# hilo_muldiv_seq

Fig. 1: hilo_muldiv_seq, met2 routing
Cells faint in the background.
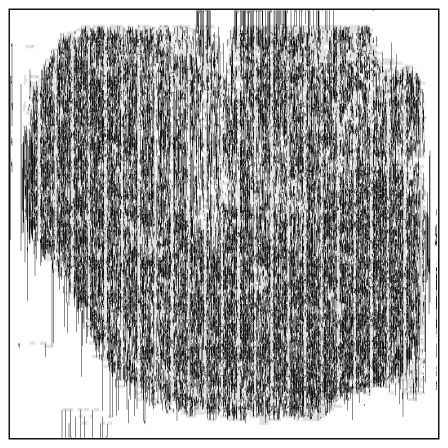
Fig. 2: hilo_muldiv_seq, cells by drive strength
The bar under the picture is 100 um long.
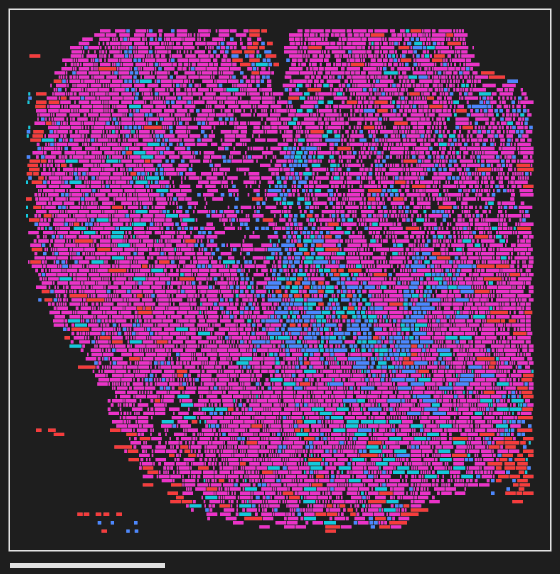
Fig. 3: hilo_muldiv_seq, signal wires by layer
Only two layers are drawn.
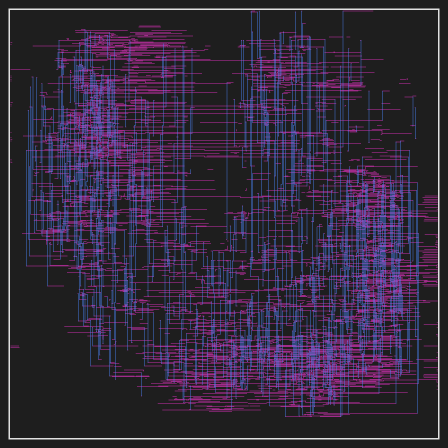
--- src/rtl/hilo_muldiv_seq.sv ---
// hilo_muldiv_seq: HI/LO owner and multi-cycle MULT/MULTU/DIV/DIVU sequencer.
// Multiply is computed on acceptance and held for MUL_CYCLES busy cycles.
// Divide is radix-2 restoring, one bit per cycle, followed by a sign-fix cycle.
module hilo_muldiv_seq #(
   parameter int         MUL_CYCLES = 4,
   parameter logic [1:0] OP_MULT    = 2'b00,
   parameter logic [1:0] OP_MULTU   = 2'b01,
   parameter logic [1:0] OP_DIV     = 2'b10,
   parameter logic [1:0] OP_DIVU    = 2'b11
) (
   input  logic        clk,
   input  logic        rst_n,
   input  logic        start,
   input  logic [1:0]  op,
   input  logic [31:0] src_a,
   input  logic [31:0] src_b,
   input  logic        flush,
   input  logic        hilo_rd,
   input  logic        hi_we,
   input  logic        lo_we,
   input  logic [31:0] wdata,
   output logic        busy,
   output logic        stall,
   output logic        done,
   output logic [31:0] hi,
   output logic [31:0] lo
);

   localparam logic [1:0] S_IDLE = 2'd0;
   localparam logic [1:0] S_MUL  = 2'd1;
   localparam logic [1:0] S_DIV  = 2'd2;
   localparam logic [1:0] S_SIGN = 2'd3;

   logic [1:0]  state;
   logic [4:0]  cnt;
   logic [63:0] prod;
   logic [32:0] rem;     // extra bit absorbs the subtract borrow
   logic [31:0] quo;     // dividend shifts out of the top, quotient bits in at the bottom
   logic [31:0] dvs;
   logic [31:0] a_orig;  // original dividend, returned as HI on divide-by-zero
   logic        neg_q;
   logic        neg_r;
   logic        dvz;

   logic        op_mul;
   logic        op_sgn;
   logic [63:0] a_ext;
   logic [63:0] b_ext;
   logic [63:0] prod_n;
   logic [31:0] abs_a;
   logic [31:0] abs_b;
   logic [33:0] r_sh;
   logic [33:0] diff;
   logic [31:0] q_fin;
   logic [31:0] r_fin;
   logic        last;

   assign op_mul = (op == OP_MULT) || (op == OP_MULTU);
   assign op_sgn = (op == OP_MULT) || (op == OP_DIV);

   assign busy  = (state != S_IDLE);
   assign stall = busy & (start | hilo_rd | hi_we | lo_we) & ~flush;
   assign last  = ((state == S_MUL) && (cnt == 5'd0)) || (state == S_SIGN);
   assign done  = last & ~flush;

   // Operand preparation: sign/zero extension for multiply, magnitudes for signed divide
   always_comb begin
      a_ext  = op_sgn ? {{32{src_a[31]}}, src_a} : {32'd0, src_a};
      b_ext  = op_sgn ? {{32{src_b[31]}}, src_b} : {32'd0, src_b};
      prod_n = a_ext * b_ext;
      abs_a  = (op_sgn && src_a[31]) ? (32'd0 - src_a) : src_a;
      abs_b  = (op_sgn && src_b[31]) ? (32'd0 - src_b) : src_b;
   end

   // One restoring-divide step and the final sign correction
   always_comb begin
      r_sh  = {rem, quo[31]};
      diff  = r_sh - {2'b00, dvs};
      q_fin = neg_q ? (32'd0 - quo) : quo;
      r_fin = neg_r ? (32'd0 - rem[31:0]) : rem[31:0];
      if (dvz) begin
         q_fin = 32'hFFFF_FFFF;
         r_fin = a_orig;
      end
   end

   // Sequencer state and working registers
   always_ff @(posedge clk or negedge rst_n) begin
      if (!rst_n) begin
         state  <= S_IDLE;
         cnt    <= 5'd0;
         prod   <= 64'd0;
         rem    <= 33'd0;
         quo    <= 32'd0;
         dvs    <= 32'd0;
         a_orig <= 32'd0;
         neg_q  <= 1'b0;
         neg_r  <= 1'b0;
         dvz    <= 1'b0;
      end else if (flush) begin
         state <= S_IDLE;
      end else begin
         case (state)
            S_IDLE: begin
               if (start) begin
                  if (op_mul) begin
                     state <= S_MUL;
                     cnt   <= 5'(MUL_CYCLES - 1);
                     prod  <= prod_n;
                  end else begin
                     state  <= S_DIV;
                     cnt    <= 5'd31;
                     rem    <= 33'd0;
                     quo    <= abs_a;
                     dvs    <= abs_b;
                     a_orig <= src_a;
                     neg_q  <= op_sgn & (src_a[31] ^ src_b[31]);
                     neg_r  <= op_sgn & src_a[31];
                     dvz    <= (src_b == 32'd0);
                  end
               end
            end
            S_MUL: begin
               if (cnt == 5'd0) state <= S_IDLE;
               else             cnt   <= cnt - 5'd1;
            end
            S_DIV: begin
               if (diff[33]) begin
                  rem <= r_sh[32:0];
                  quo <= {quo[30:0], 1'b0};
               end else begin
                  rem <= diff[32:0];
                  quo <= {quo[30:0], 1'b1};
               end
               if (cnt == 5'd0) state <= S_SIGN;
               else             cnt   <= cnt - 5'd1;
            end
            default: state <= S_IDLE;
         endcase
      end
   end

   // HI/LO: results on done; MTHI/MTLO only when idle and not displaced by a start
   always_ff @(posedge clk or negedge rst_n) begin
      if (!rst_n) begin
         hi <= 32'd0;
         lo <= 32'd0;
      end else if (done) begin
         if (state == S_MUL) begin
            hi <= prod[63:32];
            lo <= prod[31:0];
         end else begin
            hi <= r_fin;
            lo <= q_fin;
         end
      end else if (!busy && !start && !flush) begin
         if (hi_we) hi <= wdata;
         if (lo_we) lo <= wdata;
      end
   end

endmodule
--- config.mk ---
export PLATFORM = sky130hd
export DESIGN_NAME = hilo_muldiv_seq
export DESIGN_NICKNAME = d
export VERILOG_FILES = /design/src/rtl/hilo_muldiv_seq.sv
export SDC_FILE = /design/constraint.sdc
export NUM_CORES = 2
export LEC_CHECK = 0
export CAP_MARGIN = 15
export CORE_MARGIN = 10
export CORE_UTILIZATION = 59
export DETAILED_ROUTE_END_ITERATION = 10
export PLACE_DENSITY = 0.88
export REMOVE_ABC_BUFFERS = 1
export SLEW_MARGIN = 20
export SYNTH_ARGS = -nofsm -noshare
export SYNTH_HDL_FRONTEND = slang
export SYNTH_SLANG_ARGS = --single-unit
export TNS_END_PERCENT = 20
--- constraint.sdc ---
create_clock -name clk -period 3.1 [get_ports clk]
set_input_delay 0.93 -clock clk [delete_from_list [all_inputs] [get_ports clk]]
set_output_delay 0.93 -clock clk [all_outputs]
set_load 0.005 [all_outputs]
==> flow_summary.json <==
{
  "outcome": "complete, but fails checks",
  "failed_checks": "setup timing",
  "overflow": 0,
  "cp_top_family": "adder cells",
  "ys_sh_mux_pct": 1.76,
  "finalWorstPathRequiredPeriod_ns": 8.96,
  "io_pins": 172,
  "maxCapViolCount": 0,
  "rsz0062_at_grt": "yes",
  "setup_violations": 132,
  "wl_met2_um": 109000,
  "n_all_inverters": 1569,
  "logic_gates": 4738,
  "holdBufCountCts": 0,
  "finalWorstSetupSlack_ns": -5.86,
  "ys_sh_adder_pct": 51.4,
  "numCtsBuffers": 28,
  "drcViolationCount": 0,
  "slew_headroom_pct": 36.5,
  "lay_top_cells": "inv_1, fa_1, buf_4",
  "crit_start": "src_a[31]",
  "clk_share_pct": 1.16,
  "largest_registers": "prod (64), rem (33)"
}
About Fig. 1:
share of all routed wire: 45%
wire length on this layer: 109 mm
longest straight run: 136 um
main direction: vertical
vias: 56700
met2 Use GR: 60.1%
Total Wirelength: 245000 um

About Fig. 2:
[red] drive 6 and up | cells: 278 | most used: buf_12
[magenta] drive 1 or less | cells: 6171 | most used: inv_1
[blue] drive 3 to 4 | cells: 972 | most used: buf_4
[cyan] drive 2 | cells: 392 | most used: fa_2
non-clock buffer count: 1188
final instance area: 0.0792 mm^2
setup ws final: -5.86 ns

About Fig. 3:
[magenta] met3 | wire length: 33.1 mm
[blue] met4 | wire length: 25.4 mm
drt wl/cell: 26.6 um
gr usage total: 37.1%


# mux_rr_arbiter

## config.mk

```make
export PLATFORM = sky130hd
export DESIGN_NAME = mux_rr_arbiter
export DESIGN_NICKNAME = d
export VERILOG_FILES = /design/src/rtl/mux_arb_pkg.sv /design/src/rtl/rr_picker.sv /design/src/rtl/mux_rr_arbiter.sv
export SDC_FILE = /design/constraint.sdc
export NUM_CORES = 1
export LEC_CHECK = 0
export ABC_AREA = 1
export CORE_UTILIZATION = 54
export CTS_BUF_LIST = sky130_fd_sc_hd__clkbuf_8
export DETAILED_ROUTE_END_ITERATION = 7
export PLACE_DENSITY = 0.8
export SLEW_MARGIN = 20
export SYNTH_ARGS = -nofsm -noshare
export SYNTH_HDL_FRONTEND = slang
export SYNTH_SLANG_ARGS = --single-unit
```

## constraint.sdc

```tcl
create_clock -name Clk -period 1.8 [get_ports Clk]
set_input_delay 0.36 -clock Clk [delete_from_list [all_inputs] [get_ports Clk]]
set_output_delay 0.36 -clock Clk [all_outputs]
set_load 0.02 [all_outputs]
```

## src/rtl/mux_arb_pkg.sv

```systemverilog
// Shared types and helpers for the round-robin arbiter that sequences
// ownership of the 2-bit 4x1 mux output channel.
package mux_arb_pkg;

   localparam int N_REQ = 4;
   localparam int SEL_W = 2;

   typedef enum logic {
      IDLE  = 1'b0,
      GRANT = 1'b1
   } arb_state_t;

   function automatic logic [N_REQ-1:0] onehot(input logic [SEL_W-1:0] idx);
      logic [N_REQ-1:0] vec;
      vec      = '0;
      vec[idx] = 1'b1;
      return vec;
   endfunction

   // Lowest set bit wins; callers only pass one-hot or zero vectors.
   function automatic logic [SEL_W-1:0] encode(input logic [N_REQ-1:0] vec);
      logic [SEL_W-1:0] idx;
      idx = '0;
      for (int i = N_REQ - 1; i >= 0; i--) begin
         if (vec[i]) idx = SEL_W'(i);
      end
      return idx;
   endfunction

endpackage

```

## src/rtl/rr_picker.sv

```systemverilog
// Combinational round-robin pick: first requester in circular order
// ptr+1, ptr+2, ptr+3, ptr.
module rr_picker
   import mux_arb_pkg::*;
(
   input  logic [N_REQ-1:0] req,
   input  logic [SEL_W-1:0] ptr,
   output logic [SEL_W-1:0] idx,
   output logic             any_req
);

   logic [SEL_W-1:0] cand;

   // Walk the order backwards so the nearest candidate after ptr is written last.
   always_comb begin
      idx     = ptr;
      cand    = ptr;
      any_req = |req;
      for (int k = N_REQ; k >= 1; k--) begin
         cand = ptr + SEL_W'(k);
         if (req[cand]) idx = cand;
      end
   end

endmodule

```

## src/rtl/mux_rr_arbiter.sv

```systemverilog
// Round-robin arbiter with bounded hold time that drives the select of the
// shared 4x1 mux; grant, select and busy are all registered.
module mux_rr_arbiter
   import mux_arb_pkg::*;
#(
   parameter int MAX_HOLD = 4,
   parameter int HOLD_W   = 3
) (
   input  logic             Clk,
   input  logic             Rst_n,
   input  logic [N_REQ-1:0] Req,
   output logic [N_REQ-1:0] Grant,
   output logic [SEL_W-1:0] Sel,
   output logic             Busy
);

   localparam logic [HOLD_W-1:0] MAX_HOLD_C = HOLD_W'(MAX_HOLD);

   arb_state_t        state_q, state_d;
   logic [HOLD_W-1:0] hold_q, hold_d;
   logic [SEL_W-1:0]  ptr_q, ptr_d;
   logic [N_REQ-1:0]  grant_d;
   logic [SEL_W-1:0]  sel_d;
   logic              busy_d;

   logic [SEL_W-1:0]  pick_idx;
   logic              pick_any;
   logic              others_req;

   // While granted, ptr_q is the current owner, so a single picker serves both
   // the idle search and the handover/rotation search.
   rr_picker u_picker (
      .req     (Req),
      .ptr     (ptr_q),
      .idx     (pick_idx),
      .any_req (pick_any)
   );

   assign others_req = |(Req & ~onehot(ptr_q));

   always_comb begin
      state_d = state_q;
      hold_d  = hold_q;
      ptr_d   = ptr_q;
      grant_d = Grant;
      sel_d   = Sel;
      busy_d  = Busy;
      unique case (state_q)
         IDLE: begin
            grant_d = '0;
            busy_d  = 1'b0;
            if (pick_any) begin
               state_d = GRANT;
               grant_d = onehot(pick_idx);
               sel_d   = pick_idx;
               busy_d  = 1'b1;
               hold_d  = HOLD_W'(1);
               ptr_d   = pick_idx;
            end
         end
         GRANT: begin
            if (!Req[ptr_q]) begin
               if (pick_any) begin
                  grant_d = onehot(pick_idx);
                  sel_d   = pick_idx;
                  hold_d  = HOLD_W'(1);
                  ptr_d   = pick_idx;
               end else begin
                  state_d = IDLE;
                  grant_d = '0;
                  busy_d  = 1'b0;
               end
            end else if (hold_q == MAX_HOLD_C && others_req) begin
               grant_d = onehot(pick_idx);
               sel_d   = pick_idx;
               hold_d  = HOLD_W'(1);
               ptr_d   = pick_idx;
            end else if (hold_q != MAX_HOLD_C) begin
               hold_d = hold_q + HOLD_W'(1);
            end
         end
         default: begin
            state_d = IDLE;
         end
      endcase
   end

   always_ff @(posedge Clk) begin
      if (!Rst_n) begin
         state_q <= IDLE;
         hold_q  <= '0;
         ptr_q   <= SEL_W'(N_REQ - 1);
         Grant   <= '0;
         Sel     <= '0;
         Busy    <= 1'b0;
      end else begin
         state_q <= state_d;
         hold_q  <= hold_d;
         ptr_q   <= ptr_d;
         Grant   <= grant_d;
         Sel     <= sel_d;
         Busy    <= busy_d;
      end
   end

endmodule

```

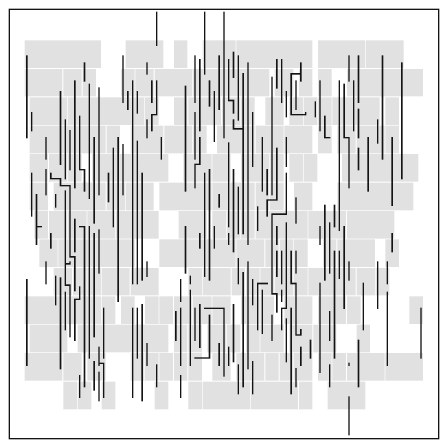
Fig. 4. Met2 routing (mux_rr_arbiter).
Cells faint in the background.
longest straight run: 19.4 um
main direction: vertical
wire length on this layer: 881 um
share of all routed wire: 48%
vias: 832
met2 Use GR: 43.0%

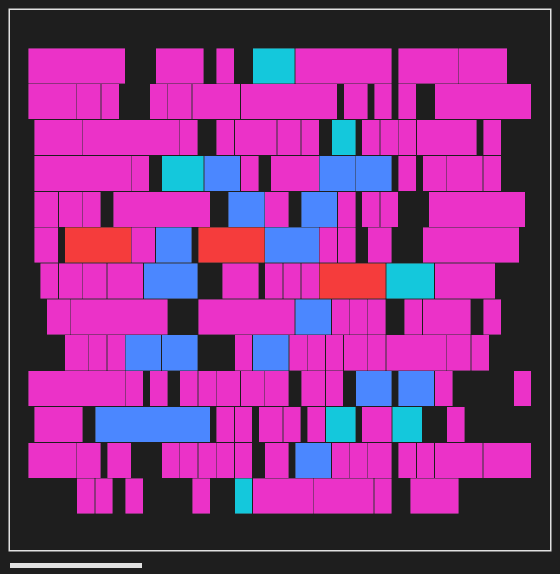
Fig. 5. Cells by drive strength (mux_rr_arbiter).
The bar under the picture is 10 um long.
[magenta] drive 1 or less | cells: 126 | most used: nand2_1
[cyan] drive 2 | cells: 7
[red] drive 6 and up | cells: 3 | most used: clkbuf_8
[blue] drive 3 to 4 | cells: 16 | most used: buf_4
setup ws final: 0.154 ns
final instance area: 0.00110 mm^2

==> flow_summary.json <==
{
  "lay_top_cells": "nand2_1, inv_1, nand3_1",
  "antenna_cells": 0,
  "dp_slack_ns": -0.0872,
  "first_pass_iters": 4,
  "grt_pass1_vias": 665,
  "xor_share_pct": 1.07,
  "flops": 13,
  "switching_share_pct": 44.9,
  "clk_share_pct": 4.21,
  "synth_nets": 136,
  "yosysTopAreaCell": "dfxtp_1",
  "grt_max_degree": 9,
  "outcome": "complete, no violations",
  "finalWorstPathRequiredPeriod_ns": 1.65,
  "overflow": 0,
  "hold_path_class": "reg2reg",
  "clkTransAtPathRegs_ns": 0.06,
  "met1_usage_pct": 30.5,
  "buf_share_pct": 19.8,
  "p_int_w": 0.00104,
  "flop_cell": "dfxtp_1",
  "postLayoutCoreUtil_pct": 81.5,
  "path_class": "reg2reg",
  "grtUsageTotal_pct": 25.2,
  "crit_fanout": 6,
  "r2r_cells": 11,
  "ant_nets": 0,
  "end_kind": "register",
  "largest_cell_class": "combinational gates",
  "layout.nets": 165
}

# mem_arbiter

Fig. 6: mem_arbiter, the clock network
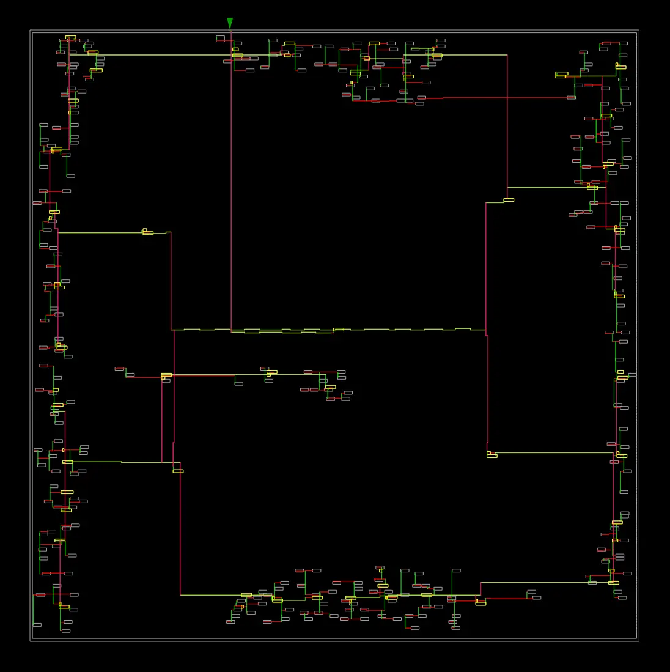
Fig. 7: mem_arbiter, M4 wires
The bar under the picture is 200 um long. Cells faint in the background.
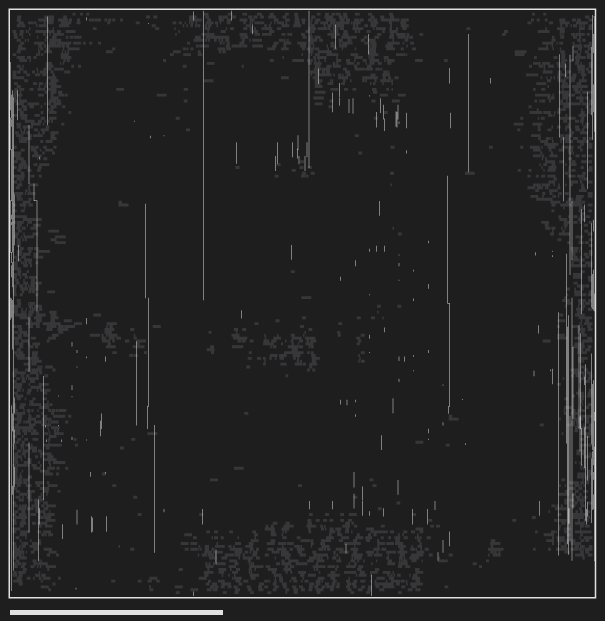
<file path="config.mk">
export PLATFORM = sky130hd
export DESIGN_NAME = mem_arbiter
export DESIGN_NICKNAME = d
export VERILOG_FILES = /design/src/rtl/mem_arb_pkg.sv /design/src/rtl/mem_arbiter.sv
export SDC_FILE = /design/constraint.sdc
export NUM_CORES = 1
export LEC_CHECK = 0
export CAP_MARGIN = 10
export CORE_AREA = 2 2 548 550
export DETAILED_ROUTE_END_ITERATION = 7
export DIE_AREA = 0 0 550 552
export PLACE_DENSITY = 0.3
export SKIP_CTS_REPAIR_TIMING = 1
export SYNTH_ARGS = -nofsm -noshare
export SYNTH_HDL_FRONTEND = slang
export SYNTH_SLANG_ARGS = --single-unit
</file>
<file path="constraint.sdc">
create_clock -name clk_i -period 1.73 [get_ports clk_i]
set_clock_uncertainty 0.05 [all_clocks]
set_input_delay 0.173 -clock clk_i [delete_from_list [all_inputs] [get_ports clk_i]]
set_output_delay 0.173 -clock clk_i [all_outputs]
set_load 0.03 [all_outputs]
</file>
<file path="src/rtl/mem_arb_pkg.sv">
// Shared types and constants for the off-chip memory arbiter and the caches
// that sit in front of it.
package mem_arb_pkg;

    localparam int ADDR_W_DEF = 32;
    localparam int DATA_W_DEF = 256;

    localparam int PORT_I = 0;
    localparam int PORT_D = 1;

    typedef enum logic [1:0] {
        IDLE,
        BUSY0,
        BUSY1
    } state_t;

endpackage

</file>
<file path="src/rtl/mem_arbiter.sv">
// Two-port round-robin arbiter for the single off-chip memory port; one
// transaction in flight, locked to its owner until the memory acknowledges.
module mem_arbiter
    import mem_arb_pkg::*;
#(
    parameter int ADDR_W = ADDR_W_DEF,
    parameter int DATA_W = DATA_W_DEF
) (
    input  logic              clk_i,
    input  logic              rst_i,

    input  logic              p0_enable_i,
    input  logic              p0_write_i,
    input  logic [ADDR_W-1:0] p0_addr_i,
    input  logic [DATA_W-1:0] p0_data_i,
    output logic              p0_ack_o,

    input  logic              p1_enable_i,
    input  logic              p1_write_i,
    input  logic [ADDR_W-1:0] p1_addr_i,
    input  logic [DATA_W-1:0] p1_data_i,
    output logic              p1_ack_o,

    output logic [DATA_W-1:0] rd_data_o,

    input  logic [DATA_W-1:0] mem_data_i,
    input  logic              mem_ack_i,
    output logic              mem_enable_o,
    output logic              mem_write_o,
    output logic [ADDR_W-1:0] mem_addr_o,
    output logic [DATA_W-1:0] mem_data_o,

    output logic [1:0]        grant_o
);

    state_t state;
    logic   last_grant;
    logic   pick_p1;

    // Port 1 wins when it is alone, or on a tie when port 0 was served last.
    assign pick_p1 = p1_enable_i & (~p0_enable_i | (last_grant == 1'(PORT_I)));

    always_ff @(posedge clk_i) begin
        if (rst_i) begin
            state        <= IDLE;
            last_grant   <= 1'(PORT_D);
            mem_enable_o <= 1'b0;
            mem_write_o  <= 1'b0;
            mem_addr_o   <= '0;
            mem_data_o   <= '0;
            grant_o      <= 2'b00;
        end else begin
            unique case (state)
                IDLE: begin
                    if (p0_enable_i | p1_enable_i) begin
                        mem_enable_o <= 1'b1;
                        if (pick_p1) begin
                            mem_write_o <= p1_write_i;
                            mem_addr_o  <= p1_addr_i;
                            mem_data_o  <= p1_data_i;
                            last_grant  <= 1'(PORT_D);
                            grant_o     <= 2'b10;
                            state       <= BUSY1;
                        end else begin
                            mem_write_o <= p0_write_i;
                            mem_addr_o  <= p0_addr_i;
                            mem_data_o  <= p0_data_i;
                            last_grant  <= 1'(PORT_I);
                            grant_o     <= 2'b01;
                            state       <= BUSY0;
                        end
                    end
                end
                BUSY0, BUSY1: begin
                    if (mem_ack_i) begin
                        mem_enable_o <= 1'b0;
                        grant_o      <= 2'b00;
                        state        <= IDLE;
                    end
                end
                default: state <= IDLE;
            endcase
        end
    end

    // A memory ack seen in IDLE matches no owner and is dropped here.
    assign p0_ack_o  = mem_ack_i & (state == BUSY0);
    assign p1_ack_o  = mem_ack_i & (state == BUSY1);
    assign rd_data_o = mem_data_i;

    // The owner must keep its request up until it has seen its ack.
    owner0_holds: assert property (@(posedge clk_i) disable iff (rst_i)
        (state == BUSY0) |-> p0_enable_i);
    owner1_holds: assert property (@(posedge clk_i) disable iff (rst_i)
        (state == BUSY1) |-> p1_enable_i);

endmodule

</file>
==> flow_summary.json <==
{
  "seq_share_pct": 17.5,
  "setup_violations": 266,
  "vdd_drop_max_mv": 0.604,
  "switching_share_pct": 38.4,
  "n_all_inverters": 3,
  "design.core.area_mm2": 0.298,
  "yosysChipArea_mm2": 0.0142,
  "outcome": "complete, but fails checks",
  "finalWorstPathRequiredPeriod_ns": 2.02,
  "routedWlPerCell_um": 27.8,
  "failed_checks": "setup timing",
  "fill_cells": 34600,
  "first_pass_iters": 5,
  "xor_share_pct": 0,
  "busiest_layer": "met2",
  "fmax_mhz": 494,
  "largest_reg_flops": 256,
  "grt_max_degree": 60,
  "syn_avg_cell_area_um2": 7.50,
  "largest_cell_class": "buffers",
  "wl_met1_um": 63600,
  "clock_sinks": 295,
  "finalWorstSetupSlack_ns": -0.295,
  "comb_area_share_pct": 19.2,
  "drtIter0Drc": 838,
  "ys_cells": 1896,
  "drcViolationCount": 0
}
About Fig. 6:
flop count: 295
CTS Buf Count: 45
Clock Power: 0.00980 W

About Fig. 7:
share of all routed wire: 3.9%
longest straight run: 445 um
wire length on this layer: 7480 um
nets with wire on the layer: 154
main direction: vertical
vias: 18700
Total Wirelength: 191000 um


# pa_in_capture

Fig. 8: pa_in_capture, cells by drive strength
The bar under the picture is 20 um long.
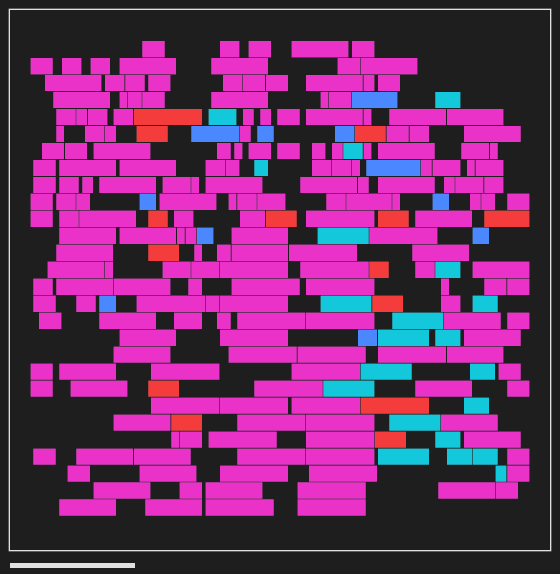
Fig. 9: pa_in_capture, the clock network
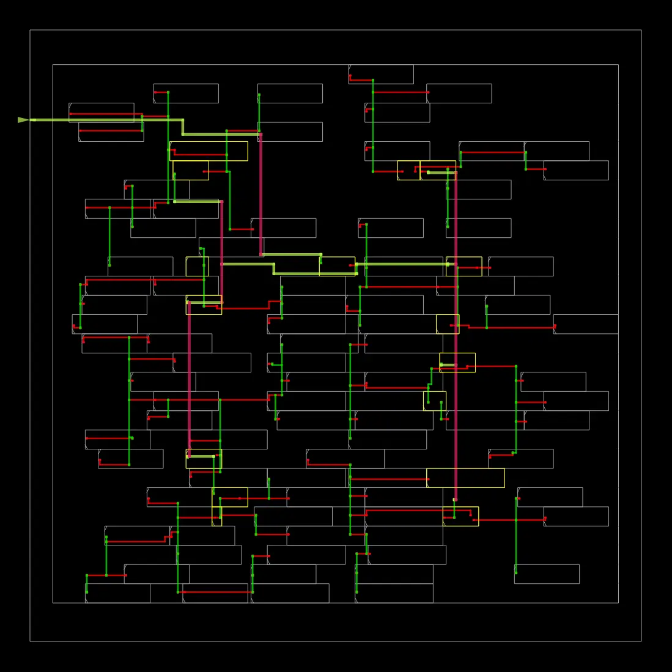
<file path="config.mk">
export PLATFORM = sky130hd
export DESIGN_NAME = pa_in_capture
export DESIGN_NICKNAME = d
export VERILOG_FILES = /design/src/rtl/pa_in_capture.sv
export SDC_FILE = /design/constraint.sdc
export NUM_CORES = 1
export LEC_CHECK = 0
export CORE_MARGIN = 3
export CORE_UTILIZATION = 50
export CTS_BUF_LIST = sky130_fd_sc_hd__clkbuf_8
export DETAILED_ROUTE_END_ITERATION = 6
export HOLD_SLACK_MARGIN = 0.08
export MAX_ROUTING_LAYER = met4
export PLACE_DENSITY_LB_ADDON = 0.1
export SKIP_LAST_GASP = 1
export SLEW_MARGIN = 20
export SYNTH_ARGS = -nofsm -noshare
export SYNTH_HDL_FRONTEND = slang
export SYNTH_SLANG_ARGS = --single-unit
export TNS_END_PERCENT = 30
</file>
<file path="constraint.sdc">
create_clock -name clock -period 2.3 [get_ports clock]
set_input_delay 0.46 -clock clock [delete_from_list [all_inputs] [get_ports clock]]
set_output_delay 0.46 -clock clock [all_outputs]
set_load 0.05 [all_outputs]
</file>
<file path="src/rtl/pa_in_capture.sv">
// rtl/pa_in_capture.sv - async parallel-port sampler feeding the datapath PI bus with load_fifo pulses
// Optional feature macro: PA_IN_TESTPAT_EN (adds test_mode and the internal data pattern).
module pa_in_capture #(
  parameter int DEPTH       = 4,
  parameter int SYNC_STAGES = 2,
  parameter int CNT_W       = 16
) (
  input  logic             clock,
  input  logic             reset_n,
  input  logic             en,
  input  logic             pa_strobe,
  input  logic [7:0]       pa_data,
  input  logic             fifo_full,
  input  logic             clr_ovf,
`ifdef PA_IN_TESTPAT_EN
  input  logic             test_mode,
`endif
  output logic [7:0]       pi_data,
  output logic             load_fifo,
  output logic             overflow,
  output logic [CNT_W-1:0] sample_count
);

  localparam int AW = (DEPTH > 1) ? $clog2(DEPTH) : 1;

  typedef enum logic [1:0] {
    IDLE    = 2'd0,
    PRESENT = 2'd1,
    LOAD    = 2'd2,
    GAP     = 2'd3
  } state_t;

  state_t state, next_state;

  logic [SYNC_STAGES-1:0] strobe_sync;
  logic [7:0]             data_sync [SYNC_STAGES];
  logic                   strobe_d;
  logic                   strobe_rise;

  logic [7:0]    mem [DEPTH];
  logic [AW-1:0] wr_ptr, rd_ptr;
  logic [AW:0]   occ;
  logic          buf_full, buf_empty;
  logic          push_req, push, pop, drop;
  logic [7:0]    push_data;

  always_ff @(posedge clock or negedge reset_n) begin
    if (!reset_n) begin
      strobe_sync <= '0;
      strobe_d    <= 1'b0;
      for (int i = 0; i < SYNC_STAGES; i++) data_sync[i] <= 8'h00;
    end else begin
      strobe_sync  <= {strobe_sync[SYNC_STAGES-2:0], pa_strobe};
      strobe_d     <= strobe_sync[SYNC_STAGES-1];
      data_sync[0] <= pa_data;
      for (int i = 1; i < SYNC_STAGES; i++) data_sync[i] <= data_sync[i-1];
    end
  end

  assign strobe_rise = strobe_sync[SYNC_STAGES-1] & ~strobe_d;

  assign buf_full  = (occ == (AW+1)'(DEPTH));
  assign buf_empty = (occ == '0);
  assign pop       = (state == LOAD);
  assign push_req  = strobe_rise & en;
  // A pop in the same cycle frees the head slot, so a full buffer can still accept.
  assign push      = push_req & (~buf_full | pop);
  assign drop      = push_req & buf_full & ~pop;

`ifdef PA_IN_TESTPAT_EN
  logic [1:0] pat_idx;
  logic [7:0] pat_byte;

  always_comb begin
    pat_byte = 8'hFF;
    case (pat_idx)
      2'd0: pat_byte = 8'hFF;
      2'd1: pat_byte = 8'hF0;
      2'd2: pat_byte = 8'hCC;
      2'd3: pat_byte = 8'hAA;
      default: pat_byte = 8'hFF;
    endcase
  end

  always_ff @(posedge clock or negedge reset_n) begin
    if (!reset_n) pat_idx <= 2'd0;
    else if (push && test_mode) pat_idx <= pat_idx + 2'd1;
  end

  assign push_data = test_mode ? pat_byte : data_sync[SYNC_STAGES-1];
`else
  assign push_data = data_sync[SYNC_STAGES-1];
`endif

  always_ff @(posedge clock) begin
    if (push) mem[wr_ptr] <= push_data;
  end

  always_ff @(posedge clock or negedge reset_n) begin
    if (!reset_n) begin
      wr_ptr       <= '0;
      rd_ptr       <= '0;
      occ          <= '0;
      overflow     <= 1'b0;
      sample_count <= '0;
    end else begin
      if (push) begin
        wr_ptr       <= wr_ptr + 1'b1;
        sample_count <= sample_count + 1'b1;
      end
      if (pop) rd_ptr <= rd_ptr + 1'b1;
      case ({push, pop})
        2'b10:   occ <= occ + 1'b1;
        2'b01:   occ <= occ - 1'b1;
        default: occ <= occ;
      endcase
      if (clr_ovf)   overflow <= 1'b0;
      else if (drop) overflow <= 1'b1;
    end
  end

  always_ff @(posedge clock or negedge reset_n) begin
    if (!reset_n) begin
      state   <= IDLE;
      pi_data <= 8'h00;
    end else begin
      state <= next_state;
      if (state == IDLE && !buf_empty) pi_data <= mem[rd_ptr];
    end
  end

  always_comb begin
    next_state = state;
    case (state)
      IDLE:    if (!buf_empty) next_state = PRESENT;
      PRESENT: if (!fifo_full) next_state = LOAD;
      LOAD:    next_state = GAP;
      GAP:     next_state = IDLE;
      default: next_state = IDLE;
    endcase
  end

  // Decoded from the state register so an async reset drops it immediately.
  assign load_fifo = (state == LOAD);

endmodule

</file>
==> flow_summary.json <==
{
  "outcome": "complete, no violations",
  "tool_warnings": 32,
  "wl_met2_um": 2490,
  "synth-async-reset-ratio_pct": 62.4,
  "finalHoldViolations": 0,
  "design.core.area_mm2": 0.00610,
  "skew_ns": 0.00934,
  "numPortBuffers": 39,
  "ff_latch_area_mm2": 0.00229,
  "synth_nets": 212,
  "antenna_found_initial": 0,
  "crit_start": "sample_count[6]",
  "end_kind": "primary output",
  "timing.rr.start": "state[0]",
  "ys_sh_mux_pct": 9.34,
  "rr_endpoint": "sample_count[12]",
  "top_cell": "dfrtp_1"
}
## Picture notes: Fig. 8
[cyan] drive 2 | cells: 21 | most used: mux2_2
[red] drive 6 and up | cells: 14 | most used: clkbuf_8
[blue] drive 3 to 4 | cells: 11 | most used: buf_4
[magenta] drive 1 or less | cells: 199 | most used: dfrtp_1
Layout area overhead: 22.8%
setup ws final: 0.203 ns

## Picture notes: Fig. 9
CTS Buf Count: 9
clk sinks: 85
flop count: 85
Clock Power: 0.00114 W
CLK BUF: 9


# dct_transpose_buffer

Fig. 10: dct_transpose_buffer, M4 wires
The bar under the picture is 100 um long. Cells faint in the background.
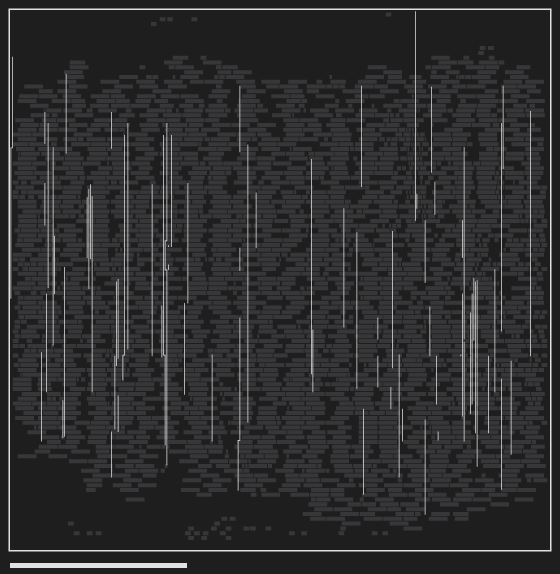
**config.mk**
```make
export PLATFORM = sky130hd
export DESIGN_NAME = dct_transpose_buffer
export DESIGN_NICKNAME = d
export VERILOG_FILES = /design/src/rtl/dct_transpose_buffer.sv
export SDC_FILE = /design/constraint.sdc
export NUM_CORES = 1
export LEC_CHECK = 0
export CAP_MARGIN = 20
export CORE_UTILIZATION = 53
export DETAILED_ROUTE_END_ITERATION = 16
export PLACE_DENSITY = 0.73
export SLEW_MARGIN = 10
export SYNTH_ARGS = -nofsm -noshare
export SYNTH_HDL_FRONTEND = slang
export SYNTH_SLANG_ARGS = --single-unit
```
**constraint.sdc**
```tcl
create_clock -name Clk -period 8.5 [get_ports Clk]
set_input_delay 1.7 -clock Clk [delete_from_list [all_inputs] [get_ports Clk]]
set_output_delay 1.7 -clock Clk [all_outputs]
set_load 0.05 [all_outputs]
```
**src/rtl/dct_transpose_buffer.sv**
```systemverilog
// dct_transpose_buffer
//   Ping-pong 8x8 transpose buffer between the row and column stages of a
//   2-D DCT. Rows are written into one bank while the other bank is read out
//   column by column; a bank becomes readable only once all 8 rows are in.
// Ports
//   Clk, Rst                 clock, synchronous active-high reset
//   In_Valid/In_Ready        row handshake, In_Data_0..7 = row coefficients
//   Out_Valid/Out_Ready      column handshake, Out_Data_k = element from row k
//   Out_Col                  index of the column being presented
//   Out_Last                 presenting column 7

// One row of both banks. Instance k holds row k of bank 0 and bank 1 and
// returns the element at the requested column of the requested bank.
module dct_transpose_row #(
  parameter int WIDTH = 10
) (
  input  logic                  Clk,
  input  logic                  we,
  input  logic                  wsel,
  input  logic [7:0][WIDTH-1:0] wdata,
  input  logic                  rsel,
  input  logic [2:0]            rcol,
  output logic [WIDTH-1:0]      rdata
);
  logic [7:0][WIDTH-1:0] mem [2];

  // Storage is deliberately not reset: the full flags gate all reads.
  always_ff @(posedge Clk) begin
    if (we) mem[wsel] <= wdata;
  end

  assign rdata = mem[rsel][rcol];
endmodule

module dct_transpose_buffer #(
  parameter int WIDTH = 10
) (
  input  logic                    Clk,
  input  logic                    Rst,
  input  logic                    In_Valid,
  output logic                    In_Ready,
  input  logic signed [WIDTH-1:0] In_Data_0,
  input  logic signed [WIDTH-1:0] In_Data_1,
  input  logic signed [WIDTH-1:0] In_Data_2,
  input  logic signed [WIDTH-1:0] In_Data_3,
  input  logic signed [WIDTH-1:0] In_Data_4,
  input  logic signed [WIDTH-1:0] In_Data_5,
  input  logic signed [WIDTH-1:0] In_Data_6,
  input  logic signed [WIDTH-1:0] In_Data_7,
  output logic                    Out_Valid,
  input  logic                    Out_Ready,
  output logic signed [WIDTH-1:0] Out_Data_0,
  output logic signed [WIDTH-1:0] Out_Data_1,
  output logic signed [WIDTH-1:0] Out_Data_2,
  output logic signed [WIDTH-1:0] Out_Data_3,
  output logic signed [WIDTH-1:0] Out_Data_4,
  output logic signed [WIDTH-1:0] Out_Data_5,
  output logic signed [WIDTH-1:0] Out_Data_6,
  output logic signed [WIDTH-1:0] Out_Data_7,
  output logic [2:0]              Out_Col,
  output logic                    Out_Last
);
  logic [1:0]            full, full_nxt;
  logic                  wb, rb;
  logic [2:0]            wr_row, rd_col;
  logic                  in_fire, out_fire;
  logic [7:0][WIDTH-1:0] in_row, rd_data;

  assign in_row = {In_Data_7, In_Data_6, In_Data_5, In_Data_4,
                   In_Data_3, In_Data_2, In_Data_1, In_Data_0};

  assign In_Ready  = !full[wb];
  assign Out_Valid = full[rb];
  assign in_fire   = In_Valid && In_Ready;
  assign out_fire  = Out_Valid && Out_Ready;

  genvar k;
  generate
    for (k = 0; k < 8; k++) begin : g_row
      dct_transpose_row #(.WIDTH(WIDTH)) u_row (
        .Clk   (Clk),
        .we    (in_fire && !Rst && (wr_row == 3'(k))),
        .wsel  (wb),
        .wdata (in_row),
        .rsel  (rb),
        .rcol  (rd_col),
        .rdata (rd_data[k])
      );
    end
  endgenerate

  // A fill and a drain can land on the same edge; they always target
  // different banks (fill needs !full[wb], drain needs full[rb]).
  always_comb begin
    full_nxt = full;
    if (in_fire && wr_row == 3'd7)  full_nxt[wb] = 1'b1;
    if (out_fire && rd_col == 3'd7) full_nxt[rb] = 1'b0;
  end

  always_ff @(posedge Clk) begin
    if (Rst) begin
      full   <= '0;
      wb     <= 1'b0;
      rb     <= 1'b0;
      wr_row <= '0;
      rd_col <= '0;
    end else begin
      full <= full_nxt;
      // 3-bit counters wrap 7 -> 0 on their own
      if (in_fire) begin
        wr_row <= wr_row + 3'd1;
        if (wr_row == 3'd7) wb <= ~wb;
      end
      if (out_fire) begin
        rd_col <= rd_col + 3'd1;
        if (rd_col == 3'd7) rb <= ~rb;
      end
    end
  end

  logic [7:0][WIDTH-1:0] out_bus;
  assign out_bus  = Out_Valid ? rd_data : '0;
  assign Out_Col  = rd_col;
  assign Out_Last = Out_Valid && (rd_col == 3'd7);

  assign Out_Data_0 = out_bus[0];
  assign Out_Data_1 = out_bus[1];
  assign Out_Data_2 = out_bus[2];
  assign Out_Data_3 = out_bus[3];
  assign Out_Data_4 = out_bus[4];
  assign Out_Data_5 = out_bus[5];
  assign Out_Data_6 = out_bus[6];
  assign Out_Data_7 = out_bus[7];
endmodule

```
==> flow_summary.json <==
{
  "pg_comb_w": 0.000246,
  "hold_ws_ns": 0.523,
  "path_cells": "buf_4 -> buf_4 -> nor3_4 -> buf_4 -> a22oi_1 -> o21ai_1 -> clkdlybuf4s50_1",
  "postLayoutCoreUtil_pct": 61.2,
  "power.total_w": 0.0127,
  "area_growth_pct": 14.4,
  "viasPerCell": 6.38,
  "design.core.area_mm2": 0.0915,
  "comb_area_share_pct": 17.3,
  "die_w_um": 306,
  "final_cells": 3564,
  "cp.depth": 7,
  "drtIter0Drc": 2626,
  "buffers": 215,
  "overflow": 0,
  "setup_violations": 0,
  "n_all_inverters": 5,
  "clock_buffers": 136,
  "yosysChipArea_mm2": 0.0489,
  "top_layer": "met5",
  "outcome": "complete, no violations"
}
About Fig. 10:
nets with wire on the layer: 49
main direction: vertical
wire length on this layer: 4570 um
Total Wirelength: 114000 um
vias: 22700


# rvfi_check_sequencer_flat

==> src/rtl/rvfi_seq_pkg.sv <==
// rtl/rvfi_seq_pkg.sv - shared types and constants for the RVFI check sequencer
package rvfi_seq_pkg;

  localparam int CNT_W = 8;
  localparam logic [CNT_W-1:0] CNT_MAX = 8'd255;

  typedef enum logic [1:0] {
    PH_RESET = 2'd0,
    PH_RUN   = 2'd1,
    PH_ARMED = 2'd2,
    PH_DONE  = 2'd3
  } phase_e;

endpackage

==> src/rtl/rvfi_check_sequencer_if.sv <==
// rtl/rvfi_check_sequencer_if.sv - retirement input and checker control bundle
interface rvfi_check_sequencer_if #(
  parameter int NRET = 1
);
  import rvfi_seq_pkg::*;

  logic [NRET-1:0]  rvfi_valid;
  logic             checker_reset;
  logic             trig;
  logic             check;
  logic [CNT_W-1:0] cycle;
  logic [CNT_W-1:0] retire_cnt;
  phase_e           phase;
  logic             timeout;

  modport master (
    output rvfi_valid,
    input  checker_reset, trig, check, cycle, retire_cnt, phase, timeout
  );

  modport slave (
    input  rvfi_valid,
    output checker_reset, trig, check, cycle, retire_cnt, phase, timeout
  );

endinterface

==> src/rtl/rvfi_retire_counter.sv <==
// rtl/rvfi_retire_counter.sv - popcount of retirement valids plus saturating accumulator
module rvfi_retire_counter
  import rvfi_seq_pkg::*;
#(
  parameter int NRET = 1
) (
  input  logic             clock,
  input  logic             reset,
  input  logic             en_i,
  input  logic [NRET-1:0]  valid_i,
  output logic [CNT_W-1:0] count_o,
  output logic [CNT_W:0]   sum_o
);

  logic [CNT_W-1:0] count_q, count_d;
  logic [CNT_W:0]   pc;

  always_comb begin
    pc = '0;
    for (int i = 0; i < NRET; i++) begin
      pc = pc + {{CNT_W{1'b0}}, valid_i[i]};
    end
  end

  // The 9-bit look-ahead sum lets the trigger see this cycle's retirements.
  assign sum_o = {1'b0, count_q} + pc;

  always_comb begin
    count_d = count_q;
    if (en_i) begin
      if (sum_o > {1'b0, CNT_MAX}) begin
        count_d = CNT_MAX;
      end else begin
        count_d = sum_o[CNT_W-1:0];
      end
    end
  end

  always_ff @(posedge clock or posedge reset) begin
    if (reset) begin
      count_q <= '0;
    end else begin
      count_q <= count_d;
    end
  end

  assign count_o = count_q;

endmodule

==> src/rtl/rvfi_check_sequencer.sv <==
// rtl/rvfi_check_sequencer.sv - drives reset, trigger and check strobes for an RVFI checker
module rvfi_check_sequencer
  import rvfi_seq_pkg::*;
#(
  parameter int RESET_CYCLES   = 1,
  parameter int TRIG_CYCLE     = 10,
  parameter int CHECK_CYCLE    = 20,
  parameter int TRIG_ON_RETIRE = 0,
  parameter int NRET           = 1
) (
  input  logic                    clock,
  input  logic                    reset,
  rvfi_check_sequencer_if.slave   bus
);

  if (RESET_CYCLES > 255) begin : g_err_reset_cycles
    $error("RESET_CYCLES must not exceed 255");
  end
  if (CHECK_CYCLE > 254) begin : g_err_check_cycle
    $error("CHECK_CYCLE must not exceed 254");
  end
  if (TRIG_ON_RETIRE == 0 && TRIG_CYCLE >= CHECK_CYCLE) begin : g_err_trig_cycle
    $error("TRIG_CYCLE must be below CHECK_CYCLE in cycle mode");
  end

  logic [CNT_W-1:0] cycle_q, cycle_d;
  phase_e           phase_q;
  logic             timeout_q;
  logic [CNT_W-1:0] retire_cnt;
  logic [CNT_W:0]   retire_sum;
  logic             checker_reset;
  logic             trig, check;
  logic             cyc_hit, ret_hit;

  assign cycle_d = (cycle_q == CNT_MAX) ? cycle_q : cycle_q + 8'd1;

  assign checker_reset = int'(cycle_q) < RESET_CYCLES;

  rvfi_retire_counter #(
    .NRET (NRET)
  ) u_retire (
    .clock   (clock),
    .reset   (reset),
    .en_i    (!checker_reset),
    .valid_i (bus.rvfi_valid),
    .count_o (retire_cnt),
    .sum_o   (retire_sum)
  );

  // The mode parameter folds away the unused path, so rvfi_valid only feeds trig in retire mode.
  assign cyc_hit = int'(cycle_q) == TRIG_CYCLE;
  assign ret_hit = int'(retire_sum) >= TRIG_CYCLE;
  assign trig    = (phase_q == PH_RUN) && ((TRIG_ON_RETIRE != 0) ? ret_hit : cyc_hit);
  assign check   = (phase_q == PH_ARMED) && (int'(cycle_q) == CHECK_CYCLE);

  always_ff @(posedge clock or posedge reset) begin
    if (reset) begin
      cycle_q   <= '0;
      phase_q   <= PH_RESET;
      timeout_q <= 1'b0;
    end else begin
      cycle_q <= cycle_d;
      case (phase_q)
        PH_RESET: begin
          if (int'(cycle_q) + 1 >= RESET_CYCLES) begin
            phase_q <= PH_RUN;
          end
        end
        PH_RUN: begin
          // A trigger landing on the check cycle still arms; check can then never match.
          if (trig) begin
            phase_q <= PH_ARMED;
          end else if (int'(cycle_q) == CHECK_CYCLE) begin
            phase_q   <= PH_DONE;
            timeout_q <= 1'b1;
          end
        end
        PH_ARMED: begin
          if (check) begin
            phase_q <= PH_DONE;
          end
        end
        default: begin
          phase_q <= PH_DONE;
        end
      endcase
    end
  end

  assign bus.checker_reset = checker_reset;
  assign bus.trig          = trig;
  assign bus.check         = check;
  assign bus.cycle         = cycle_q;
  assign bus.retire_cnt    = retire_cnt;
  assign bus.phase         = phase_q;
  assign bus.timeout       = timeout_q;

endmodule

==> src/flat_wrapper.sv <==
// flat-port wrapper written by rule: the top's interface ports become plain ports
module rvfi_check_sequencer_flat import rvfi_seq_pkg::*;
#(
  parameter int RESET_CYCLES   = 1,
  parameter int TRIG_CYCLE     = 10,
  parameter int CHECK_CYCLE    = 20,
  parameter int TRIG_ON_RETIRE = 0,
  parameter int NRET           = 1
)
  (clock, reset, bus_rvfi_valid, bus_checker_reset, bus_trig, bus_check, bus_cycle, bus_retire_cnt, bus_phase, bus_timeout);
  rvfi_check_sequencer_if #(.NRET(NRET)) bus_i ();
  input  logic clock;
  input  logic reset;
  input wire logic [$bits(bus_i.rvfi_valid)-1:0] bus_rvfi_valid;
  output wire logic [$bits(bus_i.checker_reset)-1:0] bus_checker_reset;
  output wire logic [$bits(bus_i.trig)-1:0] bus_trig;
  output wire logic [$bits(bus_i.check)-1:0] bus_check;
  output wire logic [$bits(bus_i.cycle)-1:0] bus_cycle;
  output wire logic [$bits(bus_i.retire_cnt)-1:0] bus_retire_cnt;
  output wire logic [$bits(bus_i.phase)-1:0] bus_phase;
  output wire logic [$bits(bus_i.timeout)-1:0] bus_timeout;
  assign bus_i.rvfi_valid = bus_rvfi_valid;
  assign bus_checker_reset = bus_i.checker_reset;
  assign bus_trig = bus_i.trig;
  assign bus_check = bus_i.check;
  assign bus_cycle = bus_i.cycle;
  assign bus_retire_cnt = bus_i.retire_cnt;
  assign bus_phase = bus_i.phase;
  assign bus_timeout = bus_i.timeout;
  rvfi_check_sequencer #(.RESET_CYCLES(RESET_CYCLES), .TRIG_CYCLE(TRIG_CYCLE), .CHECK_CYCLE(CHECK_CYCLE), .TRIG_ON_RETIRE(TRIG_ON_RETIRE), .NRET(NRET)) u_core (.clock(clock), .reset(reset), .bus(bus_i));
endmodule
==> config.mk <==
export PLATFORM = sky130hd
export DESIGN_NAME = rvfi_check_sequencer_flat
export DESIGN_NICKNAME = d
export VERILOG_FILES = /design/src/rtl/rvfi_seq_pkg.sv /design/src/rtl/rvfi_check_sequencer_if.sv /design/src/rtl/rvfi_retire_counter.sv /design/src/rtl/rvfi_check_sequencer.sv /design/src/flat_wrapper.sv
export SDC_FILE = /design/constraint.sdc
export NUM_CORES = 1
export LEC_CHECK = 0
export CAP_MARGIN = 10
export CORE_ASPECT_RATIO = 1.1
export CORE_MARGIN = 5
export CORE_UTILIZATION = 49
export DETAILED_ROUTE_END_ITERATION = 8
export GPL_TIMING_DRIVEN = 1
export PLACE_DENSITY = 0.89
export SYNTH_ARGS = -nofsm -noshare
export SYNTH_HDL_FRONTEND = slang
export SYNTH_SLANG_ARGS = --single-unit
==> constraint.sdc <==
create_clock -name clock -period 2.5 [get_ports clock]
set_clock_uncertainty 0.1 [all_clocks]
set_input_delay 0.5 -clock clock [delete_from_list [all_inputs] [get_ports clock]]
set_output_delay 0.5 -clock clock [all_outputs]
set_load 0.02 [all_outputs]
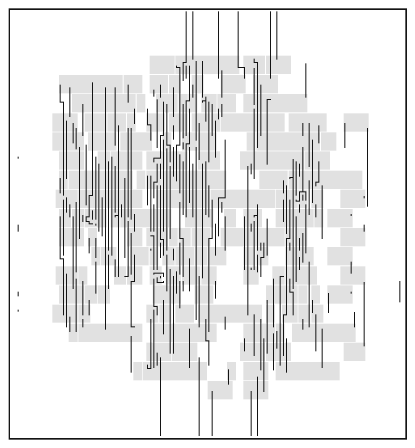
Fig. 11. Met2 routing (rvfi_check_sequencer_flat).
Cells faint in the background.
wire length on this layer: 1310 um
main direction: vertical
longest straight run: 34.3 um
share of all routed wire: 53%
nets with wire on the layer: 136
Total Wirelength: 2490 um
vias: 977
met2 Use GR: 29.9%

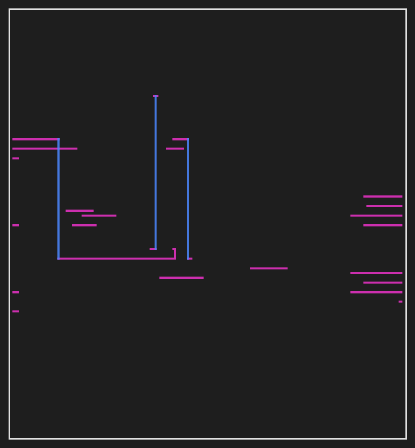
Fig. 12. Signal wires by layer (rvfi_check_sequencer_flat).
Only two layers are drawn.
[magenta] met3 | wire length: 107 um
[blue] met4 | wire length: 55.8 um
gr usage total: 16.0%
drt wl/cell: 14.0 um

==> flow_summary.json <==
{
  "die_w_um": 56.2,
  "worstSkewPairLatency_ns": 0.30,
  "clk_share_pct": 1.88,
  "vdd_drop_max_mv": 0.320,
  "postPlaceCellArea_mm2": 0.00145,
  "syn_avg_cell_area_um2": 9.85,
  "simple_gate_share_pct": 28.9,
  "top_layer": "met4",
  "lay_top_cells": "clkdlybuf4s50_1, dfrtp_1, nand2_1",
  "synthCells": 117,
  "ys_sh_mux_pct": 7.27,
  "drtIter0Drc": 24,
  "maxCapViolCount": 0,
  "crit_start": "u_core.bus.cycle[5]",
  "final_layout_size_suffix_gt1_share_pct": 17.0,
  "postLayoutCoreUtil_pct": 64.9,
  "power.density_mw_per_mm2": 575,
  "crit_fanout": 13,
  "outcome": "complete, no violations",
  "design.core.area_mm2": 0.00225,
  "power.total_w": 0.000841,
  "ys_seq_share_pct": 41.3,
  "critPathCapture": "bus_checker_reset",
  "top_area_share_pct": 41.3
}

# instr_prefetch_queue

Fig. 13: instr_prefetch_queue, the clock network
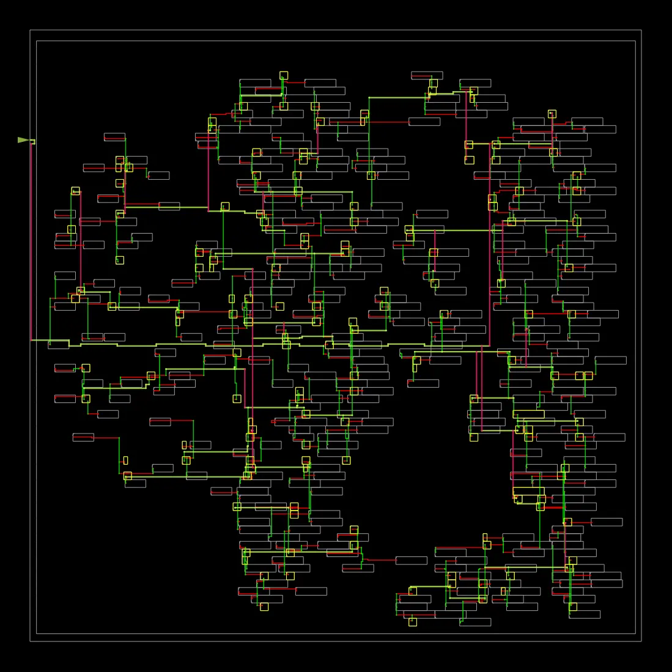
Fig. 14: instr_prefetch_queue, M4 wires
The bar under the picture is 50 um long. Cells faint in the background.
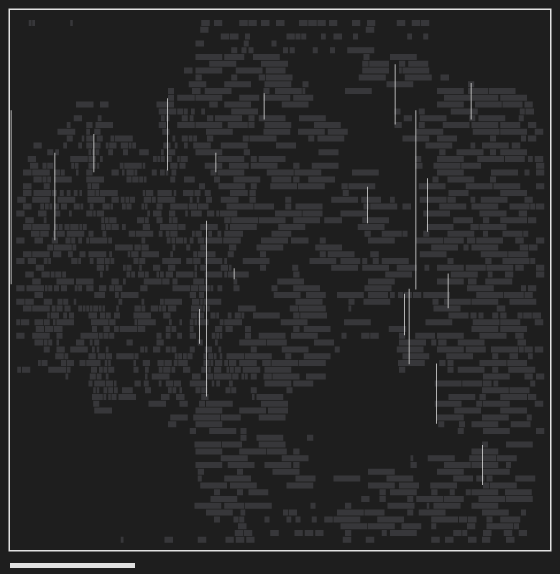
Fig. 15: instr_prefetch_queue, cells by drive strength
The bar under the picture is 50 um long.
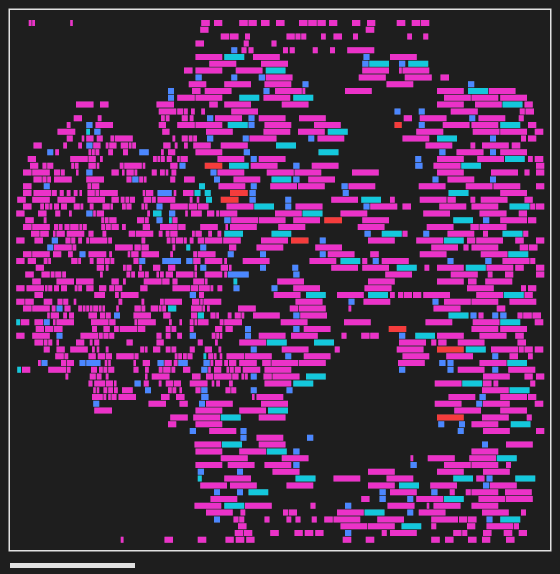
$ cat src/rtl/instr_prefetch_queue_pkg.sv
// Shared definitions for the instruction prefetch queue.
//   fetch_state_t    : fetch FSM state encoding
//   PC_STEP          : byte increment between sequential fetches
//   RESET_PC_DEFAULT : default first fetch address after reset
package instr_prefetch_queue_pkg;

  typedef enum logic [1:0] {
    FETCH_IDLE    = 2'd0,
    FETCH_REQ     = 2'd1,
    FETCH_DISCARD = 2'd2
  } fetch_state_t;

  localparam int          PC_STEP          = 4;
  localparam logic [31:0] RESET_PC_DEFAULT = 32'h0000_0000;

endpackage

$ cat src/rtl/instr_prefetch_queue_fetch_fifo.sv
// fetch_fifo: synchronous FIFO holding {pc, instr} entries.
//   clk, rst            : clock, synchronous active-low reset
//   i_push, i_push_data : write an entry (ignored when full)
//   i_pop               : remove head (ignored when empty)
//   i_flush             : empty the FIFO; dominates push and pop
//   o_count             : current occupancy
//   o_head_valid/data   : head entry; data reads as zero when empty
module fetch_fifo #(
  parameter int WIDTH = 64,
  parameter int DEPTH = 4
) (
  input  logic                   clk,
  input  logic                   rst,
  input  logic                   i_push,
  input  logic [WIDTH-1:0]       i_push_data,
  input  logic                   i_pop,
  input  logic                   i_flush,
  output logic [$clog2(DEPTH):0] o_count,
  output logic                   o_head_valid,
  output logic [WIDTH-1:0]       o_head_data
);

  localparam int AW = $clog2(DEPTH);
  localparam int CW = AW + 1;

  logic [WIDTH-1:0] r_mem [DEPTH];
  logic [AW-1:0]    r_wr_ptr, r_rd_ptr;
  logic [CW-1:0]    r_count;
  logic             w_push_ok, w_pop_ok;

  assign w_push_ok = i_push & (r_count != CW'(DEPTH));
  assign w_pop_ok  = i_pop & (r_count != '0);

  // Pointers wrap naturally because DEPTH is a power of two.
  always_ff @(posedge clk) begin
    if (!rst) begin
      r_wr_ptr <= '0;
      r_rd_ptr <= '0;
      r_count  <= '0;
    end else if (i_flush) begin
      r_wr_ptr <= '0;
      r_rd_ptr <= '0;
      r_count  <= '0;
    end else begin
      if (w_push_ok) r_wr_ptr <= r_wr_ptr + 1'b1;
      if (w_pop_ok)  r_rd_ptr <= r_rd_ptr + 1'b1;
      r_count <= r_count + CW'(w_push_ok) - CW'(w_pop_ok);
    end
  end

  always_ff @(posedge clk) begin
    if (rst && w_push_ok && !i_flush) r_mem[r_wr_ptr] <= i_push_data;
  end

  assign o_count      = r_count;
  assign o_head_valid = (r_count != '0);
  // Gate with valid so the head reads as zero when empty (incl. after reset).
  assign o_head_data  = o_head_valid ? r_mem[r_rd_ptr] : '0;

endmodule

$ cat src/rtl/instr_prefetch_queue.sv
// instr_prefetch_queue: sequential instruction fetch front-end.
//   clk, rst                  : clock, synchronous active-low reset
//   mem_req/mem_addr          : registered fetch request, held until mem_ack
//   mem_ack/mem_rdata         : one-cycle completion pulse with returned word
//   if_valid/if_instr/if_pc   : FIFO head presented to the core
//   if_ready                  : core consumes head when if_valid=1
//   redirect/redirect_pc      : flush everything and restart at redirect_pc
module instr_prefetch_queue
  import instr_prefetch_queue_pkg::*;
#(
  parameter int                    DATA_WIDTH = 32,
  parameter int                    DEPTH      = 4,
  parameter logic [DATA_WIDTH-1:0] RESET_PC   = DATA_WIDTH'(RESET_PC_DEFAULT)
) (
  input  logic                  clk,
  input  logic                  rst,
  output logic                  mem_req,
  output logic [DATA_WIDTH-1:0] mem_addr,
  input  logic                  mem_ack,
  input  logic [DATA_WIDTH-1:0] mem_rdata,
  output logic                  if_valid,
  output logic [DATA_WIDTH-1:0] if_instr,
  output logic [DATA_WIDTH-1:0] if_pc,
  input  logic                  if_ready,
  input  logic                  redirect,
  input  logic [DATA_WIDTH-1:0] redirect_pc
);

  localparam int            CW      = $clog2(DEPTH) + 1;
  localparam logic [CW-1:0] DEPTH_C = CW'(DEPTH);

  fetch_state_t            r_state;
  logic [DATA_WIDTH-1:0]   r_fetch_pc, r_mem_addr;
  logic                    r_mem_req;

  logic                    w_ack, w_pop, w_push, w_head_vld;
  logic [CW-1:0]           w_count, w_cnt_after;
  logic [2*DATA_WIDTH-1:0] w_head;
  logic [DATA_WIDTH-1:0]   w_pc_inc, w_redir_pc;

  // Acks without an outstanding request are stray and ignored.
  assign w_ack       = mem_ack & r_mem_req;
  assign w_pop       = w_head_vld & if_ready;
  // Only words fetched in REQ are kept; DISCARD and redirect drop them.
  assign w_push      = w_ack & (r_state == FETCH_REQ) & ~redirect;
  assign w_cnt_after = w_count + CW'(w_push) - CW'(w_pop);
  assign w_pc_inc    = r_fetch_pc + DATA_WIDTH'(PC_STEP);
  assign w_redir_pc  = {redirect_pc[DATA_WIDTH-1:2], 2'b00};

  fetch_fifo #(
    .WIDTH (2*DATA_WIDTH),
    .DEPTH (DEPTH)
  ) u_fifo (
    .clk          (clk),
    .rst          (rst),
    .i_push       (w_push),
    .i_push_data  ({r_fetch_pc, mem_rdata}),
    .i_pop        (w_pop),
    .i_flush      (redirect),
    .o_count      (w_count),
    .o_head_valid (w_head_vld),
    .o_head_data  (w_head)
  );

  // mem_addr tracks fetch_pc whenever no request is outstanding, so IDLE
  // always shows the next address. A new request is only issued when a FIFO
  // slot is free for its data, which keeps pushes from ever hitting a full FIFO.
  always_ff @(posedge clk) begin
    if (!rst) begin
      r_state    <= FETCH_IDLE;
      r_fetch_pc <= RESET_PC;
      r_mem_req  <= 1'b0;
      r_mem_addr <= RESET_PC;
    end else if (redirect) begin
      r_fetch_pc <= w_redir_pc;
      case (r_state)
        FETCH_REQ, FETCH_DISCARD: begin
          if (w_ack) begin
            // Request completed this edge: drop it and reissue at the target.
            r_state    <= FETCH_REQ;
            r_mem_req  <= 1'b1;
            r_mem_addr <= w_redir_pc;
          end else begin
            // Must keep req/addr stable until the old fetch completes.
            r_state <= FETCH_DISCARD;
          end
        end
        default: r_mem_addr <= w_redir_pc;
      endcase
    end else begin
      case (r_state)
        FETCH_IDLE: begin
          if (w_count < DEPTH_C) begin
            r_state    <= FETCH_REQ;
            r_mem_req  <= 1'b1;
            r_mem_addr <= r_fetch_pc;
          end
        end
        FETCH_REQ: begin
          if (w_ack) begin
            r_fetch_pc <= w_pc_inc;
            r_mem_addr <= w_pc_inc;
            if (w_cnt_after >= DEPTH_C) begin
              r_state   <= FETCH_IDLE;
              r_mem_req <= 1'b0;
            end
          end
        end
        FETCH_DISCARD: begin
          if (w_ack) begin
            r_state    <= FETCH_REQ;
            r_mem_addr <= r_fetch_pc;
          end
        end
        default: begin
          r_state   <= FETCH_IDLE;
          r_mem_req <= 1'b0;
        end
      endcase
    end
  end

  assign mem_req  = r_mem_req;
  assign mem_addr = r_mem_addr;
  assign if_valid = w_head_vld;
  assign if_pc    = w_head[2*DATA_WIDTH-1:DATA_WIDTH];
  assign if_instr = w_head[DATA_WIDTH-1:0];

endmodule

$ cat config.mk
export PLATFORM = sky130hd
export DESIGN_NAME = instr_prefetch_queue
export DESIGN_NICKNAME = d
export VERILOG_FILES = /design/src/rtl/instr_prefetch_queue_pkg.sv /design/src/rtl/instr_prefetch_queue_fetch_fifo.sv /design/src/rtl/instr_prefetch_queue.sv
export SDC_FILE = /design/constraint.sdc
export NUM_CORES = 1
export LEC_CHECK = 0
export CAP_MARGIN = 15
export CORE_MARGIN = 2
export CORE_UTILIZATION = 30
export CTS_BUF_LIST = sky130_fd_sc_hd__clkbuf_4
export CTS_CLUSTER_DIAMETER = 40
export DETAILED_ROUTE_END_ITERATION = 10
export HOLD_SLACK_MARGIN = 0.06
export MAX_ROUTING_LAYER = met4
export PLACE_DENSITY = 0.56
export SLEW_MARGIN = 0
export SYNTH_ARGS = -nofsm -noshare
export SYNTH_HDL_FRONTEND = slang
export SYNTH_SLANG_ARGS = --single-unit
$ cat constraint.sdc
create_clock -name clk -period 5.8 [get_ports clk]
set_clock_uncertainty 0.1 [all_clocks]
set_input_delay 1.16 -clock clk [delete_from_list [all_inputs] [get_ports clk]]
set_output_delay 1.16 -clock clk [all_outputs]
set_load 0.03 [all_outputs]
==> flow_summary.json <==
{
  "synth.area.top_cells": "edfxtp_1, dfxtp_1, mux4_2, and2_1, xnor2_1",
  "clkPwrFrac_pct": 40.4,
  "dp_slack_ns": 1.72,
  "comb_area_share_pct": 25.3,
  "p_comb_share_pct": 8.8,
  "busiest_layer": "met2",
  "cp.depth": 4,
  "antenna_cells": 2,
  "outcome": "complete, no violations",
  "flop_cell": "edfxtp_1",
  "top_layer": "met4",
  "simple_gate_share_pct": 10.7,
  "n_all_inverters": 15,
  "slew_violations": 0,
  "synth-edff-count": 248,
  "clkTransAtPathRegs_ns": 0.06,
  "final_layout_size_suffix_gt1_share_pct": 20.0,
  "ys_sh_adder_pct": 1.26,
  "maxCapViolCount": 0,
  "min_to": "mem_addr[2]",
  "grt_pass1_wl_um": 51300
}
## Picture notes: Fig. 13
clk latency of the worst-skew pair: 0.76 ns
flop count: 320
clk sinks: 320
CLK BUF: 133
CTS Buf Count: 87

## Picture notes: Fig. 14
longest straight run: 71.4 um
nets with wire on the layer: 9
wire length on this layer: 497 um
main direction: vertical
vias: 8404
Total Wirelength: 33400 um

## Picture notes: Fig. 15
[blue] drive 3 to 4 | cells: 150 | most used: clkbuf_4
[magenta] drive 1 or less | cells: 949 | most used: edfxtp_1
[cyan] drive 2 | cells: 78 | most used: mux4_2
[red] drive 6 and up | cells: 9 | most used: buf_12
non-clock buffer count: 175
setup ws final: 1.22 ns
final instance area: 0.0169 mm^2
Layout area overhead: 25.3%


# cla_seq_arbiter_flat

Fig. 16: cla_seq_arbiter_flat, met2 routing
Cells faint in the background.
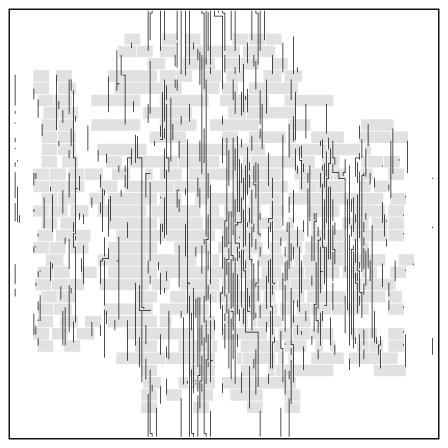
Fig. 17: cla_seq_arbiter_flat, cells by drive strength
The bar under the picture is 20 um long.
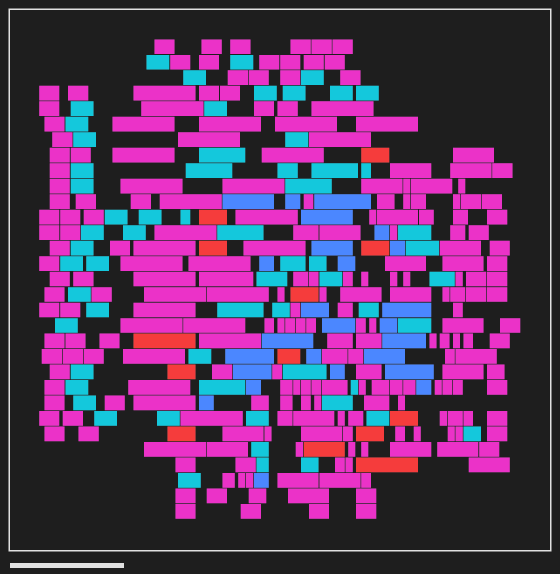
## src/rtl/cla_seq_arbiter_if.sv

```systemverilog
// Request/response bundle for the two-requester sequential CLA adder.
// The arbiter sits on the slave side; the requesters and the result consumer
// sit on the master side.
interface cla_seq_arbiter_if #(
    parameter int NIBBLES = 4
);
    localparam int W = 4 * NIBBLES;

    logic         req0_valid;
    logic [W-1:0] req0_a;
    logic [W-1:0] req0_b;
    logic         req0_ready;

    logic         req1_valid;
    logic [W-1:0] req1_a;
    logic [W-1:0] req1_b;
    logic         req1_ready;

    logic         rsp_valid;
    logic [W:0]   rsp_sum;
    logic         rsp_id;
    logic         rsp_ready;

    logic         busy;

    modport master (
        output req0_valid, req0_a, req0_b,
        output req1_valid, req1_a, req1_b,
        output rsp_ready,
        input  req0_ready, req1_ready,
        input  rsp_valid, rsp_sum, rsp_id,
        input  busy
    );

    modport slave (
        input  req0_valid, req0_a, req0_b,
        input  req1_valid, req1_a, req1_b,
        input  rsp_ready,
        output req0_ready, req1_ready,
        output rsp_valid, rsp_sum, rsp_id,
        output busy
    );
endinterface

```

## src/rtl/cla_seq_arbiter.sv

```systemverilog
// Two-requester round-robin arbiter in front of a nibble-serial adder.
// A single 4-bit carry-lookahead slice is reused once per nibble, so one add
// takes NIBBLES cycles in CALC followed by a held response in RESP.
module cla_seq_arbiter #(
    parameter int NIBBLES = 4
) (
    input  logic             clk,
    input  logic             rst,
    cla_seq_arbiter_if.slave bus
);
    localparam int W  = 4 * NIBBLES;
    localparam int KW = (NIBBLES > 1) ? $clog2(NIBBLES) : 1;
    localparam logic [KW-1:0] K_LAST = KW'(NIBBLES - 1);

    typedef enum logic [1:0] {
        IDLE = 2'd0,
        CALC = 2'd1,
        RESP = 2'd2
    } state_t;

    state_t        state_q, state_d;
    logic [W-1:0]  a_q, a_d;
    logic [W-1:0]  b_q, b_d;
    logic [W:0]    sum_q, sum_d;
    logic [KW-1:0] k_q, k_d;
    logic          carry_q, carry_d;
    logic          id_q, id_d;
    logic          last_q, last_d;
    logic          rsp_valid_q, rsp_valid_d;
    logic          busy_q, busy_d;

    logic          grant_id;
    logic          req0_rdy;
    logic          req1_rdy;
    logic          accept;

    logic [KW+1:0] nib_base;
    logic [3:0]    slice_a;
    logic [3:0]    slice_b;
    logic [3:0]    slice_g;
    logic [3:0]    slice_p;
    logic [4:0]    slice_c;
    logic [3:0]    slice_sum;
    logic          slice_cout;

    // Round-robin grant: a lone requester wins, a contested grant goes to the one not served last.
    always_comb begin
        grant_id = 1'b0;
        if (bus.req0_valid && bus.req1_valid) begin
            grant_id = ~last_q;
        end else if (bus.req1_valid) begin
            grant_id = 1'b1;
        end
        req0_rdy = !rst && (state_q == IDLE) && bus.req0_valid && !grant_id;
        req1_rdy = !rst && (state_q == IDLE) && bus.req1_valid &&  grant_id;
        accept   = req0_rdy || req1_rdy;
    end

    // The single shared 4-bit carry-lookahead slice, fed with nibble k of the latched operands.
    always_comb begin
        nib_base   = {k_q, 2'b00};
        slice_a    = a_q[nib_base +: 4];
        slice_b    = b_q[nib_base +: 4];
        slice_g    = slice_a & slice_b;
        slice_p    = slice_a ^ slice_b;
        slice_c    = '0;
        slice_c[0] = carry_q;
        slice_c[1] = slice_g[0] | (slice_p[0] & slice_c[0]);
        slice_c[2] = slice_g[1] | (slice_p[1] & slice_g[0])
                   | (slice_p[1] & slice_p[0] & slice_c[0]);
        slice_c[3] = slice_g[2] | (slice_p[2] & slice_g[1])
                   | (slice_p[2] & slice_p[1] & slice_g[0])
                   | (slice_p[2] & slice_p[1] & slice_p[0] & slice_c[0]);
        slice_c[4] = slice_g[3] | (slice_p[3] & slice_g[2])
                   | (slice_p[3] & slice_p[2] & slice_g[1])
                   | (slice_p[3] & slice_p[2] & slice_p[1] & slice_g[0])
                   | (slice_p[3] & slice_p[2] & slice_p[1] & slice_p[0] & slice_c[0]);
        slice_sum  = slice_p ^ slice_c[3:0];
        slice_cout = slice_c[4];
    end

    // Next-state logic: accept in IDLE, one nibble per CALC cycle, hold the result in RESP.
    always_comb begin
        state_d     = state_q;
        a_d         = a_q;
        b_d         = b_q;
        sum_d       = sum_q;
        k_d         = k_q;
        carry_d     = carry_q;
        id_d        = id_q;
        last_d      = last_q;
        rsp_valid_d = rsp_valid_q;
        busy_d      = busy_q;
        case (state_q)
            IDLE: begin
                if (accept) begin
                    a_d     = grant_id ? bus.req1_a : bus.req0_a;
                    b_d     = grant_id ? bus.req1_b : bus.req0_b;
                    id_d    = grant_id;
                    last_d  = grant_id;
                    k_d     = '0;
                    carry_d = 1'b0;
                    busy_d  = 1'b1;
                    state_d = CALC;
                end
            end
            CALC: begin
                sum_d[nib_base +: 4] = slice_sum;
                carry_d = slice_cout;
                k_d     = k_q + 1'b1;
                if (k_q == K_LAST) begin
                    sum_d[W]    = slice_cout;
                    k_d         = '0;
                    rsp_valid_d = 1'b1;
                    state_d     = RESP;
                end
            end
            RESP: begin
                if (bus.rsp_ready) begin
                    rsp_valid_d = 1'b0;
                    busy_d      = 1'b0;
                    state_d     = IDLE;
                end
            end
            default: begin
                rsp_valid_d = 1'b0;
                busy_d      = 1'b0;
                state_d     = IDLE;
            end
        endcase
    end

    // State register; operands need no reset since they are only read after an acceptance.
    always_ff @(posedge clk) begin
        a_q <= a_d;
        b_q <= b_d;
        if (rst) begin
            state_q     <= IDLE;
            sum_q       <= '0;
            k_q         <= '0;
            carry_q     <= 1'b0;
            id_q        <= 1'b0;
            last_q      <= 1'b1;
            rsp_valid_q <= 1'b0;
            busy_q      <= 1'b0;
        end else begin
            state_q     <= state_d;
            sum_q       <= sum_d;
            k_q         <= k_d;
            carry_q     <= carry_d;
            id_q        <= id_d;
            last_q      <= last_d;
            rsp_valid_q <= rsp_valid_d;
            busy_q      <= busy_d;
        end
    end

    assign bus.req0_ready = req0_rdy;
    assign bus.req1_ready = req1_rdy;
    assign bus.rsp_valid  = rsp_valid_q;
    assign bus.rsp_sum    = sum_q;
    assign bus.rsp_id     = id_q;
    assign bus.busy       = busy_q;
endmodule

```

## src/flat_wrapper.sv

```systemverilog
// flat-port wrapper written by rule: the top's interface ports become plain ports
module cla_seq_arbiter_flat 
#(
    parameter int NIBBLES = 4
)
  (clk, rst, bus_req0_valid, bus_req0_a, bus_req0_b, bus_req1_valid, bus_req1_a, bus_req1_b, bus_rsp_ready, bus_req0_ready, bus_req1_ready, bus_rsp_valid, bus_rsp_sum, bus_rsp_id, bus_busy);
  cla_seq_arbiter_if #(.NIBBLES(NIBBLES)) bus_i ();
  input  logic clk;
  input  logic rst;
  input wire logic [$bits(bus_i.req0_valid)-1:0] bus_req0_valid;
  input wire logic [$bits(bus_i.req0_a)-1:0] bus_req0_a;
  input wire logic [$bits(bus_i.req0_b)-1:0] bus_req0_b;
  input wire logic [$bits(bus_i.req1_valid)-1:0] bus_req1_valid;
  input wire logic [$bits(bus_i.req1_a)-1:0] bus_req1_a;
  input wire logic [$bits(bus_i.req1_b)-1:0] bus_req1_b;
  input wire logic [$bits(bus_i.rsp_ready)-1:0] bus_rsp_ready;
  output wire logic [$bits(bus_i.req0_ready)-1:0] bus_req0_ready;
  output wire logic [$bits(bus_i.req1_ready)-1:0] bus_req1_ready;
  output wire logic [$bits(bus_i.rsp_valid)-1:0] bus_rsp_valid;
  output wire logic [$bits(bus_i.rsp_sum)-1:0] bus_rsp_sum;
  output wire logic [$bits(bus_i.rsp_id)-1:0] bus_rsp_id;
  output wire logic [$bits(bus_i.busy)-1:0] bus_busy;
  assign bus_i.req0_valid = bus_req0_valid;
  assign bus_i.req0_a = bus_req0_a;
  assign bus_i.req0_b = bus_req0_b;
  assign bus_i.req1_valid = bus_req1_valid;
  assign bus_i.req1_a = bus_req1_a;
  assign bus_i.req1_b = bus_req1_b;
  assign bus_i.rsp_ready = bus_rsp_ready;
  assign bus_req0_ready = bus_i.req0_ready;
  assign bus_req1_ready = bus_i.req1_ready;
  assign bus_rsp_valid = bus_i.rsp_valid;
  assign bus_rsp_sum = bus_i.rsp_sum;
  assign bus_rsp_id = bus_i.rsp_id;
  assign bus_busy = bus_i.busy;
  cla_seq_arbiter #(.NIBBLES(NIBBLES)) u_core (.clk(clk), .rst(rst), .bus(bus_i));
endmodule
```

## config.mk

```make
export PLATFORM = sky130hd
export DESIGN_NAME = cla_seq_arbiter_flat
export DESIGN_NICKNAME = d
export VERILOG_FILES = /design/src/rtl/cla_seq_arbiter_if.sv /design/src/rtl/cla_seq_arbiter.sv /design/src/flat_wrapper.sv
export SDC_FILE = /design/constraint.sdc
export NUM_CORES = 1
export LEC_CHECK = 0
export CORE_MARGIN = 5
export CORE_UTILIZATION = 40
export CTS_BUF_LIST = sky130_fd_sc_hd__clkbuf_8
export DETAILED_ROUTE_END_ITERATION = 8
export PLACE_DENSITY = 0.73
export SETUP_SLACK_MARGIN = 0.4
export SLEW_MARGIN = 20
export SYNTH_ARGS = -nofsm -noshare
export SYNTH_HDL_FRONTEND = slang
export SYNTH_SLANG_ARGS = --single-unit
export TNS_END_PERCENT = 50
```

## constraint.sdc

```tcl
create_clock -name clk -period 2.35 [get_ports clk]
set_input_delay 0.47 -clock clk [delete_from_list [all_inputs] [get_ports clk]]
set_output_delay 0.47 -clock clk [all_outputs]
set_load 0.01 [all_outputs]
```

==> flow_summary.json <==
{
  "synthTopCellsByCount": "edfxtp_1, mux2_2, dfxtp_1",
  "numCtsBuffers": 9,
  "grt_pass1_vias": 2259,
  "outcome": "complete, no violations",
  "antenna_cells": 0,
  "combGateArea_mm2": 0.00149,
  "power-top-group": "sequential cells",
  "logic_gates": 151,
  "final_layout_size_suffix_gt1_share_pct": 30.0,
  "xor_share_pct": 0.304,
  "first_pass_iters": 4,
  "fin_crit_sh_pct": 88.8,
  "ys_cells": 223,
  "setup.worst_path.start_class": "register",
  "power.total_w": 0.00304,
  "total_leakage_power_nw": 1.53,
  "timing.rr.start": "u_core.k_q[0]",
  "dpl.cell_count": 410,
  "crit_arrival_ns": 2.30,
  "p_sw_w": 0.000838,
  "slew_violations": 0,
  "p_int_w": 0.00220,
  "hold_path_class": "reg2reg",
  "path_cells": "mux4_2 -> ha_4 -> a211oi_4 -> o21bai_2 -> a32oi_2 -> nor2_1",
  "clkPwrFrac_pct": 32.7,
  "use_met3_pct": 3.75,
  "drtIter0Drc": 98
}
About Fig. 16:
share of all routed wire: 48%
nets with wire on the layer: 354
longest straight run: 38.4 um
wire length on this layer: 3080 um
vias: 2149
Total Wirelength: 6420 um

About Fig. 17:
[magenta] drive 1 or less | cells: 231 | most used: clkdlybuf4s50_1
[red] drive 6 and up | cells: 13 | most used: clkbuf_8
[cyan] drive 2 | cells: 61 | most used: mux2_2
[blue] drive 3 to 4 | cells: 25 | most used: buf_4
final instance area: 0.00433 mm^2
setup ws final: 0.262 ns
Layout area overhead: 50.3%


# capture_sequencer_flat

Fig. 18: capture_sequencer_flat, signal wires by layer
Only two layers are drawn.
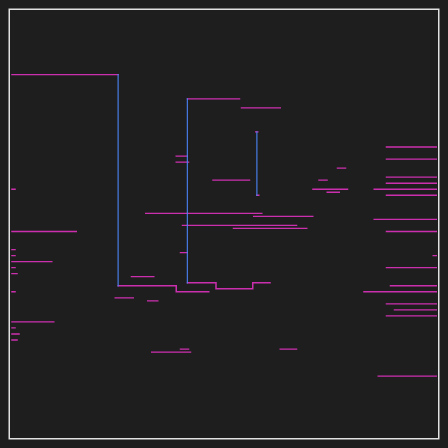
Fig. 19: capture_sequencer_flat, cells by drive strength
The bar under the picture is 20 um long.
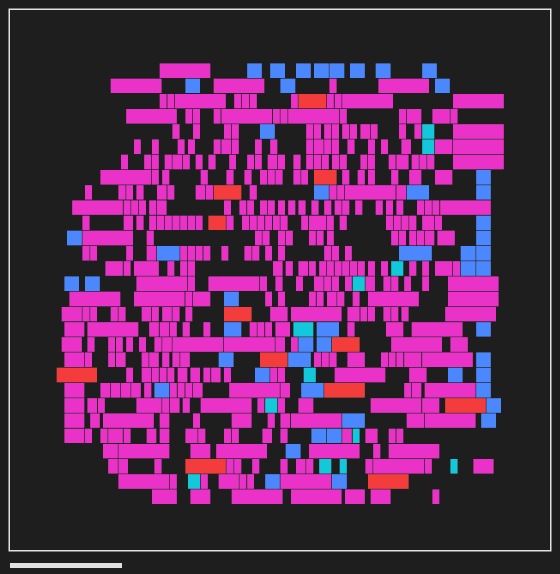
## config.mk

```make
export PLATFORM = sky130hd
export DESIGN_NAME = capture_sequencer_flat
export DESIGN_NICKNAME = d
export VERILOG_FILES = /design/src/rtl/capture_sequencer_if.sv /design/src/rtl/capture_sequencer.sv /design/src/flat_wrapper.sv
export SDC_FILE = /design/constraint.sdc
export NUM_CORES = 1
export LEC_CHECK = 0
export ABC_AREA = 1
export CAP_MARGIN = 20
export CORE_MARGIN = 8
export CORE_UTILIZATION = 46
export DETAILED_ROUTE_END_ITERATION = 8
export PLACE_DENSITY = 0.69
export SYNTH_ARGS = -nofsm -noshare
export SYNTH_HDL_FRONTEND = slang
export SYNTH_SLANG_ARGS = --single-unit
```

## constraint.sdc

```tcl
create_clock -name iCLK -period 2.1 [get_ports iCLK]
set_input_delay 0.63 -clock iCLK [delete_from_list [all_inputs] [get_ports iCLK]]
set_output_delay 0.63 -clock iCLK [all_outputs]
set_load 0.05 [all_outputs]
```

## src/rtl/capture_sequencer_if.sv

```systemverilog
// Capture-path bundle between the D5M pixel path and the SDRAM write FIFOs.
// master = capture_sequencer side, slave = camera/FIFO side.
interface capture_sequencer_if #(
  parameter int BURST_W = 8,
  parameter int FCNT_W  = 32
) ();
  logic               iSTART;
  logic               iSTOP;
  logic [1:0]         iMODE;
  logic [BURST_W-1:0] iBURST_LEN;
  logic               iFVAL;
  logic               iDVAL;
  logic               oWR_EN;
  logic               oWR_LOAD;
  logic               oBUSY;
  logic               oCAPTURING;
  logic               oFRAME_DONE;
  logic [FCNT_W-1:0]  oFRAME_CNT;
  logic               oPIX_ERR;
  logic [1:0]         dbg_state;

  // iDVAL/oWR_EN form a valid-only stream: there is no ready. Every cycle
  // with oWR_EN=1 carries one pixel that the write FIFO must accept.
  modport master (
    input  iSTART, iSTOP, iMODE, iBURST_LEN, iFVAL, iDVAL,
    output oWR_EN, oWR_LOAD, oBUSY, oCAPTURING, oFRAME_DONE, oFRAME_CNT,
           oPIX_ERR, dbg_state
  );

  modport slave (
    output iSTART, iSTOP, iMODE, iBURST_LEN, iFVAL, iDVAL,
    input  oWR_EN, oWR_LOAD, oBUSY, oCAPTURING, oFRAME_DONE, oFRAME_CNT,
           oPIX_ERR, dbg_state
  );
endinterface

```

## src/rtl/capture_sequencer.sv

```systemverilog
// Frame capture sequencer: gates pixel-valid to whole frames, pulses the
// write-address reload per frame. Optional pixel-count check: CAPSEQ_PIXCHK_EN.
module capture_sequencer #(
  parameter int BURST_W       = 8,
  parameter int FCNT_W        = 32,
  parameter int PIX_PER_FRAME = 307200,
  parameter int PIX_CNT_W     = 20
) (
  input  logic iCLK,
  input  logic iRST,
  capture_sequencer_if.master bus
);

  localparam logic [1:0] ST_IDLE    = 2'd0;
  localparam logic [1:0] ST_ARM     = 2'd1;
  localparam logic [1:0] ST_CAPTURE = 2'd2;

  localparam logic [1:0] MODE_CONT  = 2'b00;
  localparam logic [1:0] MODE_BURST = 2'b10;

  logic [1:0]         state_q, state_d;
  logic [1:0]         mode_q, mode_d;
  logic [BURST_W-1:0] burst_rem_q, burst_rem_d;
  logic               stop_pend_q, stop_pend_d;
  logic [FCNT_W-1:0]  frame_cnt_q, frame_cnt_d;
  logic               wr_load_q, wr_load_d;
  logic               frame_done_q, frame_done_d;
  logic               start_prev_q, start_prev_d;
  logic               stop_prev_q, stop_prev_d;
  logic               fval_prev_q, fval_prev_d;

  logic               start_re, stop_re, fval_re, fval_fe;
  logic               wr_en;
  logic               last_frame;
  logic [BURST_W-1:0] burst_len_eff;

  always_comb begin
    start_re      = bus.iSTART & ~start_prev_q;
    stop_re       = bus.iSTOP  & ~stop_prev_q;
    fval_re       = bus.iFVAL  & ~fval_prev_q;
    fval_fe       = ~bus.iFVAL & fval_prev_q;
    burst_len_eff = (bus.iBURST_LEN == '0) ? BURST_W'(1) : bus.iBURST_LEN;
    wr_en         = bus.iDVAL & (state_q == ST_CAPTURE);

    // Snapshot covers both 01 and 11; continuous never ends on its own.
    last_frame    = stop_pend_q | stop_re |
                    ((mode_q != MODE_CONT) && (mode_q != MODE_BURST)) |
                    ((mode_q == MODE_BURST) && (burst_rem_q == BURST_W'(1)));

    state_d      = state_q;
    mode_d       = mode_q;
    burst_rem_d  = burst_rem_q;
    stop_pend_d  = stop_pend_q;
    frame_cnt_d  = frame_cnt_q;
    wr_load_d    = 1'b0;
    frame_done_d = 1'b0;
    start_prev_d = bus.iSTART;
    stop_prev_d  = bus.iSTOP;
    fval_prev_d  = bus.iFVAL;

    case (state_q)
      ST_IDLE: begin
        if (start_re && !stop_re) begin
          mode_d      = bus.iMODE;
          burst_rem_d = burst_len_eff;
          stop_pend_d = 1'b0;
          state_d     = ST_ARM;
        end
      end
      ST_ARM: begin
        // fval_re only fires on a rising edge, so a frame already under way
        // when we arrive here is skipped.
        if (stop_re) begin
          state_d = ST_IDLE;
        end else if (fval_re) begin
          wr_load_d = 1'b1;
          state_d   = ST_CAPTURE;
        end
      end
      ST_CAPTURE: begin
        if (stop_re) stop_pend_d = 1'b1;
        if (fval_fe) begin
          frame_done_d = 1'b1;
          frame_cnt_d  = frame_cnt_q + FCNT_W'(1);
          burst_rem_d  = burst_rem_q - BURST_W'(1);
          state_d      = last_frame ? ST_IDLE : ST_ARM;
        end
      end
      default: state_d = ST_IDLE;
    endcase
  end

  always_ff @(posedge iCLK or posedge iRST) begin
    if (iRST) begin
      state_q      <= ST_IDLE;
      mode_q       <= 2'b00;
      burst_rem_q  <= '0;
      stop_pend_q  <= 1'b0;
      frame_cnt_q  <= '0;
      wr_load_q    <= 1'b0;
      frame_done_q <= 1'b0;
      start_prev_q <= 1'b0;
      stop_prev_q  <= 1'b0;
      fval_prev_q  <= 1'b0;
    end else begin
      state_q      <= state_d;
      mode_q       <= mode_d;
      burst_rem_q  <= burst_rem_d;
      stop_pend_q  <= stop_pend_d;
      frame_cnt_q  <= frame_cnt_d;
      wr_load_q    <= wr_load_d;
      frame_done_q <= frame_done_d;
      start_prev_q <= start_prev_d;
      stop_prev_q  <= stop_prev_d;
      fval_prev_q  <= fval_prev_d;
    end
  end

`ifdef CAPSEQ_PIXCHK_EN
  logic [PIX_CNT_W-1:0] pix_cnt_q, pix_cnt_d, pix_cnt_inc;
  logic                 pix_err_q, pix_err_d;

  always_comb begin
    pix_cnt_inc = (wr_en && (pix_cnt_q != '1)) ? pix_cnt_q + PIX_CNT_W'(1) : pix_cnt_q;
    pix_cnt_d   = pix_cnt_q;
    pix_err_d   = pix_err_q;
    if ((state_q == ST_IDLE) && start_re && !stop_re) pix_err_d = 1'b0;
    if ((state_q == ST_ARM) && fval_re && !stop_re)   pix_cnt_d = '0;
    if (state_q == ST_CAPTURE) begin
      pix_cnt_d = pix_cnt_inc;
      // The falling-edge cycle's own strobe is included in the total.
      if (fval_fe && (pix_cnt_inc != PIX_CNT_W'(PIX_PER_FRAME))) pix_err_d = 1'b1;
    end
  end

  always_ff @(posedge iCLK or posedge iRST) begin
    if (iRST) begin
      pix_cnt_q <= '0;
      pix_err_q <= 1'b0;
    end else begin
      pix_cnt_q <= pix_cnt_d;
      pix_err_q <= pix_err_d;
    end
  end

  assign bus.oPIX_ERR = pix_err_q;
`else
  assign bus.oPIX_ERR = 1'b0;
`endif

  assign bus.oWR_EN      = wr_en;
  assign bus.oWR_LOAD    = wr_load_q;
  assign bus.oFRAME_DONE = frame_done_q;
  assign bus.oFRAME_CNT  = frame_cnt_q;
  assign bus.oBUSY       = (state_q != ST_IDLE);
  assign bus.oCAPTURING  = (state_q == ST_CAPTURE);
  assign bus.dbg_state   = state_q;

endmodule

```

## src/flat_wrapper.sv

```systemverilog
// flat-port wrapper written by rule: the top's interface ports become plain ports
module capture_sequencer_flat 
#(
  parameter int BURST_W       = 8,
  parameter int FCNT_W        = 32,
  parameter int PIX_PER_FRAME = 307200,
  parameter int PIX_CNT_W     = 20
)
  (iCLK, iRST, bus_iSTART, bus_iSTOP, bus_iMODE, bus_iBURST_LEN, bus_iFVAL, bus_iDVAL, bus_oWR_EN, bus_oWR_LOAD, bus_oBUSY, bus_oCAPTURING, bus_oFRAME_DONE, bus_oFRAME_CNT, bus_oPIX_ERR, bus_dbg_state);
  capture_sequencer_if #(.BURST_W(BURST_W), .FCNT_W(FCNT_W)) bus_i ();
  input  logic iCLK;
  input  logic iRST;
  input wire logic [$bits(bus_i.iSTART)-1:0] bus_iSTART;
  input wire logic [$bits(bus_i.iSTOP)-1:0] bus_iSTOP;
  input wire logic [$bits(bus_i.iMODE)-1:0] bus_iMODE;
  input wire logic [$bits(bus_i.iBURST_LEN)-1:0] bus_iBURST_LEN;
  input wire logic [$bits(bus_i.iFVAL)-1:0] bus_iFVAL;
  input wire logic [$bits(bus_i.iDVAL)-1:0] bus_iDVAL;
  output wire logic [$bits(bus_i.oWR_EN)-1:0] bus_oWR_EN;
  output wire logic [$bits(bus_i.oWR_LOAD)-1:0] bus_oWR_LOAD;
  output wire logic [$bits(bus_i.oBUSY)-1:0] bus_oBUSY;
  output wire logic [$bits(bus_i.oCAPTURING)-1:0] bus_oCAPTURING;
  output wire logic [$bits(bus_i.oFRAME_DONE)-1:0] bus_oFRAME_DONE;
  output wire logic [$bits(bus_i.oFRAME_CNT)-1:0] bus_oFRAME_CNT;
  output wire logic [$bits(bus_i.oPIX_ERR)-1:0] bus_oPIX_ERR;
  output wire logic [$bits(bus_i.dbg_state)-1:0] bus_dbg_state;
  assign bus_i.iSTART = bus_iSTART;
  assign bus_i.iSTOP = bus_iSTOP;
  assign bus_i.iMODE = bus_iMODE;
  assign bus_i.iBURST_LEN = bus_iBURST_LEN;
  assign bus_i.iFVAL = bus_iFVAL;
  assign bus_i.iDVAL = bus_iDVAL;
  assign bus_oWR_EN = bus_i.oWR_EN;
  assign bus_oWR_LOAD = bus_i.oWR_LOAD;
  assign bus_oBUSY = bus_i.oBUSY;
  assign bus_oCAPTURING = bus_i.oCAPTURING;
  assign bus_oFRAME_DONE = bus_i.oFRAME_DONE;
  assign bus_oFRAME_CNT = bus_i.oFRAME_CNT;
  assign bus_oPIX_ERR = bus_i.oPIX_ERR;
  assign bus_dbg_state = bus_i.dbg_state;
  capture_sequencer #(.BURST_W(BURST_W), .FCNT_W(FCNT_W), .PIX_PER_FRAME(PIX_PER_FRAME), .PIX_CNT_W(PIX_CNT_W)) u_core (.iCLK(iCLK), .iRST(iRST), .bus(bus_i));
endmodule
```

==> flow_summary.json <==
{
  "cts_resized": 0,
  "tool_warnings": 27,
  "pg_comb_w": 0.000970,
  "holdBufCountCts": 0,
  "outcome": "complete, no violations",
  "first_pass_iters": 4,
  "drtIter0Drc": 174,
  "post_cts_buffers": 0,
  "layout.nets": 516,
  "min_path_cells": 2,
  "seq_share_pct": 33.7,
  "cp_top_family": "buffers and inverters",
  "worstSkewPairLatency_ns": 0.31,
  "busiest_layer": "met2",
  "ant_nets": 0,
  "setup_violations": 0,
  "p_int_w": 0.00169,
  "finalWeightedCongestion": 0.883,
  "top_area_share_pct": 41.9,
  "wl_met1_um": 3590,
  "grt_max_degree": 22,
  "combGateArea_mm2": 0.00151,
  "numCtsBuffers": 5,
  "synth_area_mm2": 0.00298,
  "regToRegSetupSlack_ns": 0.48
}
## Picture notes: Fig. 18
[magenta] met3 | wire length: 445 um
[blue] met4 | wire length: 103 um
gr usage total: 17.8%
vias: 2882
drt wl/cell: 13.3 um

## Picture notes: Fig. 19
[magenta] drive 1 or less | cells: 424 | most used: nand2_1
[red] drive 6 and up | cells: 12
[cyan] drive 2 | cells: 12
[blue] drive 3 to 4 | cells: 50 | most used: buf_4
Layout area overhead: 24.6%
non-clock buffer count: 62
final instance area: 0.00372 mm^2
setup ws final: 0.0528 ns


# alu_muldiv_seq

Fig. 20: alu_muldiv_seq, the clock network
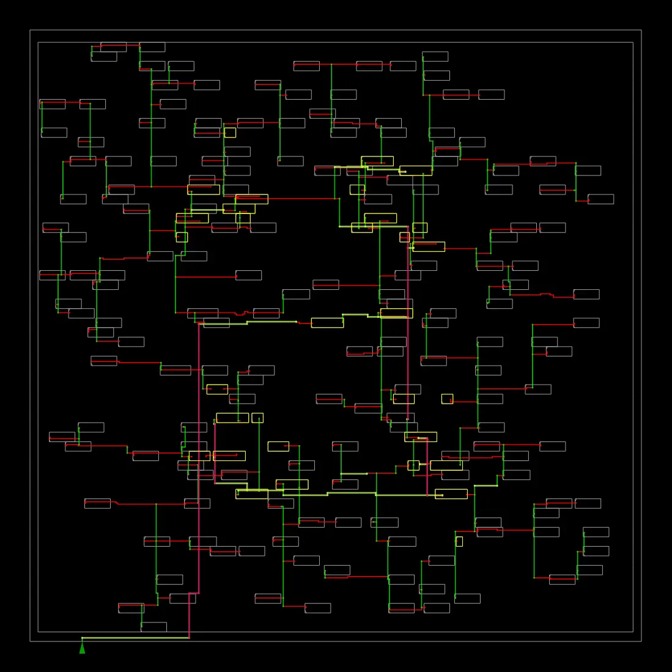
Fig. 21: alu_muldiv_seq, cells by drive strength
The bar under the picture is 50 um long.
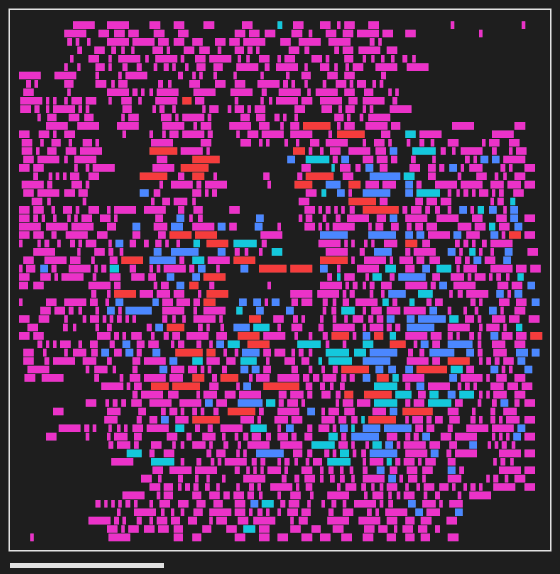
Fig. 22: alu_muldiv_seq, M4 wires
The bar under the picture is 50 um long. Cells faint in the background.
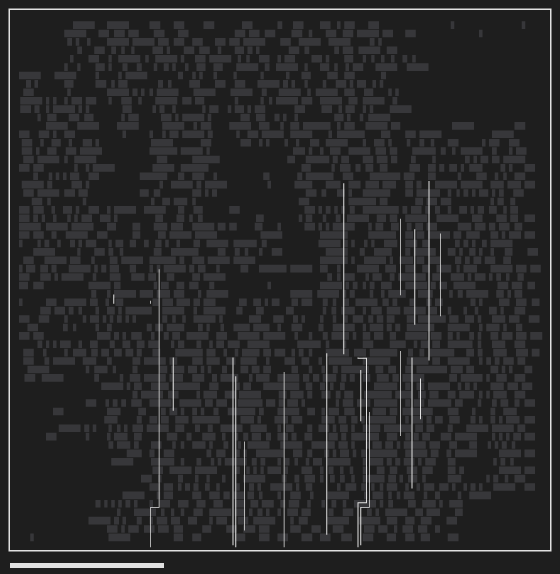
## src/rtl/alu_muldiv_seq.sv

```systemverilog
// alu_muldiv_seq: iterative MULT/MULTU/DIV/DIVU sequencer for the MIPS core.
//
// Drives an external 32-bit ALU as its add/subtract datapath for 32 iterations
// (shift-add multiply, restoring divide) and presents the 64-bit HI/LO pair with
// a one-cycle done pulse.
//
// Build option:
//   ALU_MULDIV_SIGNED_EN  defined   -> signed MULT/DIV (ops 10/11) via magnitude
//                                      iteration plus a one-cycle sign fix-up.
//                         undefined -> ops 10/11 are rejected with o_err.
//
// Ports:
//   i_clk, i_rst        clock (rising edge), synchronous active-high reset
//   i_start, i_op       request strobe and op (00 MULTU, 01 DIVU, 10 MULT, 11 DIV)
//   i_a, i_b            multiplicand/dividend, multiplier/divisor
//   o_alu_ctrl/a/b      ALU control code and operands (driven only in CALC)
//   o_alu_shamt         ALU shift amount, always 0
//   i_alu_result        combinational ALU result for the current operands
//   o_busy, o_done      busy in CALC/FIX, one-cycle completion pulse
//   o_hi, o_lo          HI (product upper / remainder), LO (product lower / quotient)
//   o_div_zero, o_err   last completed op divided by zero, last request was unsupported

module alu_muldiv_seq #(
    parameter logic [3:0]  ALU_ADD = 4'b1000,
    parameter logic [3:0]  ALU_SUB = 4'b1001,
    parameter int unsigned ITER    = 32
) (
    input  logic        i_clk,
    input  logic        i_rst,
    input  logic        i_start,
    input  logic [1:0]  i_op,
    input  logic [31:0] i_a,
    input  logic [31:0] i_b,
    output logic [3:0]  o_alu_ctrl,
    output logic [31:0] o_alu_a,
    output logic [31:0] o_alu_b,
    output logic [4:0]  o_alu_shamt,
    input  logic [31:0] i_alu_result,
    output logic        o_busy,
    output logic        o_done,
    output logic [31:0] o_hi,
    output logic [31:0] o_lo,
    output logic        o_div_zero,
    output logic        o_err
);

    localparam logic [1:0] StIdle = 2'd0;
    localparam logic [1:0] StCalc = 2'd1;
    localparam logic [1:0] StFix  = 2'd2;
    localparam logic [1:0] StDone = 2'd3;

    localparam logic [4:0] LastIter = 5'(ITER - 1);

    logic [1:0]  state_q, state_d;
    logic [4:0]  cnt_q, cnt_d;
    logic [31:0] w_hi_q, w_hi_d;
    logic [31:0] w_lo_q, w_lo_d;
    logic [31:0] d_q, d_d;
    logic        is_div_q, is_div_d;
    logic        dz_pend_q, dz_pend_d;
    logic        bad_op_q, bad_op_d;
    logic [31:0] hi_q, hi_d;
    logic [31:0] lo_q, lo_d;
    logic        done_q, done_d;
    logic        err_q, err_d;
    logic        div_zero_q, div_zero_d;

`ifdef ALU_MULDIV_SIGNED_EN
    logic        is_signed_q, is_signed_d;
    logic        neg_a_q, neg_a_d;
    logic        neg_b_q, neg_b_d;
    logic [63:0] prod_neg;
`endif

    logic [31:0] a_load;
    logic [31:0] b_load;
    logic [31:0] rem_shift;
    logic        mul_carry;

    // Operand magnitudes; 0x80000000 negates to itself and is used as unsigned.
`ifdef ALU_MULDIV_SIGNED_EN
    assign a_load   = (i_op[1] && i_a[31]) ? (32'd0 - i_a) : i_a;
    assign b_load   = (i_op[1] && i_b[31]) ? (32'd0 - i_b) : i_b;
    assign prod_neg = 64'd0 - {w_hi_q, w_lo_q};
`else
    assign a_load = i_a;
    assign b_load = i_b;
`endif

    // Partial remainder shifted left by one, pulling in the next dividend bit.
    assign rem_shift = {w_hi_q[30:0], w_lo_q[31]};
    // Carry out of W_HI + addend, recovered from the 32-bit ALU sum.
    assign mul_carry = (i_alu_result < w_hi_q);

    always_comb begin
        state_d    = state_q;
        cnt_d      = cnt_q;
        w_hi_d     = w_hi_q;
        w_lo_d     = w_lo_q;
        d_d        = d_q;
        is_div_d   = is_div_q;
        dz_pend_d  = dz_pend_q;
        bad_op_d   = bad_op_q;
        hi_d       = hi_q;
        lo_d       = lo_q;
        done_d     = 1'b0;
        err_d      = err_q;
        div_zero_d = div_zero_q;
`ifdef ALU_MULDIV_SIGNED_EN
        is_signed_d = is_signed_q;
        neg_a_d     = neg_a_q;
        neg_b_d     = neg_b_q;
`endif
        o_alu_ctrl = ALU_ADD;
        o_alu_a    = 32'd0;
        o_alu_b    = 32'd0;

        unique case (state_q)
            StIdle: begin
                if (i_start) begin
                    cnt_d     = 5'd0;
                    w_hi_d    = 32'd0;
                    w_lo_d    = a_load;
                    d_d       = b_load;
                    is_div_d  = i_op[0];
                    dz_pend_d = i_op[0] && (i_b == 32'd0);
`ifdef ALU_MULDIV_SIGNED_EN
                    is_signed_d = i_op[1];
                    neg_a_d     = i_op[1] && i_a[31];
                    neg_b_d     = i_op[1] && i_b[31];
                    bad_op_d    = 1'b0;
                    state_d     = StCalc;
`else
                    if (i_op[1]) begin
                        // Unsupported signed op: flag it immediately, skip the datapath.
                        bad_op_d = 1'b1;
                        done_d   = 1'b1;
                        err_d    = 1'b1;
                        state_d  = StDone;
                    end else begin
                        bad_op_d = 1'b0;
                        state_d  = StCalc;
                    end
`endif
                end
            end

            StCalc: begin
                cnt_d = cnt_q + 5'd1;
                if (is_div_q) begin
                    o_alu_ctrl = ALU_SUB;
                    o_alu_a    = rem_shift;
                    o_alu_b    = d_q;
                    // W_HI[31] set means the 33-bit remainder already exceeds D.
                    if (w_hi_q[31] || (rem_shift >= d_q)) begin
                        w_hi_d = i_alu_result;
                        w_lo_d = {w_lo_q[30:0], 1'b1};
                    end else begin
                        w_hi_d = rem_shift;
                        w_lo_d = {w_lo_q[30:0], 1'b0};
                    end
                end else begin
                    o_alu_ctrl       = ALU_ADD;
                    o_alu_a          = w_hi_q;
                    o_alu_b          = w_lo_q[0] ? d_q : 32'd0;
                    {w_hi_d, w_lo_d} = {mul_carry, i_alu_result, w_lo_q[31:1]};
                end
                if (cnt_q == LastIter) begin
`ifdef ALU_MULDIV_SIGNED_EN
                    state_d = is_signed_q ? StFix : StDone;
`else
                    state_d = StDone;
`endif
                end
            end

            StFix: begin
`ifdef ALU_MULDIV_SIGNED_EN
                if (is_div_q) begin
                    if (neg_a_q ^ neg_b_q) begin
                        w_lo_d = 32'd0 - w_lo_q;
                    end
                    // Remainder follows the sign of the dividend.
                    if (neg_a_q) begin
                        w_hi_d = 32'd0 - w_hi_q;
                    end
                end else if (neg_a_q ^ neg_b_q) begin
                    {w_hi_d, w_lo_d} = prod_neg;
                end
`endif
                state_d = StDone;
            end

            StDone: begin
                state_d = StIdle;
                // Result and done pulse are registered on the edge leaving DONE, so
                // they appear together in the following IDLE cycle.
                if (!bad_op_q) begin
                    hi_d       = w_hi_q;
                    lo_d       = w_lo_q;
                    done_d     = 1'b1;
                    div_zero_d = dz_pend_q;
                    err_d      = 1'b0;
                end
            end

            default: state_d = StIdle;
        endcase
    end

    always_ff @(posedge i_clk) begin
        if (i_rst) begin
            state_q    <= StIdle;
            cnt_q      <= 5'd0;
            w_hi_q     <= 32'd0;
            w_lo_q     <= 32'd0;
            d_q        <= 32'd0;
            is_div_q   <= 1'b0;
            dz_pend_q  <= 1'b0;
            bad_op_q   <= 1'b0;
            hi_q       <= 32'd0;
            lo_q       <= 32'd0;
            done_q     <= 1'b0;
            err_q      <= 1'b0;
            div_zero_q <= 1'b0;
`ifdef ALU_MULDIV_SIGNED_EN
            is_signed_q <= 1'b0;
            neg_a_q     <= 1'b0;
            neg_b_q     <= 1'b0;
`endif
        end else begin
            state_q    <= state_d;
            cnt_q      <= cnt_d;
            w_hi_q     <= w_hi_d;
            w_lo_q     <= w_lo_d;
            d_q        <= d_d;
            is_div_q   <= is_div_d;
            dz_pend_q  <= dz_pend_d;
            bad_op_q   <= bad_op_d;
            hi_q       <= hi_d;
            lo_q       <= lo_d;
            done_q     <= done_d;
            err_q      <= err_d;
            div_zero_q <= div_zero_d;
`ifdef ALU_MULDIV_SIGNED_EN
            is_signed_q <= is_signed_d;
            neg_a_q     <= neg_a_d;
            neg_b_q     <= neg_b_d;
`endif
        end
    end

    assign o_alu_shamt = 5'd0;
    assign o_busy      = (state_q == StCalc) || (state_q == StFix);
    assign o_done      = done_q;
    assign o_hi        = hi_q;
    assign o_lo        = lo_q;
    assign o_div_zero  = div_zero_q;
    assign o_err       = err_q;

endmodule

```

## config.mk

```make
export PLATFORM = sky130hd
export DESIGN_NAME = alu_muldiv_seq
export DESIGN_NICKNAME = d
export VERILOG_FILES = /design/src/rtl/alu_muldiv_seq.sv
export SDC_FILE = /design/constraint.sdc
export NUM_CORES = 1
export LEC_CHECK = 0
export CAP_MARGIN = 5
export CELL_PAD_IN_SITES_DETAIL_PLACEMENT = 1
export CELL_PAD_IN_SITES_GLOBAL_PLACEMENT = 1
export CORE_MARGIN = 2
export CORE_UTILIZATION = 32
export CTS_CLUSTER_SIZE = 25
export DETAILED_ROUTE_END_ITERATION = 16
export HOLD_SLACK_MARGIN = 0.03
export PLACE_DENSITY = 0.74
export RECOVER_POWER = 100
export SYNTH_ARGS = -nofsm -noshare
export SYNTH_HDL_FRONTEND = slang
export SYNTH_SLANG_ARGS = --single-unit
```

## constraint.sdc

```tcl
create_clock -name i_clk -period 2.4 [get_ports i_clk]
set_input_delay 0.48 -clock i_clk [delete_from_list [all_inputs] [get_ports i_clk]]
set_output_delay 0.48 -clock i_clk [all_outputs]
set_load 0.02 [all_outputs]
```

==> flow_summary.json <==
{
  "outcome": "complete, but fails checks",
  "failed_checks": "setup timing",
  "ctsHtreeMaxLevel": 4,
  "setup_violations": 17,
  "comb_area_share_pct": 40.6,
  "finalWorstSetupSlack_ns": -0.0688,
  "flop_cell": "dfxtp_1",
  "fin_crit_sh_pct": 103,
  "yosysChipArea_mm2": 0.00935,
  "finalWeightedCongestion": 0.837,
  "simple_gate_share_pct": 18.4,
  "cts_buffer_depth": 2,
  "busiest_layer": "met2",
  "fp_util_pct": 32.6,
  "first_pass_iters": 4,
  "use_met3_pct": 3.79,
  "cts_root_buffer": "clkbuf_16"
}
About Fig. 20:
CTS Buf Count: 17
clk sinks: 173
flop count: 173
Clock Skews: 0.0154 ns
CLK BUF: 17

About Fig. 21:
[red] drive 6 and up | cells: 54 | most used: clkbuf_16
[cyan] drive 2 | cells: 63 | most used: dfxtp_2
[blue] drive 3 to 4 | cells: 131 | most used: buf_4
[magenta] drive 1 or less | cells: 1222 | most used: nand2_1
Layout area overhead: 47.3%
final instance area: 0.0138 mm^2
setup ws final: -0.0688 ns

About Fig. 22:
nets with wire on the layer: 17
longest straight run: 77.0 um
main direction: vertical
wire length on this layer: 777 um
share of all routed wire: 2.1%
Total Wirelength: 36300 um
vias: 9573


# alu_share_ctrl_flat

Fig. 23: alu_share_ctrl_flat, signal wires by layer
Only two layers are drawn.
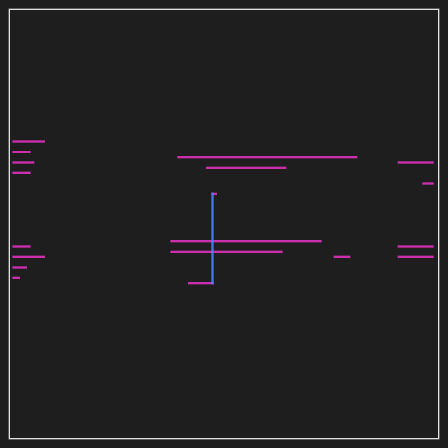
Fig. 24: alu_share_ctrl_flat, the metal 1 layer
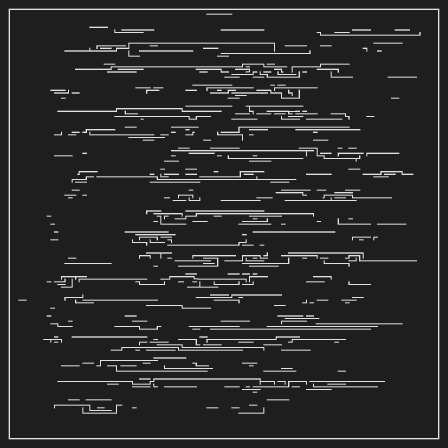
Fig. 25: alu_share_ctrl_flat, the clock network
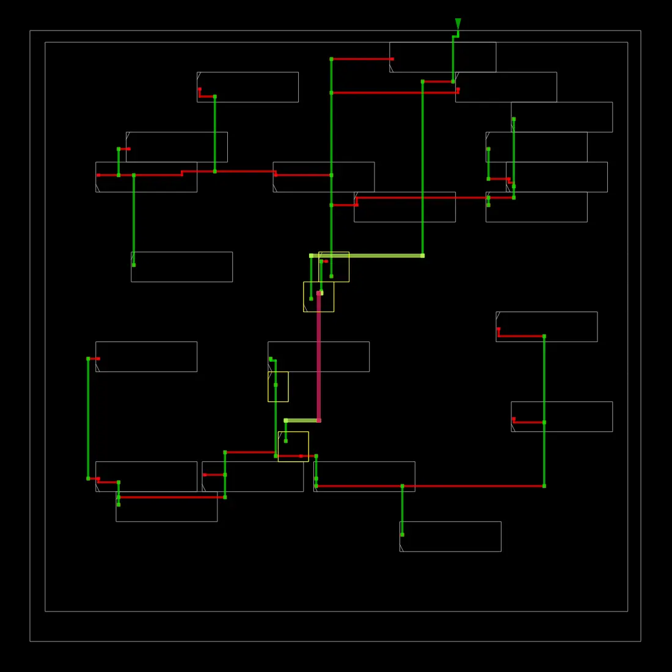
`config.mk`:
```
export PLATFORM = sky130hd
export DESIGN_NAME = alu_share_ctrl_flat
export DESIGN_NICKNAME = d
export VERILOG_FILES = /design/src/rtl/alu_share_if.sv /design/src/rtl/alu_share_ctrl.sv /design/src/flat_wrapper.sv
export SDC_FILE = /design/constraint.sdc
export NUM_CORES = 1
export LEC_CHECK = 0
export ABC_AREA = 1
export ABC_CLOCK_PERIOD_IN_PS = 1650
export CORE_UTILIZATION = 44
export DETAILED_ROUTE_END_ITERATION = 7
export HOLD_SLACK_MARGIN = 0.15
export PLACE_DENSITY = 0.75
export REMOVE_ABC_BUFFERS = 1
export SYNTH_ARGS = -nofsm -noshare
export SYNTH_HDL_FRONTEND = slang
export SYNTH_SLANG_ARGS = --single-unit
```
`constraint.sdc`:
```
create_clock -name clk -period 1.65 [get_ports clk]
set_clock_uncertainty 0.1 [all_clocks]
set_input_delay 0.33 -clock clk [delete_from_list [all_inputs] [get_ports clk]]
set_output_delay 0.33 -clock clk [all_outputs]
set_load 0.03 [all_outputs]
```
`src/rtl/alu_share_if.sv`:
```
// alu_share_if: request/operand/result bundle between two requesters and the shared ALU controller
interface alu_share_if #(parameter int N = 4);
    logic         req0;
    logic [1:0]   op0;
    logic [N-1:0] a0;
    logic [N-1:0] b0;
    logic         req1;
    logic [1:0]   op1;
    logic [N-1:0] a1;
    logic [N-1:0] b1;
    logic         ack0;
    logic         ack1;
    logic [N-1:0] result;
    logic         busy;
    modport master (output req0, op0, a0, b0, req1, op1, a1, b1, input ack0, ack1, result, busy);
    modport slave  (input req0, op0, a0, b0, req1, op1, a1, b1, output ack0, ack1, result, busy);
endinterface

```
`src/rtl/alu_share_ctrl.sv`:
```
// alu_share_ctrl: round-robin time-sharing of one N-bit ALU between two requesters
module alu_share_ctrl #(parameter int N = 4) (
    input logic       clk,
    input logic       rst_n,
    alu_share_if.slave bus
);
    typedef enum logic [1:0] {IDLE, EXEC, DONE} state_t;
    state_t       state_q, state_d;
    logic [1:0]   op_q, op_d;
    logic [N-1:0] a_q, a_d, b_q, b_d, result_q, result_d;
    logic         gid_q, gid_d, last_q, last_d;
    logic         ack0_q, ack0_d, ack1_q, ack1_d, busy_q, busy_d;
    logic         win;
    always_comb begin
        win      = (bus.req0 && bus.req1) ? ~last_q : bus.req1;
        state_d  = state_q;
        op_d     = op_q;
        a_d      = a_q;
        b_d      = b_q;
        gid_d    = gid_q;
        last_d   = last_q;
        result_d = result_q;
        case (state_q)
            IDLE: if (bus.req0 || bus.req1) begin
                state_d = EXEC;
                gid_d   = win;
                op_d    = win ? bus.op1 : bus.op0;
                a_d     = win ? bus.a1 : bus.a0;
                b_d     = win ? bus.b1 : bus.b0;
            end
            EXEC: begin
                state_d  = DONE;
                result_d = op_q == 2'd0 ? a_q + b_q :
                           op_q == 2'd1 ? a_q | b_q :
                           op_q == 2'd2 ? a_q - b_q : a_q ^ b_q;
            end
            DONE: begin
                state_d = IDLE;
                last_d  = gid_q;
            end
            default: state_d = IDLE;
        endcase
        // ack is registered on the EXEC->DONE edge so it is high exactly during DONE
        ack0_d = state_q == EXEC && !gid_q;
        ack1_d = state_q == EXEC && gid_q;
        busy_d = state_d != IDLE;
    end
    always_ff @(posedge clk or negedge rst_n) begin
        if (!rst_n) begin
            state_q  <= IDLE;
            op_q     <= '0;
            a_q      <= '0;
            b_q      <= '0;
            gid_q    <= 1'b0;
            last_q   <= 1'b1;
            result_q <= '0;
            ack0_q   <= 1'b0;
            ack1_q   <= 1'b0;
            busy_q   <= 1'b0;
        end else begin
            state_q  <= state_d;
            op_q     <= op_d;
            a_q      <= a_d;
            b_q      <= b_d;
            gid_q    <= gid_d;
            last_q   <= last_d;
            result_q <= result_d;
            ack0_q   <= ack0_d;
            ack1_q   <= ack1_d;
            busy_q   <= busy_d;
        end
    end
    assign bus.ack0   = ack0_q;
    assign bus.ack1   = ack1_q;
    assign bus.result = result_q;
    assign bus.busy   = busy_q;
endmodule

```
`src/flat_wrapper.sv`:
```
// flat-port wrapper written by rule: the top's interface ports become plain ports
module alu_share_ctrl_flat 
#(parameter int N = 4)
  (clk, rst_n, bus_req0, bus_op0, bus_a0, bus_b0, bus_req1, bus_op1, bus_a1, bus_b1, bus_ack0, bus_ack1, bus_result, bus_busy);
  alu_share_if #(.N(N)) bus_i ();
  input logic clk;
  input logic rst_n;
  input wire logic [$bits(bus_i.req0)-1:0] bus_req0;
  input wire logic [$bits(bus_i.op0)-1:0] bus_op0;
  input wire logic [$bits(bus_i.a0)-1:0] bus_a0;
  input wire logic [$bits(bus_i.b0)-1:0] bus_b0;
  input wire logic [$bits(bus_i.req1)-1:0] bus_req1;
  input wire logic [$bits(bus_i.op1)-1:0] bus_op1;
  input wire logic [$bits(bus_i.a1)-1:0] bus_a1;
  input wire logic [$bits(bus_i.b1)-1:0] bus_b1;
  output wire logic [$bits(bus_i.ack0)-1:0] bus_ack0;
  output wire logic [$bits(bus_i.ack1)-1:0] bus_ack1;
  output wire logic [$bits(bus_i.result)-1:0] bus_result;
  output wire logic [$bits(bus_i.busy)-1:0] bus_busy;
  assign bus_i.req0 = bus_req0;
  assign bus_i.op0 = bus_op0;
  assign bus_i.a0 = bus_a0;
  assign bus_i.b0 = bus_b0;
  assign bus_i.req1 = bus_req1;
  assign bus_i.op1 = bus_op1;
  assign bus_i.a1 = bus_a1;
  assign bus_i.b1 = bus_b1;
  assign bus_ack0 = bus_i.ack0;
  assign bus_ack1 = bus_i.ack1;
  assign bus_result = bus_i.result;
  assign bus_busy = bus_i.busy;
  alu_share_ctrl #(.N(N)) u_core (.clk(clk), .rst_n(rst_n), .bus(bus_i));
endmodule
```
==> flow_summary.json <==
{
  "path_cells": "ha_2 -> inv_2 -> fa_1 -> o21ai_2 -> nor3_2 -> nor2_1",
  "wl_met2_um": 1440,
  "critPathCapture": "u_core.bus.result[1]",
  "fin_crit_sh_pct": 99.9,
  "crit_fanout": 3,
  "fmax_mhz": 607,
  "worstSkewPairLatency_ns": 0.30,
  "outcome": "complete, no violations",
  "crit_slowest_cell": "fa_1",
  "finalHoldViolations": 0,
  "flop_cell": "dfrtp_1",
  "ctsHtreeMaxLevel": 1,
  "seq-power_w": 0.000938,
  "tightest_slew_ns": 0.373,
  "ys_sh_mux_pct": 0
}
## Picture notes: Fig. 23
[magenta] met3 | wire length: 105 um
[blue] met4 | wire length: 11.6 um
vias: 1124
Total Wirelength: 2790 um
gr usage total: 19.3%

## Picture notes: Fig. 24
nets with wire on the layer: 187
share of all routed wire: 44%
met1 Resource Use GR: 26.7%

## Picture notes: Fig. 25
CLK BUF: 3
clk sinks: 21
Clock Power: 0.000258 W


# gpio_edge_irq

==> src/rtl/gpio_edge_irq.sv <==
`default_nettype none
// ============================================================================
// Module   : gpio_edge_irq
// Purpose  : Debounced GPIO inputs with edge-triggered interrupt, Wishbone regs
// Revision : 1.0 - initial release
// ============================================================================
module gpio_edge_irq #(
    parameter int N_IN     = 4,
    parameter int N_OUT    = 1,
    parameter int DEBOUNCE = 4
) (
    input  logic              clk,
    input  logic              rst,
    input  logic              wb_cyc_i,
    input  logic              wb_stb_i,
    input  logic              wb_we_i,
    input  logic [31:0]       wb_adr_i,
    input  logic [31:0]       wb_dat_i,
    input  logic [3:0]        wb_sel_i,
    output logic [31:0]       wb_dat_o,
    output logic              wb_ack_o,
    input  logic [N_IN-1:0]   gpio_in,
    output logic [N_OUT-1:0]  gpio_out,
    output logic              irq_o
);

    localparam int         c_cnt_w    = $clog2(DEBOUNCE + 1);
    localparam logic [2:0] c_adr_in   = 3'd0;
    localparam logic [2:0] c_adr_out  = 3'd1;
    localparam logic [2:0] c_adr_rise = 3'd2;
    localparam logic [2:0] c_adr_fall = 3'd3;
    localparam logic [2:0] c_adr_pend = 3'd4;
    localparam logic [2:0] c_adr_irqe = 3'd5;

    logic [N_IN-1:0]  r_sync1;
    logic [N_IN-1:0]  r_sync2;
    logic [N_IN-1:0]  w_deb;
    logic [N_IN-1:0]  r_deb_d;
    logic [N_IN-1:0]  r_rise_en;
    logic [N_IN-1:0]  r_fall_en;
    logic [N_IN-1:0]  r_pend;
    logic [N_OUT-1:0] r_out;
    logic             r_irq_en;
    logic             r_ack;
    logic [31:0]      r_dat;

    logic             w_acc;
    logic             w_wr;
    logic [2:0]       w_sel;
    logic [31:0]      w_rdata;
    logic [N_IN-1:0]  w_set;
    logic [N_IN-1:0]  w_clr;
    logic             w_unused;

    always_ff @(posedge clk) begin
        if (rst) begin
            r_sync1 <= '0;
            r_sync2 <= '0;
        end else begin
            r_sync1 <= gpio_in;
            r_sync2 <= r_sync1;
        end
    end

    // A new level is accepted only after DEBOUNCE consecutive differing samples.
    for (genvar g = 0; g < N_IN; g++) begin : g_ch
        logic [c_cnt_w-1:0] r_cnt;
        logic               r_lvl;

        always_ff @(posedge clk) begin
            if (rst) begin
                r_cnt <= '0;
                r_lvl <= 1'b0;
            end else if (r_sync2[g] == r_lvl) begin
                r_cnt <= '0;
            end else if (r_cnt == c_cnt_w'(DEBOUNCE - 1)) begin
                r_lvl <= r_sync2[g];
                r_cnt <= '0;
            end else begin
                r_cnt <= r_cnt + c_cnt_w'(1);
            end
        end

        assign w_deb[g] = r_lvl;
    end

    assign w_acc = wb_cyc_i & wb_stb_i & ~r_ack;
    assign w_wr  = w_acc & wb_we_i;
    assign w_sel = wb_adr_i[4:2];

    always_comb begin
        w_rdata = '0;
        case (w_sel)
            c_adr_in:   w_rdata[N_IN-1:0]  = w_deb;
            c_adr_out:  w_rdata[N_OUT-1:0] = r_out;
            c_adr_rise: w_rdata[N_IN-1:0]  = r_rise_en;
            c_adr_fall: w_rdata[N_IN-1:0]  = r_fall_en;
            c_adr_pend: w_rdata[N_IN-1:0]  = r_pend;
            c_adr_irqe: w_rdata[0]         = r_irq_en;
            default:    w_rdata            = '0;
        endcase
    end

    assign w_set = (w_deb & ~r_deb_d & r_rise_en) | (~w_deb & r_deb_d & r_fall_en);
    assign w_clr = (w_wr && (w_sel == c_adr_pend)) ? wb_dat_i[N_IN-1:0] : '0;

    // Set is OR-ed in after the clear so a coincident new edge is never lost.
    always_ff @(posedge clk) begin
        if (rst) begin
            r_deb_d   <= '0;
            r_pend    <= '0;
            r_out     <= '0;
            r_rise_en <= '0;
            r_fall_en <= '0;
            r_irq_en  <= 1'b0;
        end else begin
            r_deb_d <= w_deb;
            r_pend  <= (r_pend & ~w_clr) | w_set;
            if (w_wr) begin
                case (w_sel)
                    c_adr_out:  r_out     <= wb_dat_i[N_OUT-1:0];
                    c_adr_rise: r_rise_en <= wb_dat_i[N_IN-1:0];
                    c_adr_fall: r_fall_en <= wb_dat_i[N_IN-1:0];
                    c_adr_irqe: r_irq_en  <= wb_dat_i[0];
                    default:    ;
                endcase
            end
        end
    end

    always_ff @(posedge clk) begin
        if (rst) begin
            r_ack <= 1'b0;
            r_dat <= '0;
        end else begin
            r_ack <= w_acc;
            r_dat <= w_acc ? w_rdata : '0;
        end
    end

    assign wb_ack_o = r_ack;
    assign wb_dat_o = r_dat;
    assign gpio_out = r_out;
    assign irq_o    = r_irq_en & (|r_pend);

    assign w_unused = ^{wb_sel_i, wb_adr_i[31:5], wb_adr_i[1:0], wb_dat_i};

endmodule
`default_nettype wire

==> config.mk <==
export PLATFORM = sky130hd
export DESIGN_NAME = gpio_edge_irq
export DESIGN_NICKNAME = d
export VERILOG_FILES = /design/src/rtl/gpio_edge_irq.sv
export SDC_FILE = /design/constraint.sdc
export NUM_CORES = 1
export LEC_CHECK = 0
export CAP_MARGIN = 20
export CORE_UTILIZATION = 39
export CTS_CLUSTER_DIAMETER = 30
export DETAILED_ROUTE_END_ITERATION = 10
export GPL_ROUTABILITY_DRIVEN = 0
export PLACE_DENSITY = 0.79
export SYNTH_ARGS = -nofsm -noshare
export SYNTH_HDL_FRONTEND = slang
export SYNTH_SLANG_ARGS = --single-unit
==> constraint.sdc <==
create_clock -name clk -period 3.35 [get_ports clk]
set_input_delay 0.335 -clock clk [delete_from_list [all_inputs] [get_ports clk]]
set_output_delay 0.335 -clock clk [all_outputs]
set_load 0.02 [all_outputs]
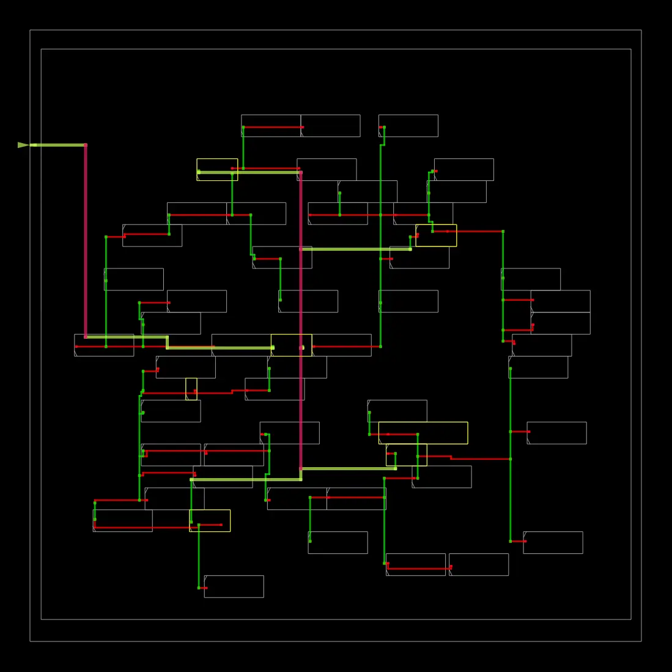
Fig. 26. The clock network (gpio_edge_irq).
flop count: 47
Clock Power: 0.000396 W
CTS Buf Count: 5

==> flow_summary.json <==
{
  "ys_cells": 213,
  "drtIter0Drc": 61,
  "pwr-share-seq_pct": 54.1,
  "slew_violations": 0,
  "ff_latch_area_um2": 941,
  "outcome": "complete, no violations",
  "yosys.area_share.aoi_pct": 5.06,
  "min_path_cells": 1,
  "cp_top_family": "buffers and inverters",
  "dpl.cell_count": 300,
  "grt_pass1_vias": 1316,
  "area_growth_pct": 13.3,
  "crit_arrival_ns": 1.60,
  "setup.worst_path.start_class": "register",
  "finalWorstPathRequiredPeriod_ns": 1.93,
  "yosysTopAreaCell": "dfxtp_1",
  "regToRegSetupSlack_ns": 1.94,
  "rr_endpoint": "r_rise_en[2]",
  "cts_resized": 0,
  "min_to": "g_ch[3].r_cnt[0]",
  "layout.nets": 322,
  "top_area_share_pct": 44.3,
  "synth_area_mm2": 0.00212,
  "seq-power_w": 0.000569,
  "crit_required_ns": 3.01
}
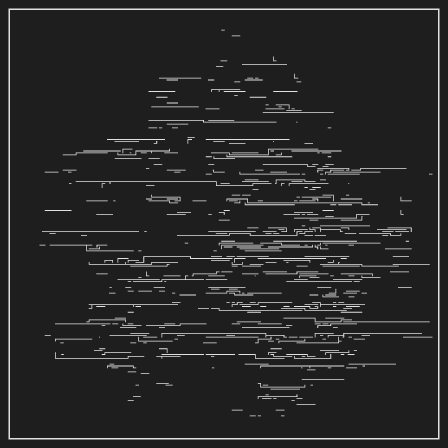
Fig. 27. The metal 1 layer (gpio_edge_irq).
longest straight run: 24.8 um
main direction: horizontal
Total Wirelength: 3350 um
vias: 1408
met1 Resource Use GR: 15.7%



## Gallery

The clock network.
(a)
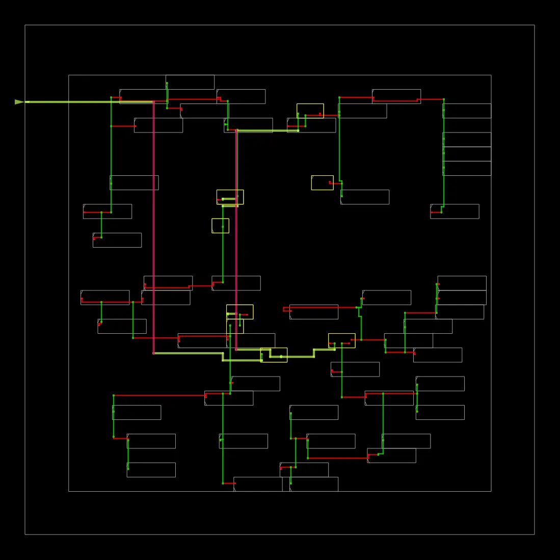
(b)
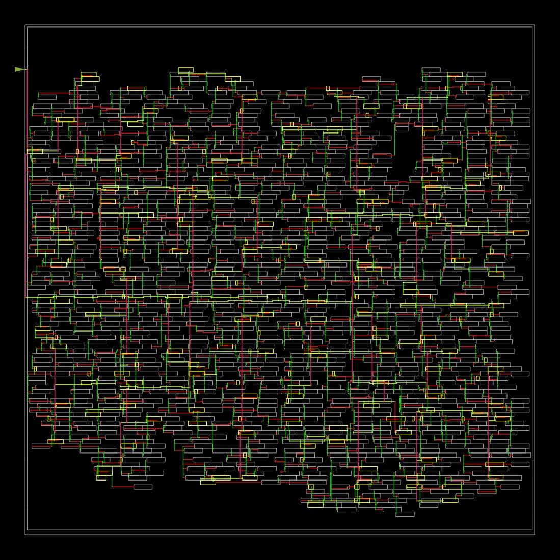
(c)
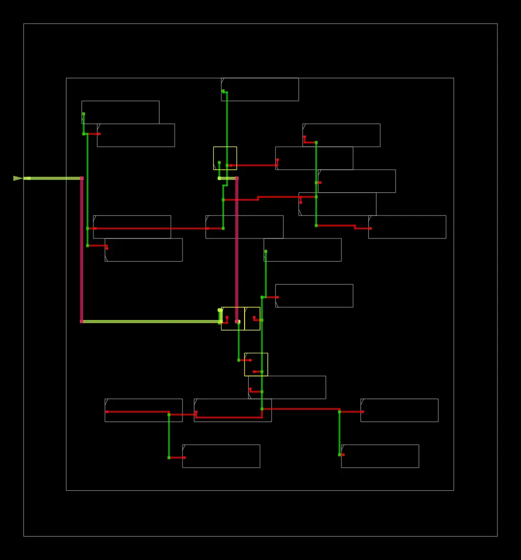
(d)
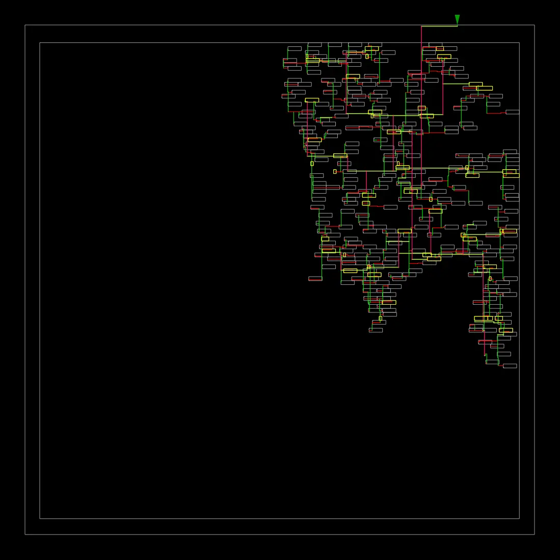
(e)
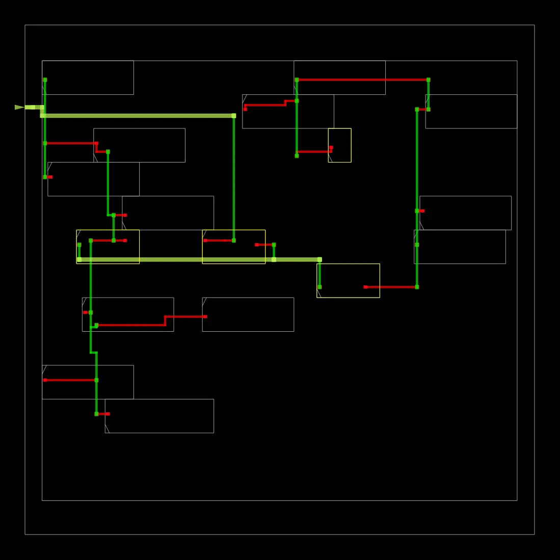
(f)
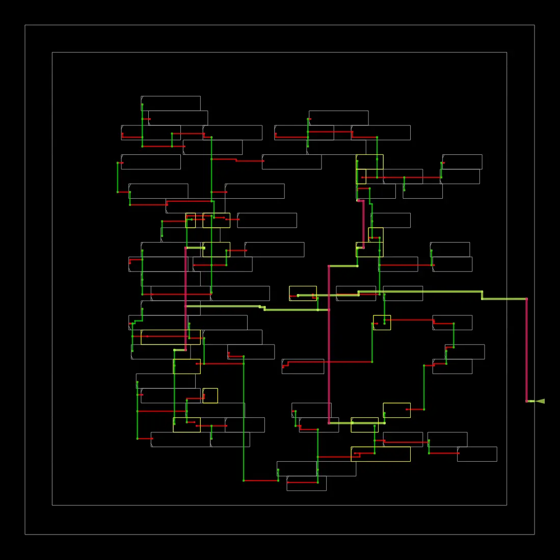
(b) is dct_transpose_buffer.
(a) is capture_sequencer_flat.
(f) is cla_seq_arbiter_flat.
(e) is mux_rr_arbiter.
(d) is hilo_muldiv_seq.
(c) is rvfi_check_sequencer_flat.
Of these, most clock buffers: (b)
Of these, most sequential cells: (b)


==> notes/layouts.md <==
Pictures saved along the way, in no particular order.

Cells by drive strength.
image #1
The bar under the picture is 20 um long.
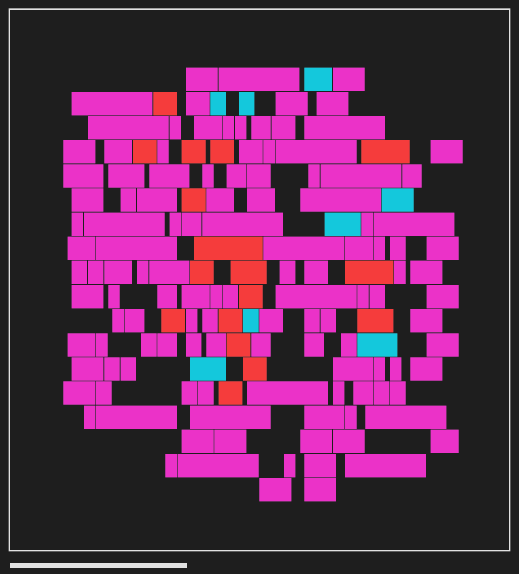
image #2
The bar under the picture is 20 um long.
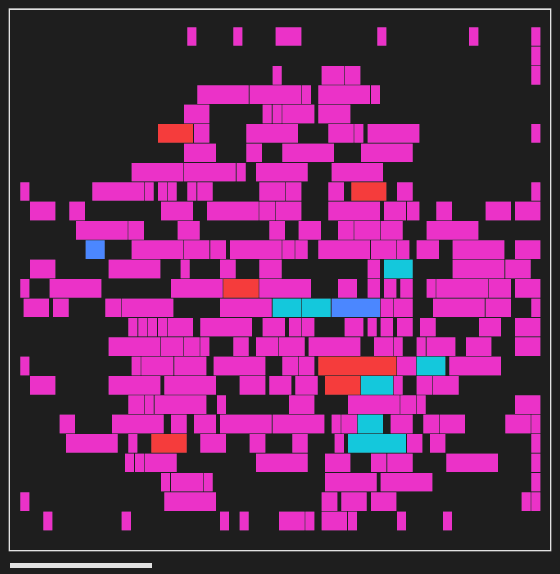
image #3
The bar under the picture is 100 um long.
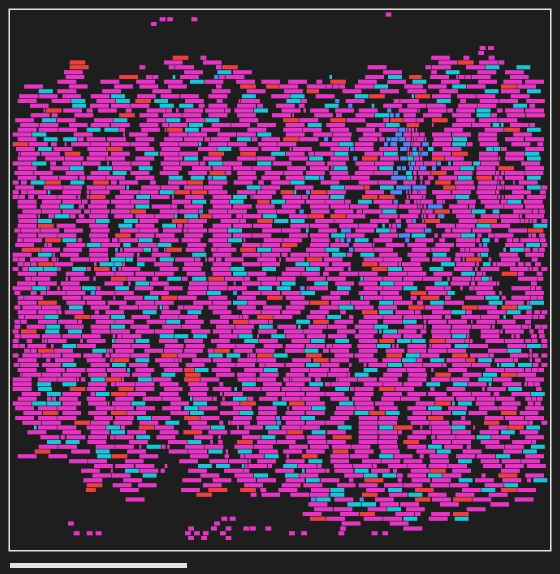
image #4
The bar under the picture is 20 um long.
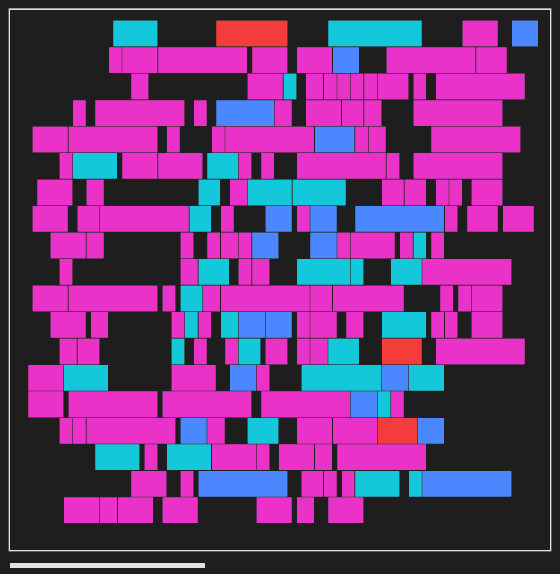
- fewest cells: image #1
- largest die: image #3
Image #3 comes from dct_transpose_buffer.
Image #2 comes from gpio_edge_irq.
Image #1 comes from rvfi_check_sequencer_flat.
Image #4 comes from alu_share_ctrl_flat.

No activity file was given, so power comes from the tool's default toggle rates.
